######## block 1 ########
**Block 1: sequential cells grouped by signal name**

The bar under the picture is 50 um long. Other sequential cells in the stronger grey, the rest of the logic in the fainter grey.
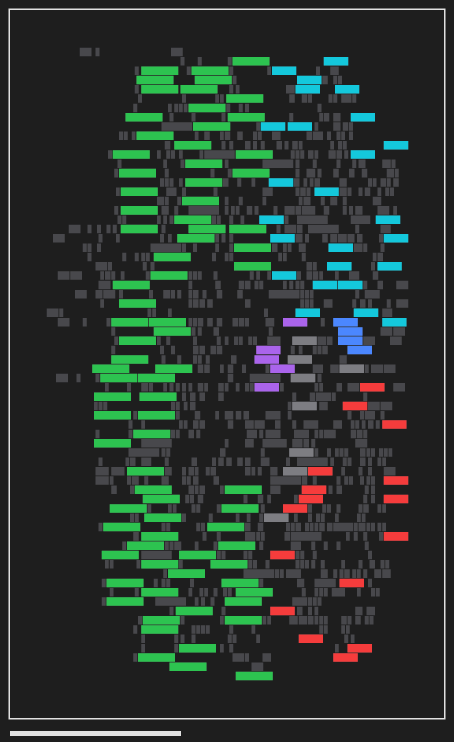

==> config.mk <==
export PLATFORM = sky130hd
export DESIGN_NAME = display_scan_ctrl
export DESIGN_NICKNAME = d
export VERILOG_FILES = /design/src/rtl/disp_pkg.sv /design/src/rtl/msg_buffer.sv /design/src/rtl/display_scan_ctrl.sv
export SDC_FILE = /design/constraint.sdc
export NUM_CORES = 1
export LEC_CHECK = 0
export ABC_AREA = 1
export CAP_MARGIN = 20
export CORE_ASPECT_RATIO = 1.75
export CORE_MARGIN = 10
export CORE_UTILIZATION = 35
export CTS_CLUSTER_DIAMETER = 150
export DETAILED_ROUTE_END_ITERATION = 8
export HOLD_SLACK_MARGIN = 0.03
export PLACE_DENSITY = 0.51
export SYNTH_ARGS = -nofsm -noshare
export SYNTH_HDL_FRONTEND = slang
export SYNTH_HIERARCHICAL = 1
export SYNTH_SLANG_ARGS = --single-unit
==> constraint.sdc <==
create_clock -name clk -period 3.9 [get_ports clk]
set_clock_uncertainty 0.1 [all_clocks]
set_input_delay 0.39 -clock clk [delete_from_list [all_inputs] [get_ports clk]]
set_output_delay 0.39 -clock clk [all_outputs]
set_load 0.02 [all_outputs]
==> src/rtl/disp_pkg.sv <==
// Shared definitions for the board display scan controller.
package disp_pkg;

    localparam int          CODE_W     = 5;
    localparam logic [4:0]  CHAR_NULL  = 5'b10000;
    localparam logic [4:0]  CHAR_POINT = 5'b10001;

    typedef enum logic {
        ST_BLANK = 1'b0,
        ST_DRIVE = 1'b1
    } scan_state_t;

endpackage

==> src/rtl/msg_buffer.sv <==
// Message register file: synchronous write, asynchronous read, resets to buffer[i] = i.
module msg_buffer
    import disp_pkg::*;
#(
    parameter int MSG_LEN = 16,
    parameter int AW      = $clog2(MSG_LEN)
) (
    input  logic              clk,
    input  logic              reset,
    input  logic              wr_en,
    input  logic [AW-1:0]     wr_addr,
    input  logic [CODE_W-1:0] wr_data,
    input  logic [AW-1:0]     rd_addr,
    output logic [CODE_W-1:0] rd_data
);

    logic [CODE_W-1:0] mem_q [MSG_LEN];

    // Storage: identity pattern on reset, single write port otherwise.
    always_ff @(posedge clk) begin
        if (reset) begin
            for (int i = 0; i < MSG_LEN; i++) begin
                mem_q[i] <= CODE_W'(i);
            end
        end else if (wr_en) begin
            mem_q[wr_addr] <= wr_data;
        end
    end

    // Read is combinational, so a same-cycle write is not seen until the next cycle.
    assign rd_data = mem_q[rd_addr];

endmodule

==> src/rtl/display_scan_ctrl.sv <==
// Scan scheduler for the shared 7-segment decoder with a scrolling 16-entry message.
//
//  state    | meaning
//  ---------+--------------------------------------------------------------
//  ST_BLANK | first BLANK_CYCLES clocks of a digit slot, all anodes off
//  ST_DRIVE | rest of the slot, one anode on, its character on char_code
module display_scan_ctrl
    import disp_pkg::*;
#(
    parameter int DIGITS       = 4,
    parameter int MSG_LEN      = 16,
    parameter int REFRESH_DIV  = 50000,
    parameter int BLANK_CYCLES = 1000,
    parameter int SHIFT_DIV    = 25000000
) (
    input  logic                       clk,
    input  logic                       reset,
    input  logic                       msg_wr_en,
    input  logic [$clog2(MSG_LEN)-1:0] msg_wr_addr,
    input  logic [CODE_W-1:0]          msg_wr_data,
    input  logic                       pause,
    input  logic                       step,
    output logic [DIGITS-1:0]          anode,
    output logic [CODE_W-1:0]          char_code,
    output logic [$clog2(MSG_LEN)-1:0] msg_offset
);

    localparam int AW = $clog2(MSG_LEN);
    localparam int RW = $clog2(REFRESH_DIV);
    localparam int SW = $clog2(SHIFT_DIV);

    localparam logic [RW-1:0] REF_LAST   = RW'(REFRESH_DIV - 1);
    localparam logic [RW-1:0] BLANK_N    = RW'(BLANK_CYCLES);
    localparam logic [SW-1:0] SHIFT_LAST = SW'(SHIFT_DIV - 1);

    scan_state_t       state_q, state_d;
    logic [RW-1:0]     ref_cnt_q, ref_cnt_d;
    logic [1:0]        digit_q, digit_d;
    logic [SW-1:0]     shift_cnt_q, shift_cnt_d;
    logic              pending_q, pending_d;
    logic [AW-1:0]     offset_q, offset_d;
    logic [DIGITS-1:0] anode_q, anode_d;
    logic [CODE_W-1:0] char_q, char_d;

    logic              ref_wrap;
    logic              frame_end;
    logic              shift_wrap;
    logic [AW-1:0]     rd_idx;
    logic [CODE_W-1:0] rd_data;

    msg_buffer #(
        .MSG_LEN (MSG_LEN),
        .AW      (AW)
    ) u_msg_buffer (
        .clk     (clk),
        .reset   (reset),
        .wr_en   (msg_wr_en),
        .wr_addr (msg_wr_addr),
        .wr_data (msg_wr_data),
        .rd_addr (rd_idx),
        .rd_data (rd_data)
    );

    // Slot/digit counters, scroll timer and tear-free offset update.
    always_comb begin
        ref_wrap    = (ref_cnt_q == REF_LAST);
        frame_end   = ref_wrap && (digit_q == 2'd0);
        ref_cnt_d   = ref_wrap ? '0 : ref_cnt_q + 1'b1;
        digit_d     = ref_wrap ? digit_q - 2'd1 : digit_q;
        shift_wrap  = 1'b0;
        shift_cnt_d = shift_cnt_q;
        if (!pause) begin
            shift_wrap  = (shift_cnt_q == SHIFT_LAST);
            shift_cnt_d = shift_wrap ? '0 : shift_cnt_q + 1'b1;
        end
        offset_d  = offset_q + AW'(pending_q && frame_end);
        pending_d = (pending_q && !frame_end) || step || shift_wrap;
    end

    // Character index for the digit about to be shown: offset + (3 - digit).
    assign rd_idx = offset_d + {{(AW-2){1'b0}}, ~digit_d};

    // Scan FSM next state and the registered output values that go with it.
    always_comb begin
        state_d = state_q;
        anode_d = '1;
        char_d  = CHAR_NULL;
        case (state_q)
            ST_BLANK: if (ref_cnt_d >= BLANK_N) state_d = ST_DRIVE;
            ST_DRIVE: if (ref_cnt_d == '0)      state_d = ST_BLANK;
            default:                            state_d = ST_BLANK;
        endcase
        if (state_d == ST_DRIVE) begin
            anode_d = ~(DIGITS'(1) << digit_d);
            char_d  = rd_data;
        end
    end

    // State, counters and output registers.
    always_ff @(posedge clk) begin
        if (reset) begin
            state_q     <= ST_BLANK;
            ref_cnt_q   <= '0;
            digit_q     <= 2'd3;
            shift_cnt_q <= '0;
            pending_q   <= 1'b0;
            offset_q    <= '0;
            anode_q     <= '1;
            char_q      <= CHAR_NULL;
        end else begin
            state_q     <= state_d;
            ref_cnt_q   <= ref_cnt_d;
            digit_q     <= digit_d;
            shift_cnt_q <= shift_cnt_d;
            pending_q   <= pending_d;
            offset_q    <= offset_d;
            anode_q     <= anode_d;
            char_q      <= char_d;
        end
    end

    assign anode      = anode_q;
    assign char_code  = char_q;
    assign msg_offset = offset_q;

endmodule

######## block 2 ########
File: src/rtl/kernel_launch_controller_pkg.sv
`default_nettype none
// ============================================================================
//  Module      : kernel_launch_controller_pkg
//  Description : Shared types and constants for the kernel launch controller.
//                Holds the launch descriptor layout, MMIO register offsets,
//                STATUS bit positions, the controller state enum and a
//                helper that assembles the STATUS read word.
//  Revision    : 1.0 - initial release
// ============================================================================
package kernel_launch_controller_pkg;

  // Field order matches the GPU's kernel_config_t (base_instr in the MSBs).
  typedef struct packed {
    logic [31:0] base_instr;
    logic [31:0] base_data;
    logic [31:0] num_blocks;
    logic [31:0] warps_per_block;
  } launch_desc_t;

  // MMIO register byte offsets
  localparam logic [7:0] c_addr_base_instr  = 8'h00;
  localparam logic [7:0] c_addr_base_data   = 8'h04;
  localparam logic [7:0] c_addr_num_blocks  = 8'h08;
  localparam logic [7:0] c_addr_warps       = 8'h0C;
  localparam logic [7:0] c_addr_control     = 8'h10;
  localparam logic [7:0] c_addr_status      = 8'h14;
  localparam logic [7:0] c_addr_last_cycles = 8'h18;

  // STATUS bit positions
  localparam int c_st_done        = 0;
  localparam int c_st_err_zero    = 1;
  localparam int c_st_err_ovf     = 2;
  localparam int c_st_err_timeout = 3;
  localparam int c_st_busy        = 4;
  localparam int c_st_qcount_lsb  = 8;
  localparam int c_st_ccount_lsb  = 16;

  typedef enum logic [1:0] {
    IDLE     = 2'd0,
    CONFIG   = 2'd1,
    RUN      = 2'd2,
    COMPLETE = 2'd3
  } launch_state_t;

  // Assemble the STATUS read word from its component fields.
  function automatic logic [31:0] pack_status(
    input logic [3:0]  flags,
    input logic        busy,
    input logic [3:0]  qcount,
    input logic [15:0] ccount
  );
    logic [31:0] w_word;
    w_word                          = '0;
    w_word[c_st_done]               = flags[0];
    w_word[c_st_err_zero]           = flags[1];
    w_word[c_st_err_ovf]            = flags[2];
    w_word[c_st_err_timeout]        = flags[3];
    w_word[c_st_busy]               = busy;
    w_word[c_st_qcount_lsb +: 4]    = qcount;
    w_word[c_st_ccount_lsb +: 16]   = ccount;
    return w_word;
  endfunction

endpackage
`default_nettype wire

File: src/rtl/kernel_launch_controller_launch_fifo.sv
`default_nettype none
// ============================================================================
//  Module      : kernel_launch_controller_launch_fifo
//  Description : Synchronous first-word-fall-through FIFO of launch
//                descriptors. The head entry is visible on pop_data whenever
//                empty is low; pop consumes it at the clock edge.
//  Ports       : clk, reset      - clock, synchronous active-high reset
//                push, push_data - write an entry (ignored when full)
//                pop, pop_data   - consume head entry (ignored when empty)
//                full, empty     - occupancy flags
//                count           - number of stored entries
//  Revision    : 1.0 - initial release
// ============================================================================
module kernel_launch_controller_launch_fifo
  import kernel_launch_controller_pkg::*;
#(
  parameter int DEPTH = 4
) (
  input  logic                     clk,
  input  logic                     reset,
  input  logic                     push,
  input  launch_desc_t             push_data,
  input  logic                     pop,
  output launch_desc_t             pop_data,
  output logic                     full,
  output logic                     empty,
  output logic [$clog2(DEPTH):0]   count
);

  localparam int c_aw = $clog2(DEPTH);

  launch_desc_t      r_mem [DEPTH];
  logic [c_aw-1:0]   r_wr_ptr;
  logic [c_aw-1:0]   r_rd_ptr;
  logic [c_aw:0]     r_count;

  logic w_do_push;
  logic w_do_pop;

  assign full      = (r_count == (c_aw + 1)'(DEPTH));
  assign empty     = (r_count == '0);
  assign count     = r_count;
  assign pop_data  = r_mem[r_rd_ptr];
  assign w_do_push = push && !full;
  assign w_do_pop  = pop && !empty;

  always_ff @(posedge clk) begin
    if (reset) begin
      r_wr_ptr <= '0;
      r_rd_ptr <= '0;
      r_count  <= '0;
      for (int i = 0; i < DEPTH; i++) begin
        r_mem[i] <= '0;
      end
    end else begin
      if (w_do_push) begin
        r_mem[r_wr_ptr] <= push_data;
        r_wr_ptr        <= r_wr_ptr + c_aw'(1);
      end
      if (w_do_pop) begin
        r_rd_ptr <= r_rd_ptr + c_aw'(1);
      end
      // Simultaneous push and pop leave the occupancy unchanged.
      case ({w_do_push, w_do_pop})
        2'b10:   r_count <= r_count + (c_aw + 1)'(1);
        2'b01:   r_count <= r_count - (c_aw + 1)'(1);
        default: r_count <= r_count;
      endcase
    end
  end

endmodule
`default_nettype wire

File: src/rtl/kernel_launch_controller.sv
`default_nettype none
// ============================================================================
//  Module      : kernel_launch_controller
//  Description : Host-facing launch front end for the GPU. Host MMIO writes
//                fill staging registers; a CONTROL write snapshots them into
//                a launch queue. The sequencer pops one descriptor at a time,
//                releases the GPU from reset, raises execution_start and
//                waits for execution_done (or a timeout). The GPU is put back
//                into reset between kernels because its start latch only
//                clears on reset.
//  Ports       : clk, reset            - clock, synchronous active-high reset
//                host_wr_*             - register write port (always accepted)
//                host_rd_* / resp      - register read port, 1-cycle response
//                irq                   - level interrupt (DONE or any error)
//                gpu_reset             - reset to the GPU
//                base_instr..warps_per_block - kernel config to the GPU
//                execution_start/done  - GPU run handshake
//  Revision    : 1.0 - initial release
// ============================================================================
module kernel_launch_controller
  import kernel_launch_controller_pkg::*;
#(
  parameter int QUEUE_DEPTH    = 4,
  parameter int CONFIG_CYCLES  = 2,
  parameter int TIMEOUT_CYCLES = 0
) (
  input  logic        clk,
  input  logic        reset,
  input  logic        host_wr_valid,
  input  logic [7:0]  host_wr_addr,
  input  logic [31:0] host_wr_data,
  input  logic        host_rd_valid,
  input  logic [7:0]  host_rd_addr,
  output logic        host_rd_resp_valid,
  output logic [31:0] host_rd_data,
  output logic        irq,
  output logic        gpu_reset,
  output logic [31:0] base_instr,
  output logic [31:0] base_data,
  output logic [31:0] num_blocks,
  output logic [31:0] warps_per_block,
  output logic        execution_start,
  input  logic        execution_done
);

  localparam int          c_cnt_w       = $clog2(QUEUE_DEPTH) + 1;
  localparam int          c_cfg_w       = $clog2(CONFIG_CYCLES + 1);
  localparam logic        c_timeout_en  = (TIMEOUT_CYCLES != 0);
  localparam logic [31:0] c_timeout_val = 32'(TIMEOUT_CYCLES);

  // --------------------------------------------------------------------------
  // State
  // --------------------------------------------------------------------------
  launch_desc_t        r_stage;
  launch_desc_t        r_cfg;
  launch_state_t       r_state;
  logic [c_cfg_w-1:0]  r_cfg_cnt;
  logic [31:0]         r_cycle_cnt;
  logic [31:0]         r_last_cycles;
  logic                r_timed_out;
  logic                r_gpu_reset;
  logic                r_exec_start;
  logic [3:0]          r_flags;       // {timeout, ovf, zero, done}
  logic [15:0]         r_ccount;
  logic                r_irq;
  logic                r_rd_valid;
  logic [31:0]         r_rd_data;

  launch_desc_t        w_fifo_head;
  logic                w_fifo_full;
  logic                w_fifo_empty;
  logic [c_cnt_w-1:0]  w_fifo_count;

  logic                w_wr_control;
  logic                w_wr_status;
  logic                w_stage_zero;
  logic                w_push;
  logic                w_pop;
  logic [3:0]          w_flags_set;
  logic [3:0]          w_flags_clr;
  logic [3:0]          w_flags_next;
  logic [31:0]         w_rd_mux;

  // --------------------------------------------------------------------------
  // Enqueue decode. The zero check has priority over the full check, and
  // fullness is judged before any same-cycle pop frees a slot.
  // --------------------------------------------------------------------------
  assign w_wr_control = host_wr_valid && (host_wr_addr == c_addr_control) && host_wr_data[0];
  assign w_wr_status  = host_wr_valid && (host_wr_addr == c_addr_status);
  assign w_stage_zero = (r_stage.num_blocks == '0) || (r_stage.warps_per_block == '0);
  assign w_push       = w_wr_control && !w_stage_zero && !w_fifo_full;
  assign w_pop        = (r_state == IDLE) && !w_fifo_empty;

  kernel_launch_controller_launch_fifo #(
    .DEPTH (QUEUE_DEPTH)
  ) u_launch_fifo (
    .clk       (clk),
    .reset     (reset),
    .push      (w_push),
    .push_data (r_stage),
    .pop       (w_pop),
    .pop_data  (w_fifo_head),
    .full      (w_fifo_full),
    .empty     (w_fifo_empty),
    .count     (w_fifo_count)
  );

  // --------------------------------------------------------------------------
  // Staging registers
  // --------------------------------------------------------------------------
  always_ff @(posedge clk) begin
    if (reset) begin
      r_stage <= '0;
    end else if (host_wr_valid) begin
      case (host_wr_addr)
        c_addr_base_instr: r_stage.base_instr      <= host_wr_data;
        c_addr_base_data:  r_stage.base_data       <= host_wr_data;
        c_addr_num_blocks: r_stage.num_blocks      <= host_wr_data;
        c_addr_warps:      r_stage.warps_per_block <= host_wr_data;
        default:           r_stage                 <= r_stage;
      endcase
    end
  end

  // --------------------------------------------------------------------------
  // Launch sequencer
  // --------------------------------------------------------------------------
  always_ff @(posedge clk) begin
    if (reset) begin
      r_state       <= IDLE;
      r_gpu_reset   <= 1'b1;
      r_exec_start  <= 1'b0;
      r_cfg         <= '0;
      r_cfg_cnt     <= '0;
      r_cycle_cnt   <= '0;
      r_last_cycles <= '0;
      r_timed_out   <= 1'b0;
    end else begin
      case (r_state)
        IDLE: begin
          r_gpu_reset  <= 1'b1;
          r_exec_start <= 1'b0;
          if (!w_fifo_empty) begin
            r_cfg       <= w_fifo_head;
            r_cfg_cnt   <= '0;
            r_gpu_reset <= 1'b0;
            r_state     <= CONFIG;
          end
        end
        CONFIG: begin
          if (r_cfg_cnt == c_cfg_w'(CONFIG_CYCLES - 1)) begin
            r_exec_start <= 1'b1;
            r_state      <= RUN;
          end else begin
            r_cfg_cnt <= r_cfg_cnt + c_cfg_w'(1);
          end
        end
        RUN: begin
          // The counter holds the number of RUN cycles that elapsed without
          // execution_done; done takes priority over a coincident timeout.
          if (execution_done) begin
            r_timed_out  <= 1'b0;
            r_gpu_reset  <= 1'b1;
            r_exec_start <= 1'b0;
            r_state      <= COMPLETE;
          end else begin
            r_cycle_cnt <= r_cycle_cnt + 32'd1;
            if (c_timeout_en && (r_cycle_cnt + 32'd1 == c_timeout_val)) begin
              r_timed_out  <= 1'b1;
              r_gpu_reset  <= 1'b1;
              r_exec_start <= 1'b0;
              r_state      <= COMPLETE;
            end
          end
        end
        COMPLETE: begin
          r_last_cycles <= r_cycle_cnt;
          r_cycle_cnt   <= '0;
          r_state       <= IDLE;
        end
        default: begin
          r_gpu_reset  <= 1'b1;
          r_exec_start <= 1'b0;
          r_state      <= IDLE;
        end
      endcase
    end
  end

  // --------------------------------------------------------------------------
  // STATUS flags: set events win over a same-cycle write-1-to-clear.
  // irq is computed from the next flag value so it tracks STATUS exactly.
  // --------------------------------------------------------------------------
  always_comb begin
    w_flags_set    = '0;
    w_flags_set[0] = (r_state == COMPLETE) && !r_timed_out;
    w_flags_set[1] = w_wr_control && w_stage_zero;
    w_flags_set[2] = w_wr_control && !w_stage_zero && w_fifo_full;
    w_flags_set[3] = (r_state == COMPLETE) && r_timed_out;
    w_flags_clr    = w_wr_status ? host_wr_data[3:0] : 4'b0000;
    w_flags_next   = (r_flags & ~w_flags_clr) | w_flags_set;
  end

  always_ff @(posedge clk) begin
    if (reset) begin
      r_flags  <= '0;
      r_ccount <= '0;
      r_irq    <= 1'b0;
    end else begin
      r_flags <= w_flags_next;
      r_irq   <= |w_flags_next;
      if (w_flags_set[0]) begin
        r_ccount <= r_ccount + 16'd1;
      end
    end
  end

  // --------------------------------------------------------------------------
  // Register read: captures state at the request cycle, so a same-cycle
  // write is not yet visible.
  // --------------------------------------------------------------------------
  always_comb begin
    w_rd_mux = '0;
    case (host_rd_addr)
      c_addr_base_instr:  w_rd_mux = r_stage.base_instr;
      c_addr_base_data:   w_rd_mux = r_stage.base_data;
      c_addr_num_blocks:  w_rd_mux = r_stage.num_blocks;
      c_addr_warps:       w_rd_mux = r_stage.warps_per_block;
      c_addr_status:      w_rd_mux = pack_status(r_flags, (r_state != IDLE),
                                                 4'(w_fifo_count), r_ccount);
      c_addr_last_cycles: w_rd_mux = r_last_cycles;
      default:            w_rd_mux = '0;
    endcase
  end

  always_ff @(posedge clk) begin
    if (reset) begin
      r_rd_valid <= 1'b0;
      r_rd_data  <= '0;
    end else begin
      r_rd_valid <= host_rd_valid;
      r_rd_data  <= host_rd_valid ? w_rd_mux : '0;
    end
  end

  // --------------------------------------------------------------------------
  // Outputs
  // --------------------------------------------------------------------------
  assign host_rd_resp_valid = r_rd_valid;
  assign host_rd_data       = r_rd_data;
  assign irq                = r_irq;
  assign gpu_reset          = r_gpu_reset;
  assign execution_start    = r_exec_start;
  assign base_instr         = r_cfg.base_instr;
  assign base_data          = r_cfg.base_data;
  assign num_blocks         = r_cfg.num_blocks;
  assign warps_per_block    = r_cfg.warps_per_block;

endmodule
`default_nettype wire

File: config.mk
export PLATFORM = sky130hd
export DESIGN_NAME = kernel_launch_controller
export DESIGN_NICKNAME = d
export VERILOG_FILES = /design/src/rtl/kernel_launch_controller_pkg.sv /design/src/rtl/kernel_launch_controller_launch_fifo.sv /design/src/rtl/kernel_launch_controller.sv
export SDC_FILE = /design/constraint.sdc
export NUM_CORES = 1
export LEC_CHECK = 0
export CAP_MARGIN = 10
export CORE_MARGIN = 1
export CORE_UTILIZATION = 40
export DETAILED_ROUTE_END_ITERATION = 10
export GPL_TIMING_DRIVEN = 0
export REMOVE_ABC_BUFFERS = 1
export SLEW_MARGIN = 20
export SYNTH_ARGS = -nofsm -noshare
export SYNTH_HDL_FRONTEND = slang
export SYNTH_SLANG_ARGS = --single-unit
File: constraint.sdc
create_clock -name clk -period 8.96 [get_ports clk]
set_input_delay 0.896 -clock clk [delete_from_list [all_inputs] [get_ports clk]]
set_output_delay 0.896 -clock clk [all_outputs]
set_load 0.02 [all_outputs]
**Block 2: signal metal coverage by tile**

The die is cut into 31 by 31 equal tiles; dark blue is low, red is high, scaled to the fullest tile. Values are wire area over tile area, all layers added.
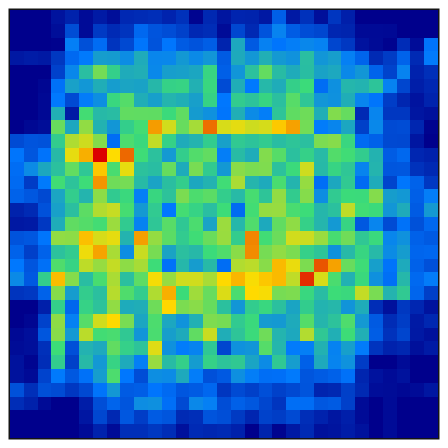
tiles over half the peak: 22%
densest ninth of the die: middle
mean over tiles: 0.19

==> summary.log, block 2 <==
INFO  setup_path     worst_ep_required_time=9.38ns
INFO  finish         biggestCellCategory=sequential cells
INFO  yosys          ys_async_sr_fraction=0
INFO  finish         finalInstanceArea=45000um^2
INFO  setup_path     critPathCapture=u_launch_fifo.r_mem[3][21]$_DFFE_PP_
INFO  finish         n_all_buffers=307
INFO  yosys          simple_gate_area_frac=0.170
INFO  cts            clock_sink_count=899
INFO  final_timing   unrepaired_setup_endpoints_after_global_routing=false
INFO  cts            cts_setup_buffers=0
INFO  global_route   grt_antenna_before_repair=9
INFO  power_and_ir_drop leakage=16.3nW
INFO  power_and_ir_drop p_clk=0.00409W
INFO  finish         insertedDiodeCount=3
INFO  yosys          synth.cellmix.compoundShare=0.0503
INFO  yosys          synth-adder-area-share=0.00357
INFO  route          remaining_drc_errors=0
INFO  run            maxCapViolations=0
INFO  yosys          synth_warnings=0
INFO  power_and_ir_drop ir_drop=0.162mV
INFO  die            floorplan.die_area=94200um^2
INFO  status         run_status=finished clean
INFO  global_route   vias_in_the_first_global_route=25631
INFO  finish         layout.cells.non_filler=4519
INFO  finish         sequential_cell_area=23100um^2
INFO  finish         filler_cell_count=7954
INFO  setup_path     critical_path_class=flop to flop
INFO  finish         nonClockInverterCount=19
INFO  setup_path     worstReg2RegEnd=u_launch_fifo.r_mem[3][21]$_DFFE_PP_
INFO  route          top_signal_layer_used=met5
INFO  setup_path     timing.critical_path.arrival=4.81ns
INFO  cts            clock_tree.buffer_depth=3
INFO  yosys          xor_area_frac=0.00895
INFO  placed_design  placement.setup.worst_slack=4.32ns
INFO  power_and_ir_drop totalPowerFinal=0.00882W
INFO  power_and_ir_drop p_int=0.00695W
INFO  final_timing   finalClockPeriodUsage=0.490
INFO  yosys          area_leaders=sky130_fd_sc_hd__edfxtp_1 41%, sky130_fd_sc_hd__dfxtp_1 21%, sky130_fd_sc_hd__mux4_2 8.7%
INFO  finish         sh_seq_area=0.514
INFO  global_route   grt_overflow_total=0
INFO  setup_path     critical_path_cell_count=10
INFO  final_timing   final_max_slew_violation_count=0
INFO  yosys          yosys_most_used_dff=sky130_fd_sc_hd__edfxtp_1
INFO  setup_path     crit_path_start_kind=flop
INFO  route          met3RoutedLength=8.26mm
INFO  power_and_ir_drop switching_power=0.00187W
INFO  yosys          mux_share=0.118
INFO  yosys          netlist_instances=3015
block 2: cells in the mapped netlist (all sizes together), types with 4 or more instances:
cell type,number
a22o,4
a21oi,245
nor3,12
a2bb2oi,15
buf,55
and3,269
a222oi,9
nor2,159
nor4,22
mux2i,115
xor2,20
a22oi,24
o21ai,9
ha,9
mux4,143
o31ai,5
clkbuf,179
nor2b,8
or4,6
xnor2,18
or3,7
nand2,427
and2,265
nand4,21
nand2b,4
inv,18
edfxtp,512
dfxtp,387
nand3,14
and4,7
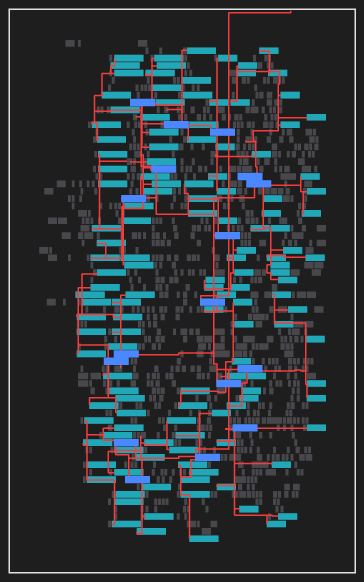
**Above:** block 1 (routed clock nets over the placement).
[red] clock wires | length: 1920 um
[cyan] flip-flops | count: 138
[blue] clock-net drivers | count: 17
routed clock nets: 18

About 'sequential cells grouped by signal name' of block 1:
[red] ref_cnt_q | placed flops: 16
[purple] char_code | placed flops: 5 | where: middle
[green] u_msg_buffer/mem_q | placed flops: 80
[cyan] shift_cnt_q | placed flops: 25
[blue] anode | placed flops: 4 | where: right middle
not coloured: 8

==> summary.log, block 1 <==
INFO  status         run_status=finished clean
INFO  power_and_ir_drop share_clk_of_total_power=0.452
INFO  die            floorplan.die_area=26200um^2
INFO  placed_design  placement.io_buffers=26
INFO  setup_path     critical-path-top-delay-family=adder cells
INFO  placed_design  area_after_detailed_placement=7470um^2
INFO  power_and_ir_drop switching_power=0.000772W
INFO  yosys          fp_nets=920
INFO  yosys          top_cell_type_by_instance_count_after_synthesis=sky130_fd_sc_hd__nand2_1
INFO  setup_path     timing.critical_path.slowest_stage_cell=sky130_fd_sc_hd__fa_1
INFO  setup_path     r2r_setup_slack=0.51ns
INFO  yosys          yosys_most_used_dff=sky130_fd_sc_hd__edfxtp_1
INFO  cts            post_cts_resized=0
INFO  cts            cts_max_level=4
INFO  yosys          edf_count=80
INFO  die            nWellTaps=245
INFO  global_route   grt_overflow_total=0
INFO  finish         lay_top_cells=248 x sky130_fd_sc_hd__nand2_1, 140 x sky130_fd_sc_hd__inv_1, 139 x sky130_fd_sc_hd__nor2_1
INFO  finish         layout.cells.most_common=sky130_fd_sc_hd__nand2_1
INFO  die            floorplan.io_pins=27
INFO  finish         filler_cell_count=2048
INFO  finish         biggestCellCategory=sequential cells
INFO  setup_path     timing.critical_path.arrival=3.65ns
INFO  final_timing   finalClockPeriodUsage=0.870
INFO  worst_hold_path worstHoldPathCells=2
==> block 1: registers in the layout (all words and copies together) (netlist names) <==
register            cells
pending_q               1
ref_cnt_q              16
msg_offset              4
anode                   4
digit_q                 2
shift_cnt_q            25
char_code               5
u_msg_buffer/mem_q     80
state_q                 1
==> block 1: layer usage <==
layer,track usage,up-vias
met4,0.0584,0
li1,-,2864
met2,0.285,74
met5,0,-
met3,0.0266,31
met1,0.127,2503
==> block 1: worst min-delay path: stages (launching register included) <==
cell	delay [ns]
sky130_fd_sc_hd__dfxtp_1	0.33
sky130_fd_sc_hd__inv_1	0.05
sky130_fd_sc_hd__a221oi_1	0.06

######## block 3 ########
**Block 3: cell outlines without signal wires**

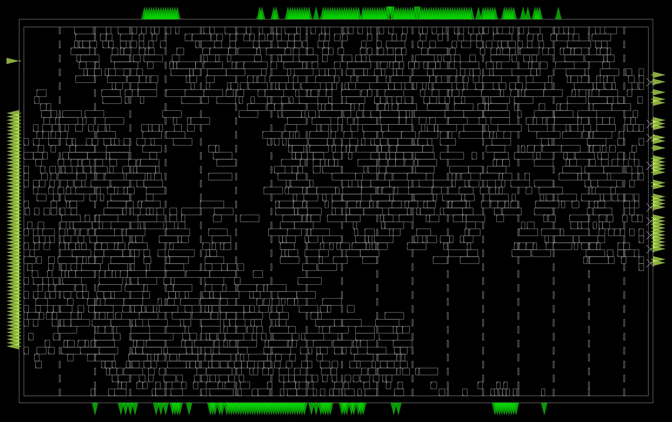

==> src/rtl/lfsr_pkg.sv <==
// Shared types and constants for the LFSR sequence generator: FSM states,
// default tap masks and the zero-seed substitution helper.
package lfsr_pkg;

    typedef enum logic [1:0] {
        IDLE = 2'd0,
        FILL = 2'd1,
        HOLD = 2'd2
    } state_t;

    localparam logic [15:0] TAPS_16 = 16'hB400;
    localparam logic [31:0] TAPS_32 = 32'hA3000000;
    localparam logic [63:0] TAPS_64 = 64'hD800000000000000;

    // Widest LFSR the seed helper supports; callers zero-extend into it.
    localparam int SEED_MAX_W = 256;

    // An all-zero LFSR locks up, so a zero seed becomes all ones of the given width.
    function automatic logic [SEED_MAX_W-1:0] seed_or_ones(input logic [SEED_MAX_W-1:0] seed,
                                                           input int unsigned width);
        if (seed == '0) return ~({SEED_MAX_W{1'b1}} << width);
        return seed;
    endfunction

endpackage

==> src/rtl/lfsr_core.sv <==
// Fibonacci LFSR that advances STEP steps per clock through a combinational
// feedback chain; new_bits[STEP-1] is the oldest bit of the clock, new_bits[0] the newest.
module lfsr_core #(
    parameter int                LFSR_W = 32,
    parameter logic [LFSR_W-1:0] TAPS   = 32'hA3000000,
    parameter logic [LFSR_W-1:0] SEED   = '1,
    parameter int                STEP   = 1
) (
    input  logic              clk,
    input  logic              reset_n,
    input  logic              load,
    input  logic [LFSR_W-1:0] load_val,
    input  logic              advance,
    output logic [STEP-1:0]   new_bits
);

    logic [LFSR_W-1:0] state_q;
    logic [LFSR_W-1:0] chain [0:STEP];
    logic [STEP-1:0]   fb;

    always_comb begin
        fb       = '0;
        new_bits = '0;
        chain[0] = state_q;
        for (int k = 0; k < STEP; k++) begin
            fb[k]              = ^(chain[k] & TAPS);
            chain[k+1]         = {chain[k][LFSR_W-2:0], fb[k]};
            new_bits[STEP-1-k] = fb[k];
        end
    end

    always_ff @(posedge clk) begin
        if (!reset_n)
            state_q <= SEED;
        else if (load)
            state_q <= load_val;
        else if (advance)
            state_q <= chain[STEP];
    end

endmodule

==> src/rtl/lfsr_seq_gen.sv <==
// Request-driven LFSR sequence generator with zero padding and valid/ack hold.
// Optional build macro LFSR_SEED_LOAD_EN adds the seed_in/seed_load ports.
//
// state | meaning
// IDLE  | waiting for start; seed may be loaded here
// FILL  | LFSR advancing STEP bits per clock into gen, cnt counts down
// HOLD  | sequence complete, seq_valid high until seq_ack
module lfsr_seq_gen
    import lfsr_pkg::*;
#(
    parameter int                LFSR_W  = 32,
    parameter logic [LFSR_W-1:0] TAPS    = TAPS_32,
    parameter logic [LFSR_W-1:0] SEED    = '1,
    parameter int                SEQ_LEN = 256,
    parameter int                STEP    = 1,
    parameter int                PAD_W   = 32
) (
    input  logic                     clk,
    input  logic                     reset_n,
    input  logic                     start,
    input  logic                     seq_ack,
    output logic [SEQ_LEN+PAD_W-1:0] seq_out,
    output logic                     seq_valid,
    output logic                     busy
`ifdef LFSR_SEED_LOAD_EN
    ,
    input  logic [LFSR_W-1:0]        seed_in,
    input  logic                     seed_load
`endif
);

    localparam int N_CYC = SEQ_LEN / STEP;
    localparam int CNT_W = $clog2(N_CYC + 1);

    state_t             state_q, state_d;
    logic [CNT_W-1:0]   cnt_q, cnt_d;
    logic [SEQ_LEN-1:0] gen_q, gen_d, gen_shift;
    logic [STEP-1:0]    new_bits;
    logic               advance;
    logic               core_load;
    logic [LFSR_W-1:0]  core_load_val;

`ifdef LFSR_SEED_LOAD_EN
    logic [SEED_MAX_W-1:0] seed_ext;

    always_comb begin
        seed_ext               = '0;
        seed_ext[LFSR_W-1:0]   = seed_in;
    end

    assign core_load     = seed_load && (state_q == IDLE);
    assign core_load_val = LFSR_W'(seed_or_ones(seed_ext, LFSR_W));
`else
    assign core_load     = 1'b0;
    assign core_load_val = '0;
`endif

    lfsr_core #(
        .LFSR_W (LFSR_W),
        .TAPS   (TAPS),
        .SEED   (SEED),
        .STEP   (STEP)
    ) u_core (
        .clk      (clk),
        .reset_n  (reset_n),
        .load     (core_load),
        .load_val (core_load_val),
        .advance  (advance),
        .new_bits (new_bits)
    );

    always_comb begin
        state_d   = state_q;
        cnt_d     = cnt_q;
        gen_d     = gen_q;
        advance   = 1'b0;
        gen_shift = gen_q << STEP;
        gen_shift[STEP-1:0] = new_bits;
        case (state_q)
            IDLE: begin
                if (start) begin
                    state_d = FILL;
                    gen_d   = '0;
                    cnt_d   = CNT_W'(N_CYC);
                end
            end
            FILL: begin
                advance = 1'b1;
                gen_d   = gen_shift;
                cnt_d   = cnt_q - CNT_W'(1);
                if (cnt_q == CNT_W'(1))
                    state_d = HOLD;
            end
            HOLD: begin
                if (seq_ack) begin
                    if (start) begin
                        state_d = FILL;
                        gen_d   = '0;
                        cnt_d   = CNT_W'(N_CYC);
                    end else begin
                        state_d = IDLE;
                    end
                end
            end
            default: state_d = IDLE;
        endcase
    end

    always_ff @(posedge clk) begin
        if (!reset_n) begin
            state_q <= IDLE;
            cnt_q   <= '0;
            gen_q   <= '0;
        end else begin
            state_q <= state_d;
            cnt_q   <= cnt_d;
            gen_q   <= gen_d;
        end
    end

    always_comb begin
        seq_valid = (state_q == HOLD);
        busy      = (state_q == FILL);
        seq_out   = '0;
        if (seq_valid)
            seq_out[SEQ_LEN+PAD_W-1 -: SEQ_LEN] = gen_q;
    end

endmodule

==> config.mk <==
export PLATFORM = sky130hd
export DESIGN_NAME = lfsr_seq_gen
export DESIGN_NICKNAME = d
export VERILOG_FILES = /design/src/rtl/lfsr_pkg.sv /design/src/rtl/lfsr_core.sv /design/src/rtl/lfsr_seq_gen.sv
export SDC_FILE = /design/constraint.sdc
export NUM_CORES = 1
export LEC_CHECK = 0
export ABC_CLOCK_PERIOD_IN_PS = 2410
export CELL_PAD_IN_SITES_DETAIL_PLACEMENT = 0
export CELL_PAD_IN_SITES_GLOBAL_PLACEMENT = 1
export CORE_ASPECT_RATIO = 0.6
export CORE_MARGIN = 1.5
export CORE_UTILIZATION = 35
export CTS_CLUSTER_DIAMETER = 150
export CTS_CLUSTER_SIZE = 16
export DETAILED_ROUTE_END_ITERATION = 10
export PLACE_DENSITY = 0.86
export SLEW_MARGIN = 40
export SYNTH_ARGS = -nofsm -noshare
export SYNTH_HDL_FRONTEND = slang
export SYNTH_HIERARCHICAL = 1
export SYNTH_SLANG_ARGS = --single-unit
==> constraint.sdc <==
create_clock -name clk -period 2.41 [get_ports clk]
set_input_delay 0.482 -clock clk [delete_from_list [all_inputs] [get_ports clk]]
set_output_delay 0.482 -clock clk [all_outputs]
set_load 0.01 [all_outputs]
######## block 4 ########
### config.mk
export PLATFORM = sky130hd
export DESIGN_NAME = step_dir_decoder_flat
export DESIGN_NICKNAME = d
export VERILOG_FILES = /design/src/rtl/step_dir_pkg.sv /design/src/rtl/step_dir_decoder_if.sv /design/src/rtl/step_dir_sync.sv /design/src/rtl/step_dir_decoder.sv /design/src/flat_wrapper.sv
export SDC_FILE = /design/constraint.sdc
export NUM_CORES = 1
export LEC_CHECK = 0
export CORE_ASPECT_RATIO = 0.75
export CORE_UTILIZATION = 54
export DETAILED_ROUTE_END_ITERATION = 10
export PLACE_DENSITY = 0.81
export RECOVER_POWER = 25
export SLEW_MARGIN = 10
export SYNTH_ARGS = -nofsm -noshare
export SYNTH_HDL_FRONTEND = slang
export SYNTH_SLANG_ARGS = --single-unit
### constraint.sdc
create_clock -name clk -period 3.9 [get_ports clk]
set_clock_uncertainty 0.1 [all_clocks]
set_input_delay 0.39 -clock clk [delete_from_list [all_inputs] [get_ports clk]]
set_output_delay 0.39 -clock clk [all_outputs]
set_load 0.05 [all_outputs]
### src/rtl/step_dir_pkg.sv
// Shared types and defaults for the step/dir receiver.
package step_dir_pkg;

    typedef enum logic [1:0] {
        StLow,
        StQual,
        StHigh
    } step_state_e;

    localparam int unsigned MinPulseDefault = 80;
    localparam int unsigned TimeoutDefault  = 50000000;
    localparam int unsigned GlitchCntBits   = 16;

endpackage

### src/rtl/step_dir_decoder_if.sv
// Pin-side and readback signals of the step/dir receiver.
// glitch_count exists only when STEP_DECODER_GLITCH_CNT_EN is defined.
interface step_dir_decoder_if #(
    parameter int unsigned PERIOD_BITS = 32,
    parameter int unsigned POS_BITS    = 32
);
    import step_dir_pkg::*;

    logic                   step_in;
    logic                   dir_in;
    logic                   pos_load;
    logic [POS_BITS-1:0]    pos_load_value;
    logic [POS_BITS-1:0]    position;
    logic [PERIOD_BITS-1:0] period;
    logic                   period_valid;
    logic                   stalled;
`ifdef STEP_DECODER_GLITCH_CNT_EN
    logic [GlitchCntBits-1:0] glitch_count;
`endif

    modport master (
        output step_in,
        output dir_in,
        output pos_load,
        output pos_load_value,
        input  position,
        input  period,
        input  period_valid,
        input  stalled
`ifdef STEP_DECODER_GLITCH_CNT_EN
        ,
        input  glitch_count
`endif
    );

    modport slave (
        input  step_in,
        input  dir_in,
        input  pos_load,
        input  pos_load_value,
        output position,
        output period,
        output period_valid,
        output stalled
`ifdef STEP_DECODER_GLITCH_CNT_EN
        ,
        output glitch_count
`endif
    );

endinterface

### src/rtl/step_dir_sync.sv
// Two-flop synchronizer for an asynchronous input line; cleared by rst.
module step_dir_sync (
    input  logic clk,
    input  logic rst,
    input  logic d,
    output logic q
);

    logic [1:0] sync_q;

    always_ff @(posedge clk) begin
        if (rst) begin
            sync_q <= '0;
        end else begin
            sync_q <= {sync_q[0], d};
        end
    end

    assign q = sync_q[1];

endmodule

### src/rtl/step_dir_decoder.sv
// Step/dir receiver: pulse-width qualification, signed position and step period.
// Optional glitch counter enabled by STEP_DECODER_GLITCH_CNT_EN.
module step_dir_decoder
    import step_dir_pkg::*;
#(
    parameter int unsigned PERIOD_BITS = 32,
    parameter int unsigned POS_BITS    = 32,
    parameter int unsigned MIN_PULSE   = MinPulseDefault,
    parameter int unsigned TIMEOUT     = TimeoutDefault
) (
    input  logic               clk,
    input  logic               rst,
    step_dir_decoder_if.slave  bus
);

    localparam int unsigned WIDTH_BITS = $clog2(MIN_PULSE + 1);
    localparam logic [WIDTH_BITS-1:0]  WidthLast  = WIDTH_BITS'(MIN_PULSE - 1);
    localparam logic [PERIOD_BITS-1:0] TicksMax   = '1;
    localparam logic [PERIOD_BITS-1:0] TimeoutVal = PERIOD_BITS'(TIMEOUT);

    logic step_s;
    logic dir_s;

    step_dir_sync u_step_sync (
        .clk (clk),
        .rst (rst),
        .d   (bus.step_in),
        .q   (step_s)
    );

    step_dir_sync u_dir_sync (
        .clk (clk),
        .rst (rst),
        .d   (bus.dir_in),
        .q   (dir_s)
    );

    step_state_e           state_q, state_d;
    logic [WIDTH_BITS-1:0] width_q, width_d;
    logic                  step_event;

    always_ff @(posedge clk) begin
        if (rst) begin
            state_q <= StLow;
            width_q <= '0;
        end else begin
            state_q <= state_d;
            width_q <= width_d;
        end
    end

    // width_q counts synchronized high samples seen so far in the current pulse.
    always_comb begin
        state_d    = state_q;
        width_d    = width_q;
        step_event = 1'b0;
        unique case (state_q)
            StLow: begin
                if (step_s) begin
                    width_d = WIDTH_BITS'(1);
                    if (MIN_PULSE == 1) begin
                        state_d    = StHigh;
                        step_event = 1'b1;
                    end else begin
                        state_d = StQual;
                    end
                end
            end
            StQual: begin
                if (!step_s) begin
                    state_d = StLow;
                end else begin
                    width_d = width_q + 1'b1;
                    if (width_q == WidthLast) begin
                        state_d    = StHigh;
                        step_event = 1'b1;
                    end
                end
            end
            StHigh: begin
                if (!step_s) begin
                    state_d = StLow;
                end
            end
            default: state_d = StLow;
        endcase
    end

    logic [POS_BITS-1:0]    position_q, position_d;
    logic [PERIOD_BITS-1:0] period_q, period_d;
    logic [PERIOD_BITS-1:0] ticks_q, ticks_d;
    logic                   period_valid_q, period_valid_d;
    logic                   stalled_q, stalled_d;

    always_ff @(posedge clk) begin
        if (rst) begin
            position_q     <= '0;
            period_q       <= '0;
            ticks_q        <= '0;
            period_valid_q <= 1'b0;
            stalled_q      <= 1'b1;
        end else begin
            position_q     <= position_d;
            period_q       <= period_d;
            ticks_q        <= ticks_d;
            period_valid_q <= period_valid_d;
            stalled_q      <= stalled_d;
        end
    end

    // The first step after a stall only re-arms the period reference.
    always_comb begin
        position_d     = position_q;
        period_d       = period_q;
        ticks_d        = ticks_q;
        period_valid_d = 1'b0;
        stalled_d      = stalled_q;
        if (step_event) begin
            ticks_d    = PERIOD_BITS'(1);
            position_d = dir_s ? position_q + POS_BITS'(1) : position_q - POS_BITS'(1);
            if (stalled_q) begin
                stalled_d = 1'b0;
            end else begin
                period_d       = ticks_q;
                period_valid_d = 1'b1;
            end
        end else begin
            if (ticks_q != TicksMax) begin
                ticks_d = ticks_q + 1'b1;
            end
            if (ticks_q >= TimeoutVal) begin
                stalled_d = 1'b1;
            end
        end
        if (bus.pos_load) begin
            position_d = bus.pos_load_value;
        end
    end

    assign bus.position     = position_q;
    assign bus.period       = period_q;
    assign bus.period_valid = period_valid_q;
    assign bus.stalled      = stalled_q;

`ifdef STEP_DECODER_GLITCH_CNT_EN
    logic [GlitchCntBits-1:0] glitch_q;
    logic                     qual_abort;

    assign qual_abort = (state_q == StQual) && !step_s;

    always_ff @(posedge clk) begin
        if (rst) begin
            glitch_q <= '0;
        end else if (qual_abort && (glitch_q != '1)) begin
            glitch_q <= glitch_q + 1'b1;
        end
    end

    assign bus.glitch_count = glitch_q;
`endif

endmodule

### src/flat_wrapper.sv
// flat-port wrapper written by rule: the top's interface ports become plain ports
module step_dir_decoder_flat import step_dir_pkg::*;
#(
    parameter int unsigned PERIOD_BITS = 32,
    parameter int unsigned POS_BITS    = 32,
    parameter int unsigned MIN_PULSE   = MinPulseDefault,
    parameter int unsigned TIMEOUT     = TimeoutDefault
)
  (clk, rst, bus_step_in, bus_dir_in, bus_pos_load, bus_pos_load_value, bus_position, bus_period, bus_period_valid, bus_stalled);
  step_dir_decoder_if #(.PERIOD_BITS(PERIOD_BITS), .POS_BITS(POS_BITS)) bus_i ();
  input  logic clk;
  input  logic rst;
  input wire logic [$bits(bus_i.step_in)-1:0] bus_step_in;
  input wire logic [$bits(bus_i.dir_in)-1:0] bus_dir_in;
  input wire logic [$bits(bus_i.pos_load)-1:0] bus_pos_load;
  input wire logic [$bits(bus_i.pos_load_value)-1:0] bus_pos_load_value;
  output wire logic [$bits(bus_i.position)-1:0] bus_position;
  output wire logic [$bits(bus_i.period)-1:0] bus_period;
  output wire logic [$bits(bus_i.period_valid)-1:0] bus_period_valid;
  output wire logic [$bits(bus_i.stalled)-1:0] bus_stalled;
  assign bus_i.step_in = bus_step_in;
  assign bus_i.dir_in = bus_dir_in;
  assign bus_i.pos_load = bus_pos_load;
  assign bus_i.pos_load_value = bus_pos_load_value;
  assign bus_position = bus_i.position;
  assign bus_period = bus_i.period;
  assign bus_period_valid = bus_i.period_valid;
  assign bus_stalled = bus_i.stalled;
  step_dir_decoder #(.PERIOD_BITS(PERIOD_BITS), .POS_BITS(POS_BITS), .MIN_PULSE(MIN_PULSE), .TIMEOUT(TIMEOUT)) u_core (.clk(clk), .rst(rst), .bus(bus_i));
endmodule
######## block 5 ########
**src/rtl/divider_128b_seq.sv**
```systemverilog
// divider_128b_seq: iterative restoring divider, 2*WIDTH-bit dividend by WIDTH-bit divisor, one quotient bit per enabled cycle.
module divider_128b_seq #(
    parameter int WIDTH = 64
) (
    input  logic                 iClk,
    input  logic                 iRst,
    input  logic                 iEn,
    input  logic                 iClr,
    input  logic                 iStart,
    input  logic [2*WIDTH-1:0]   iDividend,
    input  logic [WIDTH-1:0]     iDivisor,
    output logic                 oBusy,
    output logic                 oDone,
    output logic                 oDivZero,
    output logic [2*WIDTH-1:0]   oQuotient,
    output logic [WIDTH-1:0]     oRemainder
);
    localparam int CW = $clog2(2*WIDTH);
    typedef enum logic [1:0] {IDLE, RUN, ZDIV} state_t;
    state_t             state_q, state_d;
    logic [2*WIDTH-1:0] dvd_q, dvd_d, quo_q, quo_d;
    logic [WIDTH-1:0]   dvs_q, dvs_d, acc_q, acc_d, rem_q, rem_d, diff;
    logic [WIDTH:0]     r;
    logic [CW-1:0]      cnt_q, cnt_d;
    logic               done_q, done_d, dz_q, dz_d, ge;
    // The dividend register doubles as the quotient: each shift drops a dividend
    // bit off the top and brings a quotient bit in at the bottom.
    always_comb begin
        r       = {acc_q, dvd_q[2*WIDTH-1]};
        ge      = r >= {1'b0, dvs_q};
        diff    = r[WIDTH-1:0] - dvs_q;
        state_d = state_q;
        dvd_d   = dvd_q;
        dvs_d   = dvs_q;
        acc_d   = acc_q;
        cnt_d   = cnt_q;
        quo_d   = quo_q;
        rem_d   = rem_q;
        dz_d    = dz_q;
        done_d  = 1'b0;
        if (iEn) begin
            case (state_q)
                IDLE: if (iStart) begin
                    dvd_d   = iDividend;
                    dvs_d   = iDivisor;
                    acc_d   = '0;
                    cnt_d   = CW'(2*WIDTH-1);
                    dz_d    = 1'b0;
                    state_d = (iDivisor == '0) ? ZDIV : RUN;
                end
                RUN: begin
                    acc_d = ge ? diff : r[WIDTH-1:0];
                    dvd_d = {dvd_q[2*WIDTH-2:0], ge};
                    cnt_d = cnt_q - 1'b1;
                    if (cnt_q == '0) begin
                        quo_d   = {dvd_q[2*WIDTH-2:0], ge};
                        rem_d   = acc_d;
                        done_d  = 1'b1;
                        state_d = IDLE;
                    end
                end
                ZDIV: begin
                    quo_d   = '1;
                    rem_d   = dvd_q[WIDTH-1:0];
                    dz_d    = 1'b1;
                    done_d  = 1'b1;
                    state_d = IDLE;
                end
                default: state_d = IDLE;
            endcase
        end
    end
    always_ff @(posedge iClk) begin
        if (iRst || iClr) begin
            state_q <= IDLE;
            dvd_q   <= '0;
            dvs_q   <= '0;
            acc_q   <= '0;
            cnt_q   <= '0;
            quo_q   <= '0;
            rem_q   <= '0;
            dz_q    <= 1'b0;
            done_q  <= 1'b0;
        end else begin
            state_q <= state_d;
            dvd_q   <= dvd_d;
            dvs_q   <= dvs_d;
            acc_q   <= acc_d;
            cnt_q   <= cnt_d;
            quo_q   <= quo_d;
            rem_q   <= rem_d;
            dz_q    <= dz_d;
            done_q  <= done_d;
        end
    end
    assign oBusy      = state_q != IDLE;
    assign oDone      = done_q;
    assign oDivZero   = dz_q;
    assign oQuotient  = quo_q;
    assign oRemainder = rem_q;
endmodule

```
**config.mk**
```make
export PLATFORM = sky130hd
export DESIGN_NAME = divider_128b_seq
export DESIGN_NICKNAME = d
export VERILOG_FILES = /design/src/rtl/divider_128b_seq.sv
export SDC_FILE = /design/constraint.sdc
export NUM_CORES = 1
export LEC_CHECK = 0
export ABC_AREA = 1
export CORE_UTILIZATION = 40
export CTS_CLUSTER_SIZE = 40
export DETAILED_ROUTE_END_ITERATION = 16
export PLACE_DENSITY = 0.63
export SETUP_SLACK_MARGIN = 0.02
export SLEW_MARGIN = 20
export SYNTH_ARGS = -nofsm -noshare
export SYNTH_HDL_FRONTEND = slang
export SYNTH_SLANG_ARGS = --single-unit
```
**constraint.sdc**
```tcl
create_clock -name iClk -period 2.5 [get_ports iClk]
set_input_delay 0.25 -clock iClk [delete_from_list [all_inputs] [get_ports iClk]]
set_output_delay 0.25 -clock iClk [all_outputs]
set_load 0.03 [all_outputs]
```
######## block 6 ########
==> src/rtl/adc_sar_sequencer.sv <==
// adc_sar_sequencer: periodic trigger, start/ready handshake with a SAR ADC,
// result capture, optional averaging and an output FIFO with valid/ready.
// Optional feature macro: ADC_SEQ_AVG_EN (averages 2^AVG_LOG2 captures per push).
module adc_sar_sequencer #(
    parameter int unsigned RESOLUTION = 4,
    parameter int unsigned AVG_LOG2   = 2,
    parameter int unsigned FIFO_DEPTH = 4,
    parameter int unsigned TIMEOUT    = 64
) (
    input  logic                  clk_i,
    input  logic                  rst_i,
    input  logic                  en_i,
    input  logic [15:0]           period_i,
    output logic                  adc_start_o,
    input  logic                  adc_rdy_i,
    input  logic [RESOLUTION-1:0] adc_result_i,
    output logic [RESOLUTION-1:0] data_o,
    output logic                  valid_o,
    input  logic                  ready_i,
    output logic                  overflow_o,
    output logic                  timeout_o,
    output logic                  busy_o
);
    localparam int unsigned PTR_W = (FIFO_DEPTH > 1) ? $clog2(FIFO_DEPTH) : 1;
    localparam int unsigned CNT_W = PTR_W + 1;
    localparam int unsigned TO_W  = (TIMEOUT > 1) ? $clog2(TIMEOUT) : 1;

    // Elaboration-time parameter sanity checks
    if (AVG_LOG2 < 1 || AVG_LOG2 > 4) begin : g_bad_avg
        $error("AVG_LOG2 must be in 1..4");
    end
    if (FIFO_DEPTH < 2 || (FIFO_DEPTH & (FIFO_DEPTH - 1)) != 0) begin : g_bad_depth
        $error("FIFO_DEPTH must be a power of two, at least 2");
    end

    typedef enum logic [2:0] {
        S_IDLE,
        S_START,
        S_WAIT_RDY,
        S_RELEASE,
        S_CAPTURE
    } state_t;

    state_t                  state_q, state_d;
    logic [15:0]             per_cnt_q, per_cnt_d, per_last_c;
    logic                    trig_c;
    logic [TO_W-1:0]         to_cnt_q, to_cnt_d;
    logic                    start_q, start_d;
    logic                    busy_q, busy_d;
    logic                    timeout_q, timeout_d;
    logic                    cap_c;
    logic                    push_c;
    logic [RESOLUTION-1:0]   push_data_c;

    logic [RESOLUTION-1:0]   mem_q [FIFO_DEPTH];
    logic [PTR_W-1:0]        wr_q, wr_d, rd_q, rd_d;
    logic [CNT_W-1:0]        cnt_q, cnt_d;
    logic                    pop_c, full_c, wr_en_c;
    logic                    overflow_q, overflow_d;

    // Period counter: trigger on reaching period-1 (period 0 behaves as 1)
    always_comb begin
        per_cnt_d  = per_cnt_q;
        trig_c     = 1'b0;
        per_last_c = (period_i == 16'd0) ? 16'd0 : period_i - 16'd1;
        if (!en_i) begin
            per_cnt_d = 16'd0;
        end else if (per_cnt_q >= per_last_c) begin
            trig_c    = 1'b1;
            per_cnt_d = 16'd0;
        end else begin
            per_cnt_d = per_cnt_q + 16'd1;
        end
    end

    // Conversion FSM next state, timeout counter and registered-output decode
    always_comb begin
        state_d   = state_q;
        to_cnt_d  = to_cnt_q;
        timeout_d = 1'b0;
        cap_c     = 1'b0;
        case (state_q)
            S_IDLE: begin
                if (trig_c) state_d = S_START;
            end
            S_START: begin
                to_cnt_d = '0;
                state_d  = S_WAIT_RDY;
            end
            S_WAIT_RDY: begin
                if (adc_rdy_i) begin
                    state_d = S_RELEASE;
                end else if (to_cnt_q == TO_W'(TIMEOUT - 1)) begin
                    state_d   = S_IDLE;
                    timeout_d = 1'b1;
                end else begin
                    to_cnt_d = to_cnt_q + TO_W'(1);
                end
            end
            S_RELEASE: begin
                state_d = S_CAPTURE;
            end
            S_CAPTURE: begin
                cap_c   = 1'b1;
                state_d = S_IDLE;
            end
            default: begin
                state_d = S_IDLE;
            end
        endcase
        start_d = (state_d == S_START) || (state_d == S_WAIT_RDY);
        busy_d  = (state_d != S_IDLE);
    end

    // Sequencer state registers
    always_ff @(posedge clk_i) begin
        if (rst_i) begin
            state_q   <= S_IDLE;
            per_cnt_q <= 16'd0;
            to_cnt_q  <= '0;
            start_q   <= 1'b0;
            busy_q    <= 1'b0;
            timeout_q <= 1'b0;
        end else begin
            state_q   <= state_d;
            per_cnt_q <= per_cnt_d;
            to_cnt_q  <= to_cnt_d;
            start_q   <= start_d;
            busy_q    <= busy_d;
            timeout_q <= timeout_d;
        end
    end

`ifdef ADC_SEQ_AVG_EN
    localparam int unsigned ACC_W = RESOLUTION + AVG_LOG2;

    logic [ACC_W-1:0]    acc_q, acc_d, acc_sum_c;
    logic [AVG_LOG2-1:0] smp_q, smp_d;

    // Accumulate captures; push the truncated mean after a full group
    always_comb begin
        acc_d       = acc_q;
        smp_d       = smp_q;
        push_c      = 1'b0;
        push_data_c = '0;
        acc_sum_c   = acc_q + ACC_W'(adc_result_i);
        if (cap_c) begin
            if (smp_q == {AVG_LOG2{1'b1}}) begin
                push_c      = 1'b1;
                push_data_c = RESOLUTION'(acc_sum_c >> AVG_LOG2);
                acc_d       = '0;
                smp_d       = '0;
            end else begin
                acc_d = acc_sum_c;
                smp_d = smp_q + AVG_LOG2'(1);
            end
        end
    end

    // Accumulator and sample counter registers
    always_ff @(posedge clk_i) begin
        if (rst_i) begin
            acc_q <= '0;
            smp_q <= '0;
        end else begin
            acc_q <= acc_d;
            smp_q <= smp_d;
        end
    end
`else
    // Every capture goes straight to the FIFO
    always_comb begin
        push_c      = cap_c;
        push_data_c = adc_result_i;
    end
`endif

    // FIFO control: a pop in the same cycle frees room for a push into a full FIFO
    always_comb begin
        pop_c      = (cnt_q != '0) && ready_i;
        full_c     = (cnt_q == CNT_W'(FIFO_DEPTH));
        wr_en_c    = push_c && (!full_c || pop_c);
        overflow_d = push_c && full_c && !pop_c;
        wr_d       = wr_en_c ? wr_q + PTR_W'(1) : wr_q;
        rd_d       = pop_c ? rd_q + PTR_W'(1) : rd_q;
        cnt_d      = cnt_q;
        if (wr_en_c && !pop_c) begin
            cnt_d = cnt_q + CNT_W'(1);
        end else if (!wr_en_c && pop_c) begin
            cnt_d = cnt_q - CNT_W'(1);
        end
    end

    // FIFO storage and pointers
    always_ff @(posedge clk_i) begin
        if (rst_i) begin
            for (int i = 0; i < int'(FIFO_DEPTH); i++) begin
                mem_q[i] <= '0;
            end
            wr_q       <= '0;
            rd_q       <= '0;
            cnt_q      <= '0;
            overflow_q <= 1'b0;
        end else begin
            if (wr_en_c) begin
                mem_q[wr_q] <= push_data_c;
            end
            wr_q       <= wr_d;
            rd_q       <= rd_d;
            cnt_q      <= cnt_d;
            overflow_q <= overflow_d;
        end
    end

    assign adc_start_o = start_q;
    assign busy_o      = busy_q;
    assign timeout_o   = timeout_q;
    assign overflow_o  = overflow_q;
    assign data_o      = mem_q[rd_q];
    assign valid_o     = (cnt_q != '0);

endmodule

==> config.mk <==
export PLATFORM = sky130hd
export DESIGN_NAME = adc_sar_sequencer
export DESIGN_NICKNAME = d
export VERILOG_FILES = /design/src/rtl/adc_sar_sequencer.sv
export SDC_FILE = /design/constraint.sdc
export NUM_CORES = 1
export LEC_CHECK = 0
export CAP_MARGIN = 20
export CORE_MARGIN = 8
export CORE_UTILIZATION = 45
export DETAILED_ROUTE_END_ITERATION = 8
export GPL_ROUTABILITY_DRIVEN = 0
export MAX_ROUTING_LAYER = met4
export PLACE_DENSITY = 0.72
export SYNTH_ARGS = -nofsm -noshare
export SYNTH_HDL_FRONTEND = slang
export SYNTH_SLANG_ARGS = --single-unit
==> constraint.sdc <==
create_clock -name clk_i -period 6.9 [get_ports clk_i]
set_clock_uncertainty 0.15 [all_clocks]
set_input_delay 0.69 -clock clk_i [delete_from_list [all_inputs] [get_ports clk_i]]
set_output_delay 0.69 -clock clk_i [all_outputs]
set_load 0.005 [all_outputs]

==> notes/layouts.md <==
Pictures saved along the way, in no particular order.

Sizing map.
picture 1
The bar under the picture is 100 um long.
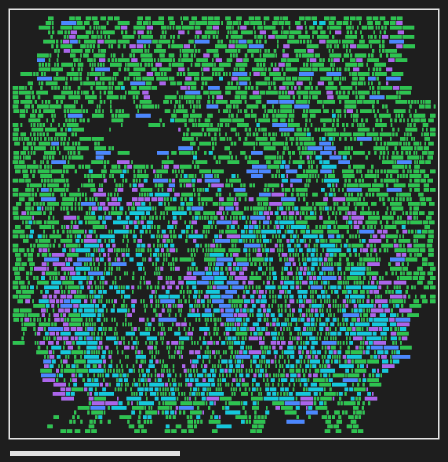
picture 2
The bar under the picture is 20 um long.
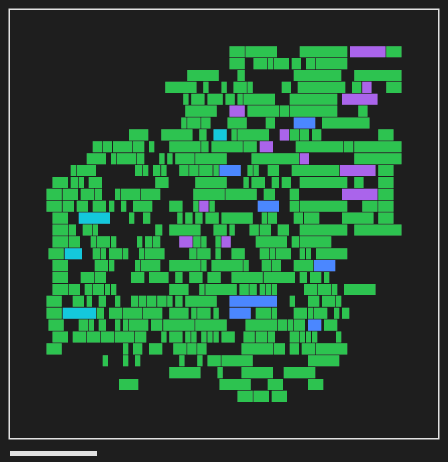
picture 3
The bar under the picture is 50 um long.
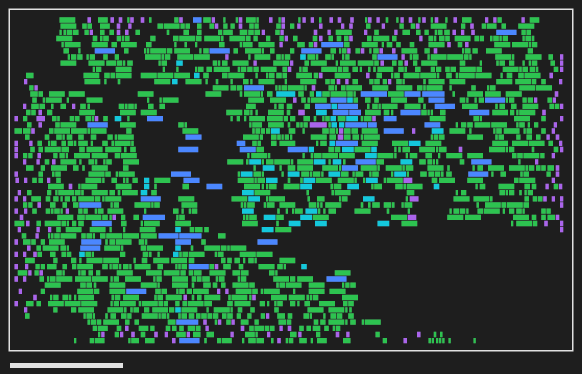
picture 4
The bar under the picture is 20 um long.
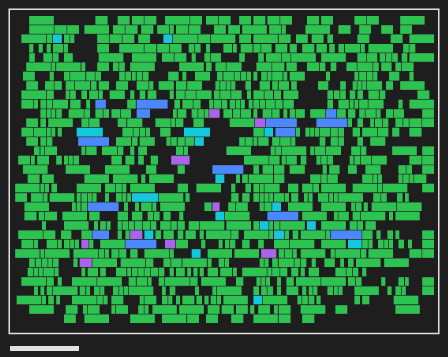
- picture 4 = block 4
- picture 1 = block 5
- picture 2 = block 6
- picture 3 = block 3
- largest die: picture 1
- fewest cells: picture 2

Key to picture 1:
[green] x1 and smaller | cells: 3350 | share: 74%
[blue] x6 and larger | cells: 124 | share: 2.7%
[purple] x2 | cells: 496 | share: 11%
[cyan] x3 and x4 | cells: 566 | share: 12%

**Block 5: cell outlines without signal wires**

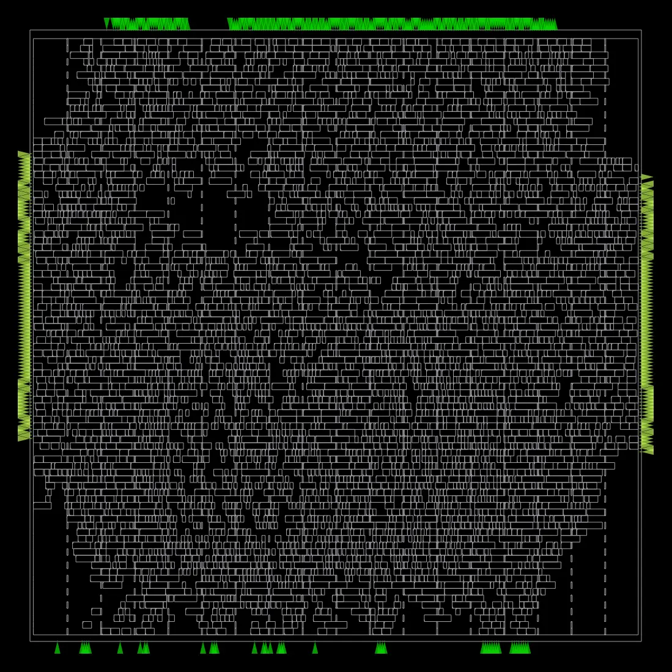
placeable core region: 60800 um^2
fillcell total: 5596
fraction of standard cell area that is sequential: 0.248

==> summary.log, block 5 <==
INFO  status         run_status=finished with violations
INFO  status         failing_checks=setup timing
INFO  final_timing   slew-limit-headroom=0.455
INFO  route          drt_wl_total=97.5mm
INFO  yosys          common_cells=970 x sky130_fd_sc_hd__nand2_1, 605 x sky130_fd_sc_hd__a21oi_1, 595 x sky130_fd_sc_hd__inv_1, 459 x sky130_fd_sc_hd__dfxtp_1, 282 x sky130_fd_sc_hd__o21ai_0
INFO  power_and_ir_drop power_frac_seq=0.399
INFO  global_route   grt.busiest_layer=met2
INFO  route          viasPerCell=5.21
INFO  yosys          xor_area_frac=0.0109
INFO  cts            post_cts_resized=249
INFO  yosys          netlist_area=24800um^2
INFO  final_timing   timing.final.ws_setup=-0.0702ns
INFO  power_and_ir_drop leakage=16.5nW
INFO  run            maxCapViolations=0
INFO  power_and_ir_drop power_drawn_by_the_combinational_cells=0.00372W
INFO  finish         layout.cells.non_filler=5319
INFO  worst_hold_path min_delay_worst_endpoint=dvd_q[126]$_SDFFE_PP0P_
INFO  yosys          post-synth-top-area-fraction=0.370
INFO  setup_path     critical_path_class=flop to flop
INFO  global_route   pin_count_of_the_biggest_net_entering_global_routing=129
INFO  route          remaining_drc_errors=0
INFO  placed_design  post-dp-hpwl=70.9mm
INFO  global_route   vias_in_the_first_global_route=25942
INFO  placed_design  area_after_detailed_placement=32400um^2
INFO  setup_path     maximum_fanout_along_the_worst_path=5
INFO  route          detailroute.via_count=27686
INFO  yosys          synth.cellmix.compoundShare=0.214
INFO  final_timing   finalCriticalPeriod=2.57ns
INFO  route          routed-wl-met2=45.8mm
INFO  power_and_ir_drop totalPowerFinal=0.0189W
INFO  route          antenna_violating_nets_post_route=0
INFO  yosys          netlist_instances=3812
INFO  final_timing   setup-violations-final=13
INFO  route          met3RoutedLength=6.86mm
INFO  finish         layout.cells.most_common=sky130_fd_sc_hd__nand2_1
INFO  setup_path     worstReg2RegEnd=oRemainder[28]$_SDFFE_PP0P_
-- block 5: layout make-up --
type                       count  area (um^2)  share of cell area
multi-input combinational   2541        15200               0.408
sequential                   459         9240               0.248
timing repair buffer         842         7890               0.212
inverter                     603         2270              0.0610
clock buffer                  73         1490              0.0400
tap                          782          978              0.0263
clock inverter                18          193             0.00517
antenna                        1         2.50           0.0000672
-- block 5: registers in the layout (all words and copies together) (netlist names) --
signal,count
oDivZero,1
oQuotient,128
acc_q,64
dvd_q,128
dvs_q,64
oRemainder,64
cnt_q,7
state_q,2
oDone,1
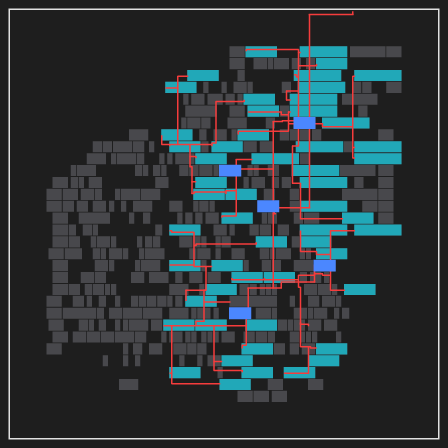
**Above:** block 6 (routed clock nets over the placement).
[red] clock wires | length: 622 um
[blue] clock-net drivers | count: 5
[cyan] flip-flops | count: 54
routed clock nets: 6
insertion delay of the later-clocked pin in the worst-skew pair: 0.31 ns
share of power burned in the clock network: 0.301
Clock Power: 0.000219 W

==> summary.log, block 6 <==
INFO  die            floorplan.die_area=9590um^2
INFO  setup_path     critPathBufInv=1
INFO  power_and_ir_drop power_frac_seq=0.502
INFO  setup_path     maximum_fanout_along_the_worst_path=16
INFO  setup_path     worstReg2RegEnd=cnt_q[2]$_SDFFE_PP0P_
INFO  power_and_ir_drop maxPowerGroup=registers
INFO  die            initial_utilization=0.455
INFO  worst_hold_path worstHoldPathCells=2
INFO  power_and_ir_drop leakage=1.37nW
INFO  setup_path     timing.critical_path.arrival=4.34ns
INFO  final_timing   final-hold-violation-count=0
INFO  final_timing   final.hold.worst_slack=0.362ns
INFO  status         run_status=finished clean
INFO  yosys          netlist.top_cell.by_area=sky130_fd_sc_hd__dfxtp_1
INFO  global_route   use_met3=0.0242
INFO  global_route   met2_usage=0.219
INFO  yosys          post-synth-top-area-fraction=0.252
INFO  worst_hold_path min_delay_worst_endpoint=cnt_q[2]$_SDFFE_PP0P_
INFO  finish         comb_share=0.483
INFO  cts            cts_max_level=2
INFO  finish         lay_top_cells=41 x sky130_fd_sc_hd__nor2_1, 38 x sky130_fd_sc_hd__dfxtp_1, 34 x sky130_fd_sc_hd__nand2_1
INFO  route          drt_wl_total=5.73mm
INFO  finish         combGateArea=1700um^2
INFO  setup_path     worst_ep_required_time=6.98ns
INFO  yosys          post_synthesis_cell_count_from_yosys=318
INFO  cts            clock_sink_count=54
INFO  cts            number_of_hold_buffers_added_after_cts=0
INFO  final_timing   finalCriticalPeriod=4.25ns
INFO  setup_path     critical_path.reg2reg.startpoint=cnt_q[0]$_SDFFE_PP0P_
INFO  route          detailroute.via_count=2239
INFO  power_and_ir_drop switching_power=0.000188W
INFO  setup_path     reg2reg_depth=8
INFO  global_route   vias_in_the_first_global_route=2210
INFO  finish         ff_count=54
INFO  finish         sequential_cell_area=1240um^2
INFO  setup_path     critPathCapture=per_cnt_q[0]$_SDFF_PP0_
INFO  run            stage_log_warnings=27
INFO  finish         layout.nonclk_buf_frac=0.0936
INFO  die            floorplan.io_pins=34
INFO  final_timing   setup-violations-final=0
INFO  finish         finalInstanceArea=3530um^2
INFO  finish         insertedDiodeCount=0
INFO  cts            worst_setup_hold_path_clk_slew=0.11ns
INFO  setup_path     timing.critical_path.slowest_stage_cell=sky130_fd_sc_hd__nor4_1
INFO  route          route.layer.met1.wl=2.67mm
==> block 6: kinds of logic after synthesis <==
family                     Yosys count  share of synthesized area
xor gates and xnor gates            35                      0.101
AOI/OAI and AO/OA                   32                     0.0708
and+or+nand+nor                    150                      0.258
buffers and inverters               18                     0.0253
adders and majority gates           22                     0.0936
muxes                                7                     0.0398
DFF                                 54                      0.411
==> block 6: worst reg2reg max path: cells and delay by family, from the launching register on <==
kind | cells | cell delay [ns]
buf+inv | 1 | 0.08
compound gates | 1 | 0.14
fa+ha+maj | 2 | 0.40
simple gates | 3 | 1.30
flops | 1 | 0.36
xor+xnor | 1 | 0.07
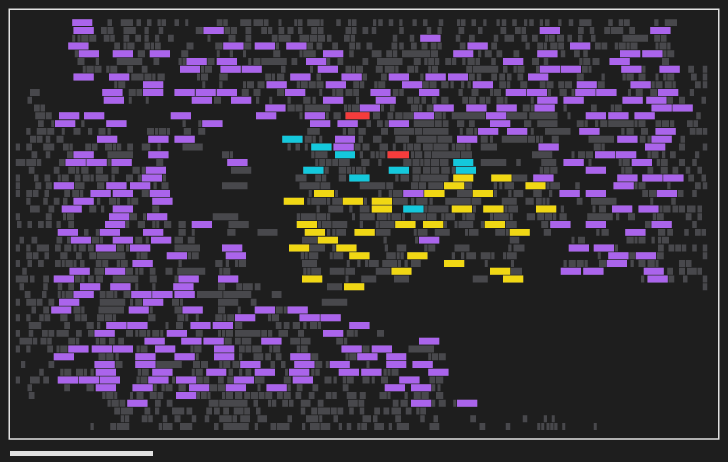
**Above:** block 3 (sequential cells grouped by signal name).
The bar under the picture is 50 um long. Other cells in grey.
[yellow] u_core/state_q | placed flops: 32 | where: middle
[red] state_q | placed flops: 2
[cyan] cnt_q | placed flops: 9
[purple] gen_q | placed flops: 256 | where: spread over the die

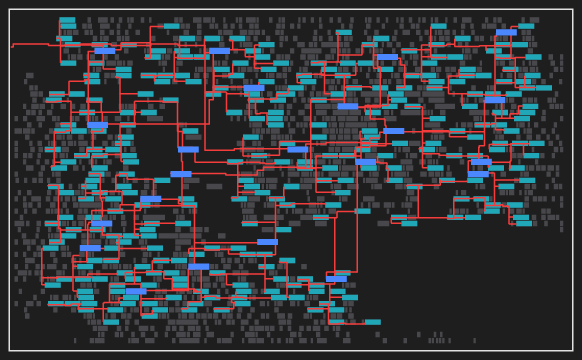
**Above:** block 3 (routed clock nets over the placement).
[blue] clock-net drivers | count: 22
[red] clock wires | length: 3630 um
[cyan] flip-flops | count: 299
routed clock nets: 23
share of power burned in the clock network: 0.361
worst clock skew on the final layout: 0.0176 ns
insertion delay of the later-clocked pin in the worst-skew pair: 0.53 ns

About 'cell outlines without signal wires' of block 3:
fillcell total: 3437
tapcells inserted: 467

==> summary.log, block 3 <==
INFO  status         run_status=finished with violations
INFO  status         failing_checks=DRC
INFO  yosys          post_synthesis_cell_count_from_yosys=1385
INFO  route          antenna_violating_nets_post_route=0
INFO  route          detail_route.wl_per_cell=17.2um
INFO  yosys          area_leaders=sky130_fd_sc_hd__dfxtp_1 48%, sky130_fd_sc_hd__a22oi_1 15%, sky130_fd_sc_hd__and2_1 13%
INFO  yosys          simple_gate_area_frac=0.227
INFO  setup_path     critical_path.reg2reg.startpoint=state_q[1]$_SDFFE_PN0P_
INFO  yosys          top_cell_type_by_instance_count_after_synthesis=sky130_fd_sc_hd__dfxtp_1
INFO  setup_path     r2r_setup_slack=0.35ns
INFO  route          remaining_drc_errors=9
INFO  route          met3RoutedLength=2.17mm
INFO  route          route.layer.met1.wl=17.7mm
INFO  setup_path     timing.critical_path.arrival=1.89ns
INFO  cts            cts_setup_buffers=3
INFO  global_route   grt.busiest_layer=met1
INFO  placed_design  gp_congestion=0.796
INFO  cts            cts_max_level=1
INFO  die            floorplan.io_pins=294
INFO  yosys          ys_chip_area=12600um^2
INFO  global_route   met1_usage=0.263
INFO  cts            worst_setup_hold_path_clk_slew=0.07ns
INFO  power_and_ir_drop ir_drop=0.405mV
INFO  setup_path     critical_path_cell_count=6
INFO  cts            cts.root.buffer_cell=sky130_fd_sc_hd__clkbuf_16
INFO  setup_path     critPathBufInv=4
INFO  finish         finalInstanceArea=15800um^2
INFO  die            die_height=150um
INFO  yosys          netlist_instances=1385
INFO  global_route   vias_in_the_first_global_route=9234
INFO  finish         largest_registers=gen_q x256, u_core/state_q x32, cnt_q x9
INFO  yosys          post-synth-top-area-fraction=0.475
INFO  yosys          synth.ff_latch_count=299
INFO  run            maxCapViolations=0
INFO  finish         layout.cells.non_filler=2092
INFO  setup_path     critical_path_class=flop to primary output
INFO  setup_path     worst_ep_required_time=1.93ns
INFO  die            placement_rows=53
INFO  cts            cts-buffers-inserted=22
INFO  yosys          synth_seq_share=0.475
-- block 3: power breakdown --
group	leakage, nW	total [W]	switching (W)	internal [W]
combinational	4.24	0.000871	0.000569	0.000302
sequential	2.42	0.00505	0.0000479	0.00500
clock	0.278	0.00334	0.00170	0.00163
-- block 3: area by class of cell --
class | instances | area (um^2) | share of cell area
Clock inverter | 2 | 23.8 | 0.00151
Timing Repair Buffer | 311 | 2570 | 0.163
Multi-Input combinational cell | 983 | 6020 | 0.381
Sequential cell | 299 | 5990 | 0.380
Tap cell | 467 | 584 | 0.0370
Clock buffer | 22 | 551 | 0.0349
Inverter | 8 | 45.0 | 0.00285
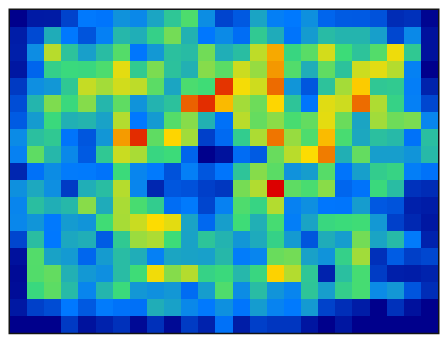
**Above:** block 4 (signal metal coverage by tile).
The die is cut into 25 by 19 equal tiles; dark blue is low, red is high, scaled to the fullest tile. Values are wire area over tile area, all layers added.
emptiest ninth of the die: bottom right
tiles over half the peak: 27%
fullest tile: 0.58
nearly empty tiles: 3.4%
mean over tiles: 0.21
densest ninth of the die: top middle

==> summary.log, block 4 <==
INFO  status         run_status=finished with violations
INFO  status         failing_checks=DRC
INFO  power_and_ir_drop ir_drop=0.218mV
INFO  power_and_ir_drop share_clk_of_total_power=0.340
INFO  setup_path     crit_chain=clkinvlp_4, ha_1, a21oi_2, o21ai_1, a2111oi_0, a21oi_1, a211oi_1, xnor2_1, nand2_1, a311oi_1
INFO  run            maxCapViolations=0
INFO  final_timing   finalClockPeriodUsage=0.932
INFO  route          detailroute.via_count=5766
INFO  route          remaining_drc_errors=7
INFO  yosys          common_cells=131 x sky130_fd_sc_hd__nand2_1, 111 x sky130_fd_sc_hd__dfxtp_1, 99 x sky130_fd_sc_hd__a21oi_1, 65 x sky130_fd_sc_hd__nor2_1, 39 x sky130_fd_sc_hd__o21ai_0
INFO  yosys          yosys_most_used_dff=sky130_fd_sc_hd__dfxtp_1
INFO  finish         drive_above_1_share=0.0468
INFO  setup_path     maximum_fanout_along_the_worst_path=13
INFO  setup_path     critical_path_class=flop to flop
INFO  yosys          simple_gate_area_frac=0.229
INFO  yosys          synth.cellmix.compoundShare=0.212
INFO  finish         syn_to_final_growth=22.7%
INFO  finish         clock_buffer_count=10
INFO  power_and_ir_drop power_drawn_by_the_combinational_cells=0.000617W
INFO  die            core_region_area=11000um^2
INFO  finish         layout.cells.most_common=sky130_fd_sc_hd__nand2_1
INFO  route          routed-wl-met2=7.25mm
INFO  yosys          synth.ff_latch_count=111
INFO  die            floorplan.die.width=125um
INFO  yosys          post_synthesis_cell_count_from_yosys=768
INFO  global_route   grt_overflow_total=0
INFO  die            floorplan.die_area=11700um^2
INFO  final_timing   worst_slew_pin_slew=1.10ns
INFO  power_and_ir_drop power_frac_seq=0.434
INFO  global_route   grt_util_all_layers=0.267
INFO  finish         comb_share=0.486
INFO  finish         insertedDiodeCount=0
INFO  power_and_ir_drop power.combinational.fraction=0.226
INFO  route          met3RoutedLength=857um
INFO  cts            post_cts_resized=0
INFO  yosys          netlist.top_cell.by_area=sky130_fd_sc_hd__dfxtp_1
INFO  finish         ff_count=111
INFO  yosys          ys_chip_area=6100um^2
INFO  finish         n_all_buffers=111
INFO  finish         sh_seq_area=0.297
INFO  setup_path     timing.critical_path.arrival=3.80ns
==> block 4: cells by family (layout without fill, tap and decap cells) <==
family	after synthesis	after routing
buf+inv	56	143
mux	1	1
flops	111	111
simple gates	299	299
xor+xnor	58	58
compound gates	209	209
fa+ha+maj	34	34
==> block 4: registers in the layout, indices dropped and copies added (netlist names) <==
name	flops
u_core.u_step_sync.sync_q	2
u_core.width_q	7
u_core.u_dir_sync.sync_q	2
u_core.bus.period	32
u_core.ticks_q	32
u_core.bus.stalled	1
u_core.bus.period_valid	1
u_core.state_q	2
u_core.bus.position	32

######## block 7 ########
**Block 7: sizing map**

The bar under the picture is 50 um long.
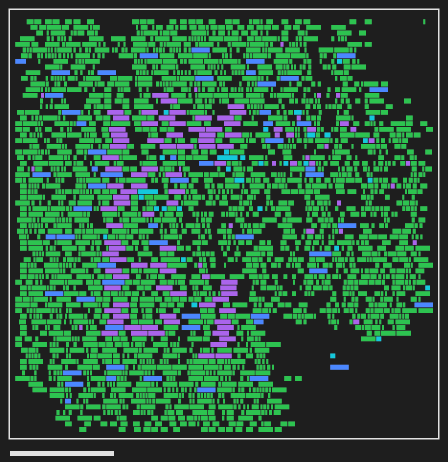

`src/rtl/mdp_msg_framer.sv`:
```
// CME MDP 3.0 packet framer: captures the packet header, walks the little-endian
// MsgSize chain and emits one descriptor per SBE message plus per-packet end pulses.
module mdp_msg_framer #(
  parameter int unsigned MIN_MSG_SIZE = 10,
  parameter int unsigned IDX_W        = 8
) (
  input  logic             clk,
  input  logic             reset,
  input  logic [63:0]      in_data,
  input  logic             in_valid,
  input  logic             in_sop,
  input  logic             in_eop,
  input  logic [2:0]       in_empty,
  output logic             in_ready,
  output logic             msg_valid,
  output logic [31:0]      msg_seq_num,
  output logic [63:0]      msg_sending_time,
  output logic [15:0]      msg_size,
  output logic [15:0]      msg_template_id,
  output logic [IDX_W-1:0] msg_index,
  output logic             pkt_done,
  output logic [IDX_W-1:0] pkt_msg_count,
  output logic             pkt_error,
  output logic [2:0]       pkt_err_code
);

  localparam logic [2:0] ERR_SHORT   = 3'd1;
  localparam logic [2:0] ERR_BADSIZE = 3'd2;
  localparam logic [2:0] ERR_TRUNC   = 3'd3;
  localparam logic [2:0] ERR_ABORT   = 3'd4;

  typedef enum logic [1:0] {S_IDLE, S_HDR, S_MSGS, S_DROP} state_e;

  state_e           state_q, state_d;
  logic [15:0]      word_base_q, word_base_d;
  logic [16:0]      next_ptr_q, next_ptr_d;
  logic [63:0]      prev_word_q, prev_word_d;
  logic [31:0]      seq_q, seq_d;
  logic [63:0]      time_q, time_d;
  logic [IDX_W-1:0] cnt_q, cnt_d;

  logic             msg_valid_q, msg_valid_d;
  logic [31:0]      msg_seq_num_q, msg_seq_num_d;
  logic [63:0]      msg_sending_time_q, msg_sending_time_d;
  logic [15:0]      msg_size_q, msg_size_d;
  logic [15:0]      msg_template_id_q, msg_template_id_d;
  logic [IDX_W-1:0] msg_index_q, msg_index_d;
  logic             pkt_done_q, pkt_done_d;
  logic [IDX_W-1:0] pkt_msg_count_q, pkt_msg_count_d;
  logic             pkt_error_q, pkt_error_d;
  logic [2:0]       pkt_err_code_q, pkt_err_code_d;

  // Byte k of the 16-byte window {prev_word, in_data}; byte 0 is the oldest.
  function automatic logic [7:0] win_byte(input logic [127:0] win, input logic [3:0] k);
    return win[{~k, 3'b111} -: 8];
  endfunction

  logic [127:0]     win;
  logic [16:0]      nptr;
  logic [17:0]      diff;
  logic [3:0]       off;
  logic             in_win;
  logic [16:0]      pkt_len;
  logic             fits;
  logic             hit;
  logic [15:0]      fld_size;
  logic [15:0]      fld_tid;
  logic [17:0]      sum;
  logic             bad;
  logic [IDX_W-1:0] cnt_inc;
  logic [31:0]      lo_le32;
  logic [31:0]      hi_le32;

  // Window offset of the pending message start; in range 0..15 when it lies in prev or current word.
  assign win      = {prev_word_q, in_data};
  assign nptr     = (state_q == S_HDR) ? 17'd12 : next_ptr_q;
  assign diff     = 18'(nptr) + 18'd8 - 18'(word_base_q);
  assign off      = diff[3:0];
  assign in_win   = diff < 18'd16;
  assign pkt_len  = 17'(word_base_q) + 17'd8 - 17'(in_empty);
  assign fits     = !in_eop || ((nptr + 17'd6) <= pkt_len);
  assign hit      = in_win && (off <= 4'd10) && fits;
  assign fld_size = {win_byte(win, off + 4'd1), win_byte(win, off)};
  assign fld_tid  = {win_byte(win, off + 4'd5), win_byte(win, off + 4'd4)};
  assign sum      = 18'(nptr) + 18'(fld_size);
  assign bad      = (fld_size < 16'(MIN_MSG_SIZE)) || (sum[17:16] != 2'b00);
  assign cnt_inc  = (cnt_q == '1) ? cnt_q : cnt_q + IDX_W'(1);
  assign lo_le32  = {in_data[39:32], in_data[47:40], in_data[55:48], in_data[63:56]};
  assign hi_le32  = {in_data[7:0], in_data[15:8], in_data[23:16], in_data[31:24]};

  always_comb begin
    state_d            = state_q;
    word_base_d        = word_base_q;
    next_ptr_d         = next_ptr_q;
    prev_word_d        = prev_word_q;
    seq_d              = seq_q;
    time_d             = time_q;
    cnt_d              = cnt_q;
    msg_valid_d        = 1'b0;
    msg_seq_num_d      = msg_seq_num_q;
    msg_sending_time_d = msg_sending_time_q;
    msg_size_d         = msg_size_q;
    msg_template_id_d  = msg_template_id_q;
    msg_index_d        = msg_index_q;
    pkt_done_d         = 1'b0;
    pkt_msg_count_d    = pkt_msg_count_q;
    pkt_error_d        = 1'b0;
    pkt_err_code_d     = pkt_err_code_q;

    if (in_valid) begin
      prev_word_d = in_data;
      word_base_d = word_base_q + 16'd8;
      if (in_sop) begin
        // A sop always restarts parsing; an open packet is reported as aborted.
        seq_d        = lo_le32;
        time_d[31:0] = hi_le32;
        cnt_d        = '0;
        word_base_d  = 16'd8;
        next_ptr_d   = 17'd12;
        state_d      = in_eop ? S_IDLE : S_HDR;
        if (state_q != S_IDLE) begin
          pkt_error_d     = 1'b1;
          pkt_err_code_d  = ERR_ABORT;
          pkt_msg_count_d = cnt_q;
        end else if (in_eop) begin
          pkt_error_d     = 1'b1;
          pkt_err_code_d  = ERR_SHORT;
          pkt_msg_count_d = '0;
        end
      end else begin
        case (state_q)
          S_IDLE: ;
          S_DROP: if (in_eop) state_d = S_IDLE;
          default: begin
            if (state_q == S_HDR) time_d[63:32] = lo_le32;
            if ((state_q == S_HDR) && in_eop && (in_empty > 3'd4)) begin
              pkt_error_d     = 1'b1;
              pkt_err_code_d  = ERR_SHORT;
              pkt_msg_count_d = cnt_q;
              state_d         = S_IDLE;
            end else if (hit && bad) begin
              pkt_error_d     = 1'b1;
              pkt_err_code_d  = ERR_BADSIZE;
              pkt_msg_count_d = cnt_q;
              state_d         = in_eop ? S_IDLE : S_DROP;
            end else begin
              state_d    = in_eop ? S_IDLE : S_MSGS;
              next_ptr_d = nptr;
              if (hit) begin
                msg_valid_d        = 1'b1;
                msg_seq_num_d      = seq_q;
                msg_sending_time_d = time_q;
                msg_size_d         = fld_size;
                msg_template_id_d  = fld_tid;
                msg_index_d        = cnt_q;
                cnt_d              = cnt_inc;
                next_ptr_d         = sum[16:0];
              end
              if (in_eop) begin
                pkt_msg_count_d = hit ? cnt_inc : cnt_q;
                if (next_ptr_d == pkt_len) begin
                  pkt_done_d = 1'b1;
                end else begin
                  pkt_error_d    = 1'b1;
                  pkt_err_code_d = ERR_TRUNC;
                end
              end
            end
          end
        endcase
      end
    end
  end

  always_ff @(posedge clk) begin
    if (reset) begin
      state_q            <= S_IDLE;
      word_base_q        <= '0;
      next_ptr_q         <= '0;
      prev_word_q        <= '0;
      seq_q              <= '0;
      time_q             <= '0;
      cnt_q              <= '0;
      msg_valid_q        <= 1'b0;
      msg_seq_num_q      <= '0;
      msg_sending_time_q <= '0;
      msg_size_q         <= '0;
      msg_template_id_q  <= '0;
      msg_index_q        <= '0;
      pkt_done_q         <= 1'b0;
      pkt_msg_count_q    <= '0;
      pkt_error_q        <= 1'b0;
      pkt_err_code_q     <= '0;
    end else begin
      state_q            <= state_d;
      word_base_q        <= word_base_d;
      next_ptr_q         <= next_ptr_d;
      prev_word_q        <= prev_word_d;
      seq_q              <= seq_d;
      time_q             <= time_d;
      cnt_q              <= cnt_d;
      msg_valid_q        <= msg_valid_d;
      msg_seq_num_q      <= msg_seq_num_d;
      msg_sending_time_q <= msg_sending_time_d;
      msg_size_q         <= msg_size_d;
      msg_template_id_q  <= msg_template_id_d;
      msg_index_q        <= msg_index_d;
      pkt_done_q         <= pkt_done_d;
      pkt_msg_count_q    <= pkt_msg_count_d;
      pkt_error_q        <= pkt_error_d;
      pkt_err_code_q     <= pkt_err_code_d;
    end
  end

  assign in_ready         = 1'b1;
  assign msg_valid        = msg_valid_q;
  assign msg_seq_num      = msg_seq_num_q;
  assign msg_sending_time = msg_sending_time_q;
  assign msg_size         = msg_size_q;
  assign msg_template_id  = msg_template_id_q;
  assign msg_index        = msg_index_q;
  assign pkt_done         = pkt_done_q;
  assign pkt_msg_count    = pkt_msg_count_q;
  assign pkt_error        = pkt_error_q;
  assign pkt_err_code     = pkt_err_code_q;

endmodule

```
`config.mk`:
```
export PLATFORM = sky130hd
export DESIGN_NAME = mdp_msg_framer
export DESIGN_NICKNAME = d
export VERILOG_FILES = /design/src/rtl/mdp_msg_framer.sv
export SDC_FILE = /design/constraint.sdc
export NUM_CORES = 1
export LEC_CHECK = 0
export CAP_MARGIN = 15
export CORE_MARGIN = 2
export CORE_UTILIZATION = 50
export DETAILED_ROUTE_END_ITERATION = 10
export PLACE_DENSITY = 0.77
export REMOVE_ABC_BUFFERS = 1
export SLEW_MARGIN = 10
export SYNTH_ARGS = -nofsm -noshare
export SYNTH_HDL_FRONTEND = slang
export SYNTH_SLANG_ARGS = --single-unit
```
`constraint.sdc`:
```
create_clock -name clk -period 13.7 [get_ports clk]
set_input_delay 1.37 -clock clk [delete_from_list [all_inputs] [get_ports clk]]
set_output_delay 1.37 -clock clk [all_outputs]
set_load 0.005 [all_outputs]
```
######## block 8 ########
$ cat config.mk
export PLATFORM = sky130hd
export DESIGN_NAME = instr_fetch_engine
export DESIGN_NICKNAME = d
export VERILOG_FILES = /design/src/rtl/instr_fetch_engine.sv
export SDC_FILE = /design/constraint.sdc
export NUM_CORES = 1
export LEC_CHECK = 0
export ABC_CLOCK_PERIOD_IN_PS = 5200
export CAP_MARGIN = 20
export CORE_MARGIN = 1
export CORE_UTILIZATION = 50
export CTS_CLUSTER_DIAMETER = 30
export DETAILED_ROUTE_END_ITERATION = 8
export GPL_TIMING_DRIVEN = 0
export PLACE_DENSITY = 0.78
export SYNTH_ARGS = -nofsm -noshare
export SYNTH_HDL_FRONTEND = slang
export SYNTH_SLANG_ARGS = --single-unit
$ cat constraint.sdc
create_clock -name CLK -period 5.2 [get_ports CLK]
set_clock_uncertainty 0.15 [all_clocks]
set_input_delay 1.04 -clock CLK [delete_from_list [all_inputs] [get_ports CLK]]
set_output_delay 1.04 -clock CLK [all_outputs]
set_load 0.1 [all_outputs]
$ cat src/rtl/instr_fetch_engine.sv
// ---------------------------------------------------------------------------
// instr_fetch_engine
//   Fetch-side producer for the IF/ID pipeline register. Owns the fetch PC,
//   issues req/ack reads to instruction memory (wait states allowed), buffers
//   returned words in a small prefetch FIFO and presents the FIFO head as
//   {instr, pc, pc+4}. Downstream STALL holds the head. FLUSH discards all
//   buffered and in-flight fetches and restarts fetching at FLUSH_PC.
//
// Ports
//   CLK               in   clock, rising edge
//   RESET             in   asynchronous, active-low reset
//   STALL             in   downstream holds; FIFO head not consumed
//   FLUSH             in   discard buffered/in-flight fetches, restart at FLUSH_PC
//   FLUSH_PC[31:0]    in   redirect target (bits [1:0] ignored)
//   IMem_Req          out  read request (registered)
//   IMem_Addr[31:0]   out  read address (registered, word aligned)
//   IMem_Ack          in   read complete; IMem_Data valid this cycle
//   IMem_Data[31:0]   in   read data
//   Instr1_IF[31:0]   out  head instruction, 0 when FIFO empty
//   Instr_PC_IF[31:0] out  head PC, 0 when FIFO empty
//   Instr_PC_Plus4_IF out  head PC+4 (wrapping), 0 when FIFO empty
//   Instr_Valid_IF    out  FIFO non-empty
// ---------------------------------------------------------------------------
module instr_fetch_engine #(
    parameter logic [31:0] RESET_PC = 32'h00400000,
    parameter int          QDEPTH   = 2
) (
    input  logic        CLK,
    input  logic        RESET,
    input  logic        STALL,
    input  logic        FLUSH,
    input  logic [31:0] FLUSH_PC,
    output logic        IMem_Req,
    output logic [31:0] IMem_Addr,
    input  logic        IMem_Ack,
    input  logic [31:0] IMem_Data,
    output logic [31:0] Instr1_IF,
    output logic [31:0] Instr_PC_IF,
    output logic [31:0] Instr_PC_Plus4_IF,
    output logic        Instr_Valid_IF
);

    localparam int PW = (QDEPTH > 1) ? $clog2(QDEPTH) : 1;
    localparam int CW = $clog2(QDEPTH + 1);

    typedef enum logic [1:0] {
        IDLE = 2'd0,
        REQ  = 2'd1,
        DROP = 2'd2
    } state_t;

    state_t          state_reg;
    logic            req_reg;
    logic [31:0]     addr_reg;
    logic [31:0]     fetch_pc_reg;
    logic [PW-1:0]   rd_ptr_reg;
    logic [PW-1:0]   wr_ptr_reg;
    logic [CW-1:0]   count_reg;

    logic [31:0]     instr_mem [QDEPTH];
    logic [31:0]     pc_mem    [QDEPTH];

    logic [31:0]     flush_target;
    logic            pop;
    logic            push;
    logic            space;
    logic [CW:0]     occ_next;

    assign flush_target = FLUSH_PC & ~32'd3;

    // FLUSH suppresses both pop and push; the FIFO is emptied instead.
    assign pop  = (count_reg != '0) && !STALL && !FLUSH;
    assign push = (state_reg == REQ) && IMem_Ack && !FLUSH;

    // Occupancy after this edge decides whether another request may be issued,
    // so an accepted request always has a free slot when its data returns.
    assign occ_next = {1'b0, count_reg} + {{CW{1'b0}}, push} - {{CW{1'b0}}, pop};
    assign space    = occ_next < (CW + 1)'(QDEPTH);

    function automatic logic [PW-1:0] ptr_inc(input logic [PW-1:0] p);
        return (p == PW'(QDEPTH - 1)) ? '0 : p + 1'b1;
    endfunction

    // Request FSM
    always_ff @(posedge CLK or negedge RESET) begin
        if (!RESET) begin
            state_reg    <= IDLE;
            req_reg      <= 1'b0;
            addr_reg     <= '0;
            fetch_pc_reg <= RESET_PC;
        end else begin
            case (state_reg)
                IDLE: begin
                    if (FLUSH) begin
                        fetch_pc_reg <= flush_target;
                    end else if (space) begin
                        req_reg      <= 1'b1;
                        addr_reg     <= fetch_pc_reg;
                        fetch_pc_reg <= fetch_pc_reg + 32'd4;
                        state_reg    <= REQ;
                    end
                end
                REQ: begin
                    if (IMem_Ack) begin
                        if (FLUSH) begin
                            // Response is stale; reissue straight to the target.
                            addr_reg     <= flush_target;
                            fetch_pc_reg <= flush_target + 32'd4;
                        end else if (space) begin
                            addr_reg     <= fetch_pc_reg;
                            fetch_pc_reg <= fetch_pc_reg + 32'd4;
                        end else begin
                            req_reg   <= 1'b0;
                            state_reg <= IDLE;
                        end
                    end else if (FLUSH) begin
                        // Address must stay stable until the ack; remember to drop it.
                        fetch_pc_reg <= flush_target;
                        state_reg    <= DROP;
                    end
                end
                DROP: begin
                    if (IMem_Ack) begin
                        if (FLUSH) begin
                            addr_reg     <= flush_target;
                            fetch_pc_reg <= flush_target + 32'd4;
                        end else begin
                            addr_reg     <= fetch_pc_reg;
                            fetch_pc_reg <= fetch_pc_reg + 32'd4;
                        end
                        state_reg <= REQ;
                    end else if (FLUSH) begin
                        fetch_pc_reg <= flush_target;
                    end
                end
                default: begin
                    req_reg   <= 1'b0;
                    state_reg <= IDLE;
                end
            endcase
        end
    end

    // FIFO occupancy and pointers
    always_ff @(posedge CLK or negedge RESET) begin
        if (!RESET) begin
            rd_ptr_reg <= '0;
            wr_ptr_reg <= '0;
            count_reg  <= '0;
        end else if (FLUSH) begin
            rd_ptr_reg <= '0;
            wr_ptr_reg <= '0;
            count_reg  <= '0;
        end else begin
            if (push) begin
                wr_ptr_reg <= ptr_inc(wr_ptr_reg);
            end
            if (pop) begin
                rd_ptr_reg <= ptr_inc(rd_ptr_reg);
            end
            count_reg <= occ_next[CW-1:0];
        end
    end

    // FIFO storage; contents are only observed when count is non-zero.
    always_ff @(posedge CLK) begin
        if (push) begin
            instr_mem[wr_ptr_reg] <= IMem_Data;
            pc_mem[wr_ptr_reg]    <= addr_reg;
        end
    end

    assign IMem_Req          = req_reg;
    assign IMem_Addr         = addr_reg;
    assign Instr_Valid_IF    = (count_reg != '0);
    assign Instr1_IF         = Instr_Valid_IF ? instr_mem[rd_ptr_reg] : '0;
    assign Instr_PC_IF       = Instr_Valid_IF ? pc_mem[rd_ptr_reg] : '0;
    assign Instr_PC_Plus4_IF = Instr_Valid_IF ? pc_mem[rd_ptr_reg] + 32'd4 : '0;

endmodule

######## block 9 ########
File: src/rtl/bj_pkg.sv
// Shared blackjack definitions: action codes used by the button queue and the game FSM.
package bj_pkg;
  localparam int ACT_W = 2;

  localparam logic [ACT_W-1:0] ACT_NONE  = 2'd0;
  localparam logic [ACT_W-1:0] ACT_HIT   = 2'd1;
  localparam logic [ACT_W-1:0] ACT_STAND = 2'd2;
  localparam logic [ACT_W-1:0] ACT_DEAL  = 2'd3;

  // Fixed priority DEAL > STAND > HIT.
  function automatic logic [ACT_W-1:0] prio_action(input logic hit, input logic stand,
                                                   input logic deal);
    if (deal)       return ACT_DEAL;
    else if (stand) return ACT_STAND;
    else if (hit)   return ACT_HIT;
    return ACT_NONE;
  endfunction
endpackage

File: src/rtl/sync_rise_detect.sv
// 2-FF synchroniser followed by a rising-edge register; emits a one-cycle rise pulse.
module sync_rise_detect (
  input  logic clk,
  input  logic reset,
  input  logic din,
  output logic rise
);
  logic [1:0] sync_q, sync_d;
  logic       edge_q, edge_d;
  logic [2:0] vld_pipe_q, vld_pipe_d;

  always_comb begin
    sync_d     = {sync_q[0], din};
    edge_d     = sync_q[1];
    vld_pipe_d = {vld_pipe_q[1:0], 1'b1};
  end

  always_ff @(posedge clk) begin
    if (reset) begin
      sync_q     <= '0;
      edge_q     <= 1'b0;
      vld_pipe_q <= '0;
    end else begin
      sync_q     <= sync_d;
      edge_q     <= edge_d;
      vld_pipe_q <= vld_pipe_d;
    end
  end

  // Edges are only trusted once the edge register has loaded a real synchroniser
  // value, so a button held through reset release never looks like a press.
  assign rise = sync_q[1] & ~edge_q & vld_pipe_q[2];
endmodule

File: src/rtl/button_action_queue.sv
// Turns debounced hit/stand/deal levels into prioritised, rate-limited action
// events and buffers them in a small FIFO popped by the game FSM.
module button_action_queue
  import bj_pkg::*;
#(
  parameter int          DEPTH          = 4,
  parameter logic [25:0] LOCKOUT_CYCLES = 26'd12_500_000
) (
  input  logic                       CLOCK_50,
  input  logic                       reset,
  input  logic                       hit_pressed,
  input  logic                       stand_pressed,
  input  logic                       deal_pressed,
  input  logic                       enable,
  input  logic                       flush,
  input  logic                       action_ready,
  output logic                       action_valid,
  output logic [ACT_W-1:0]           action_code,
  output logic [$clog2(DEPTH+1)-1:0] queue_count,
  output logic                       queue_full,
  output logic                       dropped
);
  localparam int AW = $clog2(DEPTH);
  localparam int CW = $clog2(DEPTH+1);

  logic [2:0] btn, rise;
  assign btn = {deal_pressed, stand_pressed, hit_pressed};

  for (genvar i = 0; i < 3; i++) begin : g_btn
    sync_rise_detect u_sync (
      .clk   (CLOCK_50),
      .reset (reset),
      .din   (btn[i]),
      .rise  (rise[i])
    );
  end

  logic [ACT_W-1:0] mem_q [DEPTH];
  logic [AW-1:0]    wptr_q, wptr_d, rptr_q, rptr_d;
  logic [CW-1:0]    count_q, count_d;
  logic             full_q, full_d;
  logic [25:0]      lock_q, lock_d;
  logic             dropped_q, dropped_d;

  logic [ACT_W-1:0] cand;
  logic             multi, accept, push, pop;

  always_comb begin
    cand   = prio_action(rise[0], rise[1], rise[2]);
    multi  = (rise[0] & rise[1]) | (rise[0] & rise[2]) | (rise[1] & rise[2]);
    accept = (cand != ACT_NONE) && enable && (lock_q == '0) && !flush;
    // A full queue rejects the push even if the head is popped this cycle.
    push   = accept && !full_q;
    pop    = (count_q != '0) && action_ready && !flush;

    lock_d = lock_q;
    if (accept)              lock_d = LOCKOUT_CYCLES - 26'd1;
    else if (lock_q != '0)   lock_d = lock_q - 26'd1;

    dropped_d = multi | (accept & full_q);

    if (flush) begin
      wptr_d  = '0;
      rptr_d  = '0;
      count_d = '0;
    end else begin
      wptr_d  = wptr_q + AW'(push);
      rptr_d  = rptr_q + AW'(pop);
      count_d = count_q + CW'(push) - CW'(pop);
    end
    full_d = (count_d == CW'(DEPTH));
  end

  always_ff @(posedge CLOCK_50) begin
    if (reset) begin
      wptr_q    <= '0;
      rptr_q    <= '0;
      count_q   <= '0;
      full_q    <= 1'b0;
      lock_q    <= '0;
      dropped_q <= 1'b0;
    end else begin
      wptr_q    <= wptr_d;
      rptr_q    <= rptr_d;
      count_q   <= count_d;
      full_q    <= full_d;
      lock_q    <= lock_d;
      dropped_q <= dropped_d;
    end
  end

  always_ff @(posedge CLOCK_50) begin
    if (push) mem_q[wptr_q] <= cand;
  end

  assign action_valid = (count_q != '0);
  assign action_code  = action_valid ? mem_q[rptr_q] : ACT_NONE;
  assign queue_count  = count_q;
  assign queue_full   = full_q;
  assign dropped      = dropped_q;
endmodule

File: config.mk
export PLATFORM = sky130hd
export DESIGN_NAME = button_action_queue
export DESIGN_NICKNAME = d
export VERILOG_FILES = /design/src/rtl/bj_pkg.sv /design/src/rtl/sync_rise_detect.sv /design/src/rtl/button_action_queue.sv
export SDC_FILE = /design/constraint.sdc
export NUM_CORES = 1
export LEC_CHECK = 0
export CORE_MARGIN = 4
export CORE_UTILIZATION = 50
export DETAILED_ROUTE_END_ITERATION = 12
export PLACE_DENSITY = 0.76
export SLEW_MARGIN = 20
export SYNTH_ARGS = -nofsm -noshare
export SYNTH_HDL_FRONTEND = slang
export SYNTH_HIERARCHICAL = 1
export SYNTH_SLANG_ARGS = --single-unit
File: constraint.sdc
create_clock -name CLOCK_50 -period 3.8 [get_ports CLOCK_50]
set_clock_uncertainty 0.1 [all_clocks]
set_input_delay 0.76 -clock CLOCK_50 [delete_from_list [all_inputs] [get_ports CLOCK_50]]
set_output_delay 0.76 -clock CLOCK_50 [all_outputs]
set_load 0.005 [all_outputs]
######## block 10 ########
File: src/rtl/pkt_pkg.sv
// Shared types and defaults for the packet source arbiter.
package pkt_pkg;

    localparam int unsigned PKT_W_DEF = 13;

    typedef logic [PKT_W_DEF-1:0] pkt_t;

    typedef enum logic {
        IDLE = 1'b0,
        BUSY = 1'b1
    } arb_state_e;

endpackage

File: src/rtl/rr_picker.sv
// Combinational round-robin picker: first set request after i_last, wrapping.
module rr_picker #(
    parameter int unsigned NUM_SRC = 4,
    parameter int unsigned IDX_W   = $clog2(NUM_SRC)
) (
    input  logic [NUM_SRC-1:0] i_req,
    input  logic [IDX_W-1:0]   i_last,
    output logic               o_found,
    output logic [IDX_W-1:0]   o_idx
);

    logic [IDX_W-1:0] w_cand;

    // Scan offsets 1..NUM_SRC from the last owner; the first hit wins.
    always_comb begin
        o_found = 1'b0;
        o_idx   = '0;
        w_cand  = '0;
        for (int unsigned k = 1; k <= NUM_SRC; k++) begin
            w_cand = IDX_W'((32'(i_last) + k) % NUM_SRC);
            if (!o_found && i_req[w_cand]) begin
                o_found = 1'b1;
                o_idx   = w_cand;
            end
        end
    end

endmodule

File: src/rtl/pkt_src_arbiter.sv
// Round-robin arbiter feeding one packet generator from NUM_SRC requesters,
// with bounded bursts and a one-cycle arbitration bubble per grant.
module pkt_src_arbiter
    import pkt_pkg::*;
#(
    parameter int unsigned NUM_SRC   = 4,
    parameter int unsigned PKT_W     = PKT_W_DEF,
    parameter int unsigned MAX_BURST = 4,
    localparam int unsigned IDX_W    = $clog2(NUM_SRC)
) (
    input  logic                     clk,
    input  logic                     rst_n,
    input  logic                     en,
    input  logic [NUM_SRC-1:0]       req_valid,
    input  logic [NUM_SRC*PKT_W-1:0] req_pkt,
    output logic [NUM_SRC-1:0]       req_ready,
    output logic                     src_valid,
    output logic [PKT_W-1:0]         pkt_out,
    output logic [IDX_W-1:0]         grant_id,
    output logic                     busy
);

    arb_state_e       r_state;
    arb_state_e       w_next_state;
    logic [IDX_W-1:0] r_grant_id;
    logic [IDX_W-1:0] r_last_owner;
    logic [3:0]       r_burst_cnt;
    logic             r_src_valid;
    logic [PKT_W-1:0] r_pkt_out;

    logic             w_found;
    logic [IDX_W-1:0] w_pick_idx;
    logic             w_owner_valid;
    logic             w_xfer;
    logic             w_burst_last;
    logic [PKT_W-1:0] w_sel_pkt;

    rr_picker #(
        .NUM_SRC (NUM_SRC),
        .IDX_W   (IDX_W)
    ) u_picker (
        .i_req   (req_valid),
        .i_last  (r_last_owner),
        .o_found (w_found),
        .o_idx   (w_pick_idx)
    );

    assign w_owner_valid = req_valid[r_grant_id];
    assign w_xfer        = (r_state == BUSY) && en && w_owner_valid;
    assign w_burst_last  = (r_burst_cnt == 4'(MAX_BURST - 1));

    // Select the current owner's packet data.
    always_comb begin
        w_sel_pkt = '0;
        for (int unsigned i = 0; i < NUM_SRC; i++) begin
            if (r_grant_id == IDX_W'(i)) begin
                w_sel_pkt = req_pkt[i*PKT_W +: PKT_W];
            end
        end
    end

    // State register.
    always_ff @(posedge clk or negedge rst_n) begin
        if (!rst_n) begin
            r_state <= IDLE;
        end else begin
            r_state <= w_next_state;
        end
    end

    // Next state: grant when anyone asks; end grant on burst limit, owner drop or disable.
    always_comb begin
        w_next_state = r_state;
        case (r_state)
            IDLE: if (en && w_found) w_next_state = BUSY;
            BUSY: if (!en || !w_owner_valid || w_burst_last) w_next_state = IDLE;
            default: w_next_state = IDLE;
        endcase
    end

    // FSM outputs: only the owner sees ready, and only while enabled.
    always_comb begin
        req_ready = '0;
        busy      = 1'b0;
        if (r_state == BUSY) begin
            busy                  = 1'b1;
            req_ready[r_grant_id] = en;
        end
    end

    // Grant bookkeeping: owner load, burst counting, last owner on release.
    always_ff @(posedge clk or negedge rst_n) begin
        if (!rst_n) begin
            r_grant_id   <= '0;
            r_burst_cnt  <= '0;
            r_last_owner <= IDX_W'(NUM_SRC - 1);
        end else begin
            if (r_state == IDLE && w_next_state == BUSY) begin
                r_grant_id  <= w_pick_idx;
                r_burst_cnt <= '0;
            end else if (w_xfer && r_burst_cnt != 4'hF) begin
                r_burst_cnt <= r_burst_cnt + 4'd1;
            end
            if (r_state == BUSY && w_next_state == IDLE) begin
                r_last_owner <= r_grant_id;
            end
        end
    end

    // Single output stage: registered strobe, data zeroed when nothing moved.
    always_ff @(posedge clk or negedge rst_n) begin
        if (!rst_n) begin
            r_src_valid <= 1'b0;
            r_pkt_out   <= '0;
        end else begin
            r_src_valid <= w_xfer;
            r_pkt_out   <= w_xfer ? w_sel_pkt : '0;
        end
    end

    assign src_valid = r_src_valid;
    assign pkt_out   = r_pkt_out;
    assign grant_id  = r_grant_id;

endmodule

File: config.mk
export PLATFORM = sky130hd
export DESIGN_NAME = pkt_src_arbiter
export DESIGN_NICKNAME = d
export VERILOG_FILES = /design/src/rtl/pkt_pkg.sv /design/src/rtl/rr_picker.sv /design/src/rtl/pkt_src_arbiter.sv
export SDC_FILE = /design/constraint.sdc
export NUM_CORES = 1
export LEC_CHECK = 0
export ABC_AREA = 1
export CAP_MARGIN = 30
export CELL_PAD_IN_SITES_DETAIL_PLACEMENT = 1
export CELL_PAD_IN_SITES_GLOBAL_PLACEMENT = 2
export CORE_UTILIZATION = 20
export CTS_CLUSTER_DIAMETER = 80
export DETAILED_ROUTE_END_ITERATION = 10
export PLACE_DENSITY = 0.79
export REMOVE_ABC_BUFFERS = 1
export SYNTH_ARGS = -nofsm -noshare
export SYNTH_HDL_FRONTEND = slang
export SYNTH_SLANG_ARGS = --single-unit
File: constraint.sdc
create_clock -name clk -period 4.6 [get_ports clk]
set_input_delay 0.46 -clock clk [delete_from_list [all_inputs] [get_ports clk]]
set_output_delay 0.46 -clock clk [all_outputs]
set_load 0.02 [all_outputs]
**Block 7: routed clock nets over the placement**

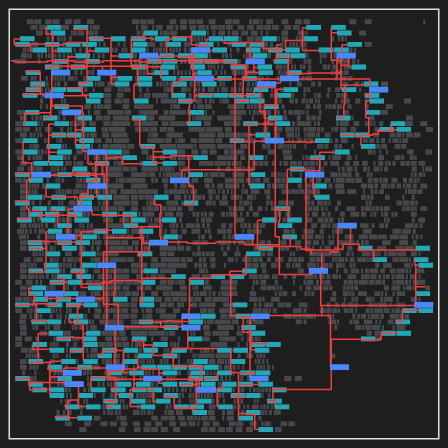
[blue] clock-net drivers | count: 39
[cyan] flip-flops | count: 350
[red] clock wires | length: 4490 um
routed clock nets: 40
flops lie: spread over the die
worst clock skew on the final layout: 0.0192 ns
insertion delay of the later-clocked pin in the worst-skew pair: 0.57 ns
share of power burned in the clock network: 0.370

## Picture notes: 'sizing map' of block 7
[green] x1 and smaller | cells: 2315 | share: 92%
[purple] x2 | cells: 113 | share: 4.5%
[cyan] x3 and x4 | cells: 31 | share: 1.2%
[blue] x6 and larger | cells: 57 | share: 2.3%

==> summary.log, block 7 <==
INFO  setup_path     critical_path.reg2reg.startpoint=state_q[1]$_SDFFE_PP0P_
INFO  run            stage_log_warnings=44
INFO  yosys          ys_chip_area=20300um^2
INFO  power_and_ir_drop totalPowerFinal=0.00286W
INFO  setup_path     worst_ep_required_time=14.17ns
INFO  run            maxCapViolations=0
INFO  power_and_ir_drop switching_power=0.000893W
INFO  die            floorplan.die_area=42200um^2
INFO  finish         lay_top_cells=535 x sky130_fd_sc_hd__nand2_1, 350 x sky130_fd_sc_hd__dfxtp_1, 293 x sky130_fd_sc_hd__a21oi_1
INFO  route          detail_route.wl_per_cell=19.9um
INFO  final_timing   unrepaired_setup_endpoints_after_global_routing=false
INFO  status         run_status=finished clean
INFO  yosys          simple_gate_area_frac=0.183
INFO  yosys          ys_async_sr_fraction=0
INFO  final_timing   timing.final.ws_setup=4.46ns
[block 7: per-layer routing]
layer / track usage / share of wire
met5: 0 / 0.00038
met4: 0.103 / 0.029
met3: 0.0645 / 0.081
met2: 0.476 / 0.48
met1: 0.355 / 0.41
[block 7: metrics by stage]
stage	area, um^2	utilization
finish	24000	0.601
global route	24000	0.601
CTS	24000	0.601
detailed placement	22700	0.569
global placement	22700	0.569
floorplan	19600	-
[block 7: cell type report]
type,count,area [um^2]
clock buffer,51,1100
inverter,62,235
timing repair buffer,239,2360
fill,3404,15900
multi-input combinational,1796,12400
clock inverter,18,204
tap,525,657
sequential,350,7010
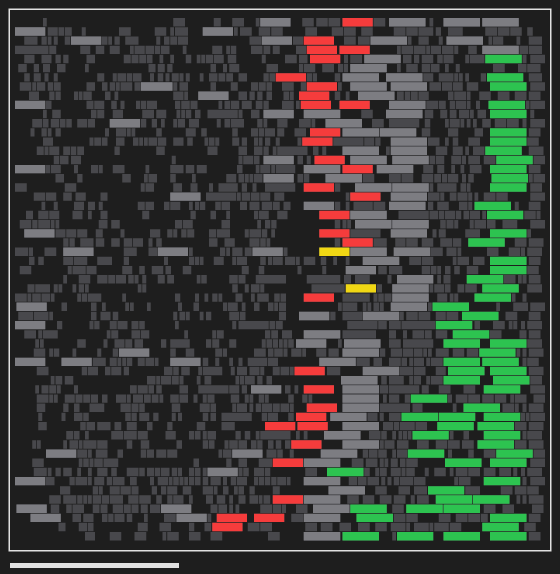
**Above:** block 8 (sequential cells grouped by signal name).
The bar under the picture is 50 um long. Other sequential cells in the stronger grey, the rest of the logic in the fainter grey.
[yellow] count_reg | placed flops: 2
[green] instr_mem | placed flops: 64 | where: a vertical strip on the right
[red] IMem_Addr | placed flops: 32 | where: a vertical strip down the middle
not coloured: 101

==> summary.log, block 8 <==
INFO  status         run_status=finished clean
INFO  finish         filler_cell_count=2032
INFO  placed_design  dp_cells=1869
INFO  cts            cts.root.buffer_cell=sky130_fd_sc_hd__clkbuf_16
INFO  route          detail_route.wl_per_cell=26.8um
INFO  route          drt_wl_total=51.0mm
INFO  setup_path     critPathCapture=IMem_Addr[27]$_DFFE_PN0P_
INFO  die            die_height=160um
INFO  placed_design  post-dp-hpwl=36.9mm
INFO  final_timing   maxClockFrequency=196MHz
INFO  setup_path     worstReg2RegEnd=IMem_Addr[27]$_DFFE_PN0P_
INFO  setup_path     crit_path_start=FLUSH
INFO  final_timing   final.hold.worst_slack=0.310ns
INFO  placed_design  gp_congestion=1.08
INFO  yosys          synth.ff_latch_count=199
INFO  yosys          largest_logic_family=AND-OR/OR-AND gates
INFO  route          remaining_drc_errors=0
INFO  setup_path     worst_ep_required_time=5.40ns
INFO  final_timing   unrepaired_setup_endpoints_after_global_routing=false
INFO  setup_path     crit_path_start_kind=primary input
INFO  yosys          ys_types=74
INFO  finish         sequential_cell_area=5620um^2
INFO  finish         drive_above_1_share=0.0949
INFO  finish         lay_top_cells=147 x sky130_fd_sc_hd__nor2_1, 130 x sky130_fd_sc_hd__clkdlybuf4s50_1, 128 x sky130_fd_sc_hd__edfxtp_1
INFO  power_and_ir_drop pwr.group.sequential=0.00234W
INFO  global_route   grt_overflow_total=0
INFO  cts            worst_setup_hold_path_clk_slew=0.09ns
INFO  global_route   use_met3=0.105
INFO  yosys          synth.cellmix.compoundShare=0.189
INFO  cts            cts_max_level=4
INFO  yosys          post-synth-top-area-fraction=0.308
INFO  route          route.layer.met1.wl=19.0mm
[block 8: area by class of cell]
class / instances / area share
Buffer: 120 / 0.0352
Timing Repair Buffer: 201 / 0.133
Tap cell: 324 / 0.0257
Inverter: 38 / 0.00922
Clock buffer: 18 / 0.0272
Clock inverter: 14 / 0.0110
Sequential cell: 199 / 0.357
Multi-Input combinational cell: 991 / 0.402
[block 8: timing repair]
| action | CTS | global route |
|---|---|---|
| pin swaps | 4 | 2 |
| hold buffers | 0 | 0 |
| setup endpoints to repair | 99 | 81 |
| setup buffers | 4 | 1 |
| gates resized | 121 | 60 |
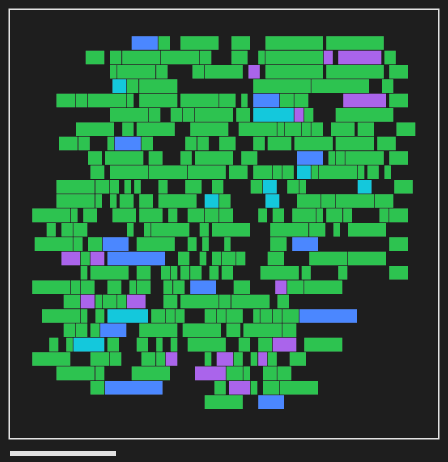
**Above:** block 9 (sizing map).
The bar under the picture is 20 um long.
[purple] x2 | cells: 16 | share: 5.6%
[blue] x6 and larger | cells: 12 | share: 4.2%
[green] x1 and smaller | cells: 250 | share: 87%
[cyan] x3 and x4 | cells: 9 | share: 3.1%

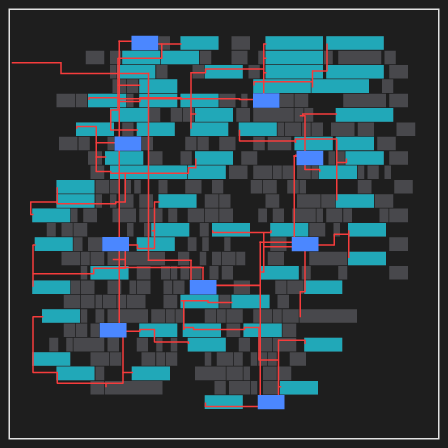
**Above:** block 9 (routed clock nets over the placement).
[cyan] flip-flops | count: 61
[red] clock wires | length: 748 um
[blue] clock-net drivers | count: 9
routed clock nets: 10
insertion delay of the later-clocked pin in the worst-skew pair: 0.34 ns
share of power burned in the clock network: 0.270

==> summary.log, block 9 <==
INFO  setup_path     reg2reg_depth=13
INFO  power_and_ir_drop power_drawn_by_the_combinational_cells=0.000942W
INFO  yosys          xor_area_frac=0.0197
INFO  setup_path     worst_ep_required_time=3.96ns
INFO  finish         drive_above_1_share=0.129
INFO  finish         sequential_cell_area=1300um^2
INFO  yosys          netlist.top_cell.by_area=sky130_fd_sc_hd__dfxtp_1
INFO  yosys          mux_share=0.0169
INFO  global_route   use_met3=0.0466
INFO  finish         registers.top_by_ff_count=lock_q
INFO  yosys          fp_nets=274
INFO  finish         combGateArea=1260um^2
INFO  status         run_status=finished clean
INFO  finish         clock_buffer_count=11
INFO  yosys          synth.cellmix.compoundShare=0.151
-- block 9: routing by layer --
metal | vias to the layer above | wire [um]
met5 | - | 0
met4 | 0 | 156
met3 | 15 | 310
met2 | 53 | 2340
met1 | 931 | 2310
li1 | 1009 | -
-- block 9: stage by stage --
stage	std cells	total power, W
finish	357	0.00251
global route	357	0.00268
CTS	357	0.00252
detailed placement	341	0.00183
global placement	341	0.00180
floorplan	259	0.00165
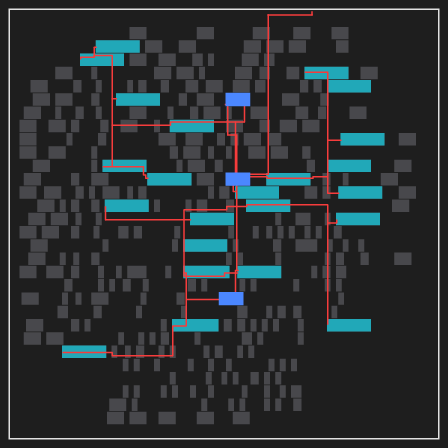
**Above:** block 10 (routed clock nets over the placement).
[blue] clock-net drivers | count: 3
[cyan] flip-flops | count: 23
[red] clock wires | length: 404 um
routed clock nets: 4
Clock Power: 0.000136 W
share of power burned in the clock network: 0.124
worst clock skew on the final layout: 0.00390 ns
insertion delay of the later-clocked pin in the worst-skew pair: 0.28 ns

==> summary.log, block 10 <==
INFO  power_and_ir_drop totalPowerFinal=0.00110W
INFO  placed_design  post-dp-hpwl=4.34mm
INFO  setup_path     timing.critical_path.arrival=2.17ns
INFO  setup_path     critPathBufInv=2
INFO  yosys          area_leaders=sky130_fd_sc_hd__dfrtp_1 36%, sky130_fd_sc_hd__nand2_1 20%, sky130_fd_sc_hd__o21ai_0 9.2%
INFO  yosys          netlist_area=1470um^2
INFO  yosys          ys_async_sr_fraction=1.00
INFO  die            floorplan.io_pins=80
INFO  run            maxCapViolations=0
INFO  final_timing   final-hold-violation-count=0
INFO  yosys          post_synthesis_cell_count_from_yosys=219
INFO  cts            worst_setup_hold_path_clk_slew=0.09ns
INFO  route          detail_route.wl_per_cell=13.8um
INFO  finish         sh_seq_area=0.242
INFO  finish         layout.cells.non_filler=393
INFO  yosys          top_cell_type_by_instance_count_after_synthesis=sky130_fd_sc_hd__nand2_1
INFO  die            die_height=87.7um
INFO  route          route.layer.met1.wl=2.42mm
INFO  route          top_signal_layer_used=met4
INFO  route          detailedRoute.firstPassIterationCount=3
INFO  worst_hold_path hold_path_class=primary input to async pin
INFO  finish         nonClockInverterCount=18
INFO  finish         layout.nonclk_buf_frac=0.334
INFO  global_route   pin_count_of_the_biggest_net_entering_global_routing=24
INFO  yosys          common_cells=79 x sky130_fd_sc_hd__nand2_1, 27 x sky130_fd_sc_hd__o21ai_0, 21 x sky130_fd_sc_hd__dfrtp_1, 21 x sky130_fd_sc_hd__nor2_1, 13 x sky130_fd_sc_hd__nand3_1
INFO  status         run_status=finished clean
INFO  final_timing   setup-violations-final=0
INFO  setup_path     r2r_setup_slack=2.36ns
INFO  yosys          ys_types=22
INFO  route          first_iter_violations=25
INFO  power_and_ir_drop power.combinational.fraction=0.581
INFO  finish         syn_to_final_growth=62.9%
INFO  global_route   use_met3=0.0151
INFO  yosys          edf_count=0
INFO  setup_path     critical_path_cell_count=4
==> block 10: registers in the layout, summed over array words and instances, names as in the netlist <==
name / count
pkt_out: 13
r_burst_cnt: 4
grant_id: 2
r_last_owner: 2
r_state: 1
src_valid: 1
==> block 10: cells by family after synthesis <==
kind of cell	after synthesis	share of synthesized area
compound gates	48	0.176
buf+inv	24	0.0741
xor+xnor	1	0.00596
simple gates	122	0.342
flops	23	0.394
fa+ha+maj	1	0.00852


==> gallery <==
Sequential cells grouped by signal name.
(a)
The bar under the picture is 100 um long. Other sequential cells in the stronger grey, the rest of the logic in the fainter grey.
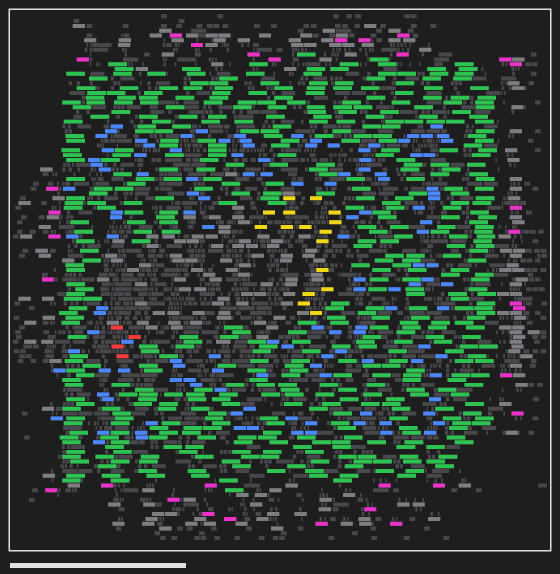
(b)
The bar under the picture is 20 um long. Other sequential cells in the stronger grey, the rest of the logic in the fainter grey.
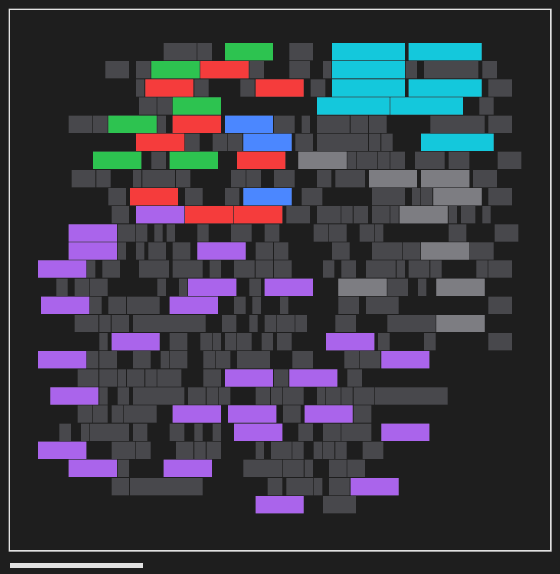
(c)
The bar under the picture is 20 um long. Other sequential cells in the stronger grey, the rest of the logic in the fainter grey.
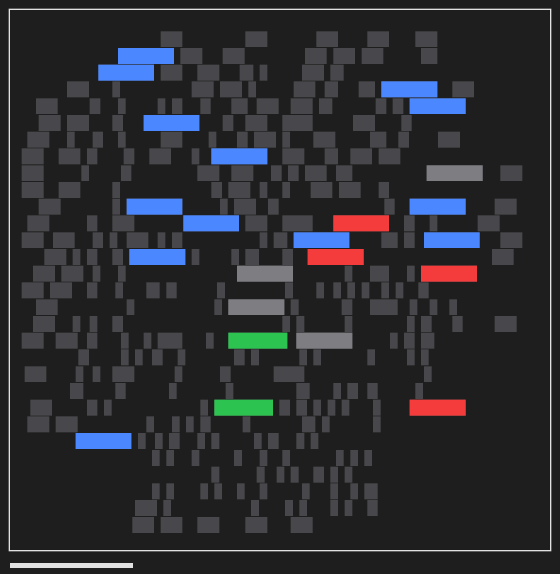
(d)
The bar under the picture is 100 um long. Other sequential cells in the stronger grey, the rest of the logic in the fainter grey.
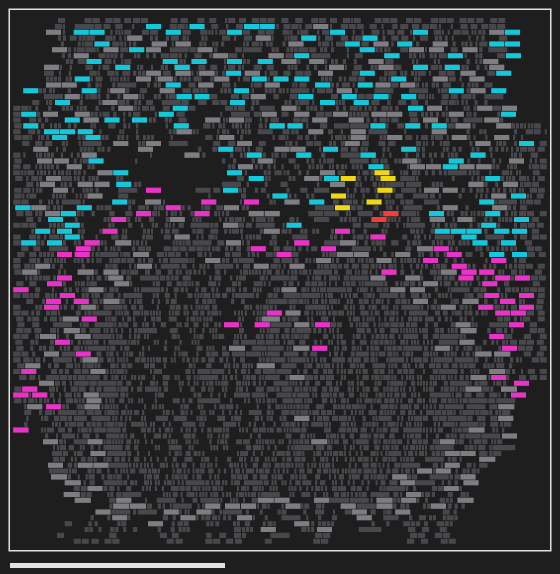
(e)
The bar under the picture is 20 um long. Other sequential cells in the stronger grey, the rest of the logic in the fainter grey.
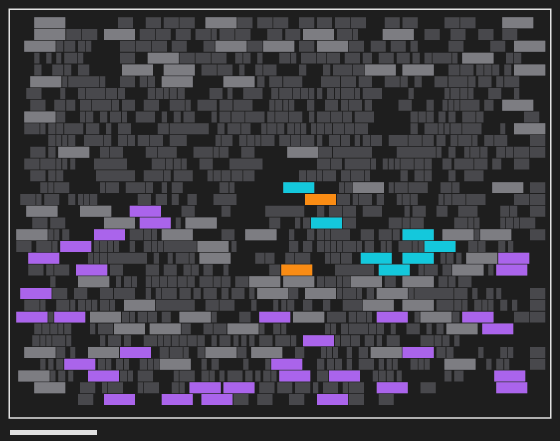
(f)
The bar under the picture is 20 um long. Other sequential cells in the stronger grey, the rest of the logic in the fainter grey.
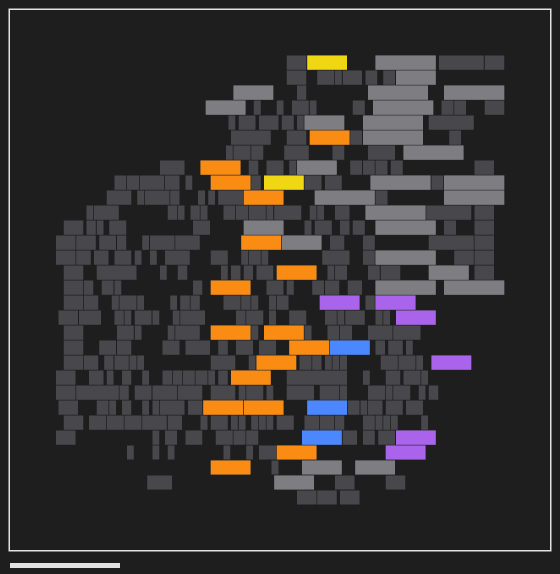
- smallest die: (b)
- most sequential cells: (a)
Block 2 is (a).
Block 10 is (c).
Block 5 is (d).
Block 9 is (b).
Block 6 is (f).
Block 4 is (e).

Key to (f):
[yellow] rd_q | placed flops: 2
[purple] to_cnt_q | placed flops: 6
[orange] per_cnt_q | placed flops: 16
[blue] state_q | placed flops: 3
not coloured: 27


==> layout pictures side by side <==
Sizing map.
shot_01.png
The bar under the picture is 20 um long.
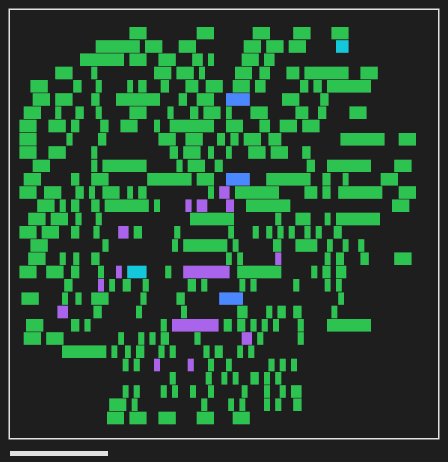
shot_02.png
The bar under the picture is 50 um long.
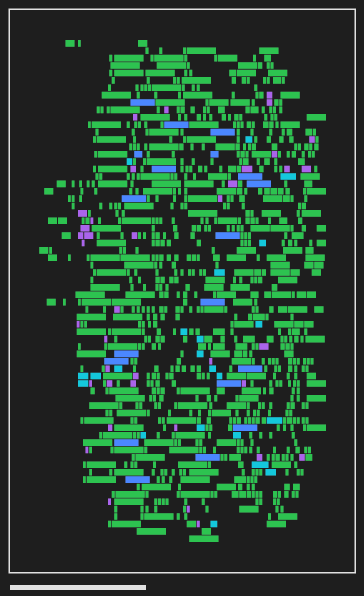
shot_03.png
The bar under the picture is 100 um long.
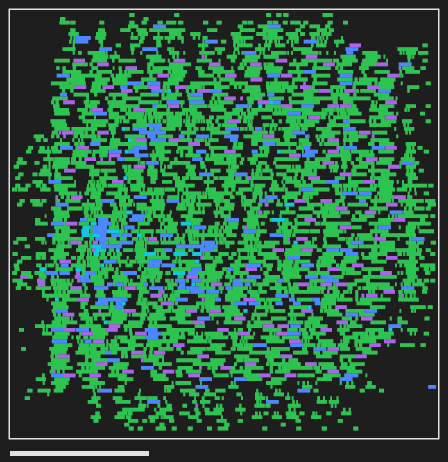
shot_04.png
The bar under the picture is 50 um long.
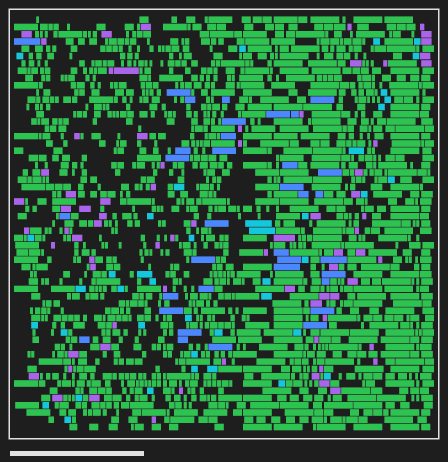
| picture | from |
|---|---|
| shot_03.png | block 2 |
| shot_04.png | block 8 |
| shot_01.png | block 10 |
| shot_02.png | block 1 |
The one with the fewest cells is shot_01.png.
The one with the most cells is shot_03.png.

Power is estimated from default activity; no workload was simulated.
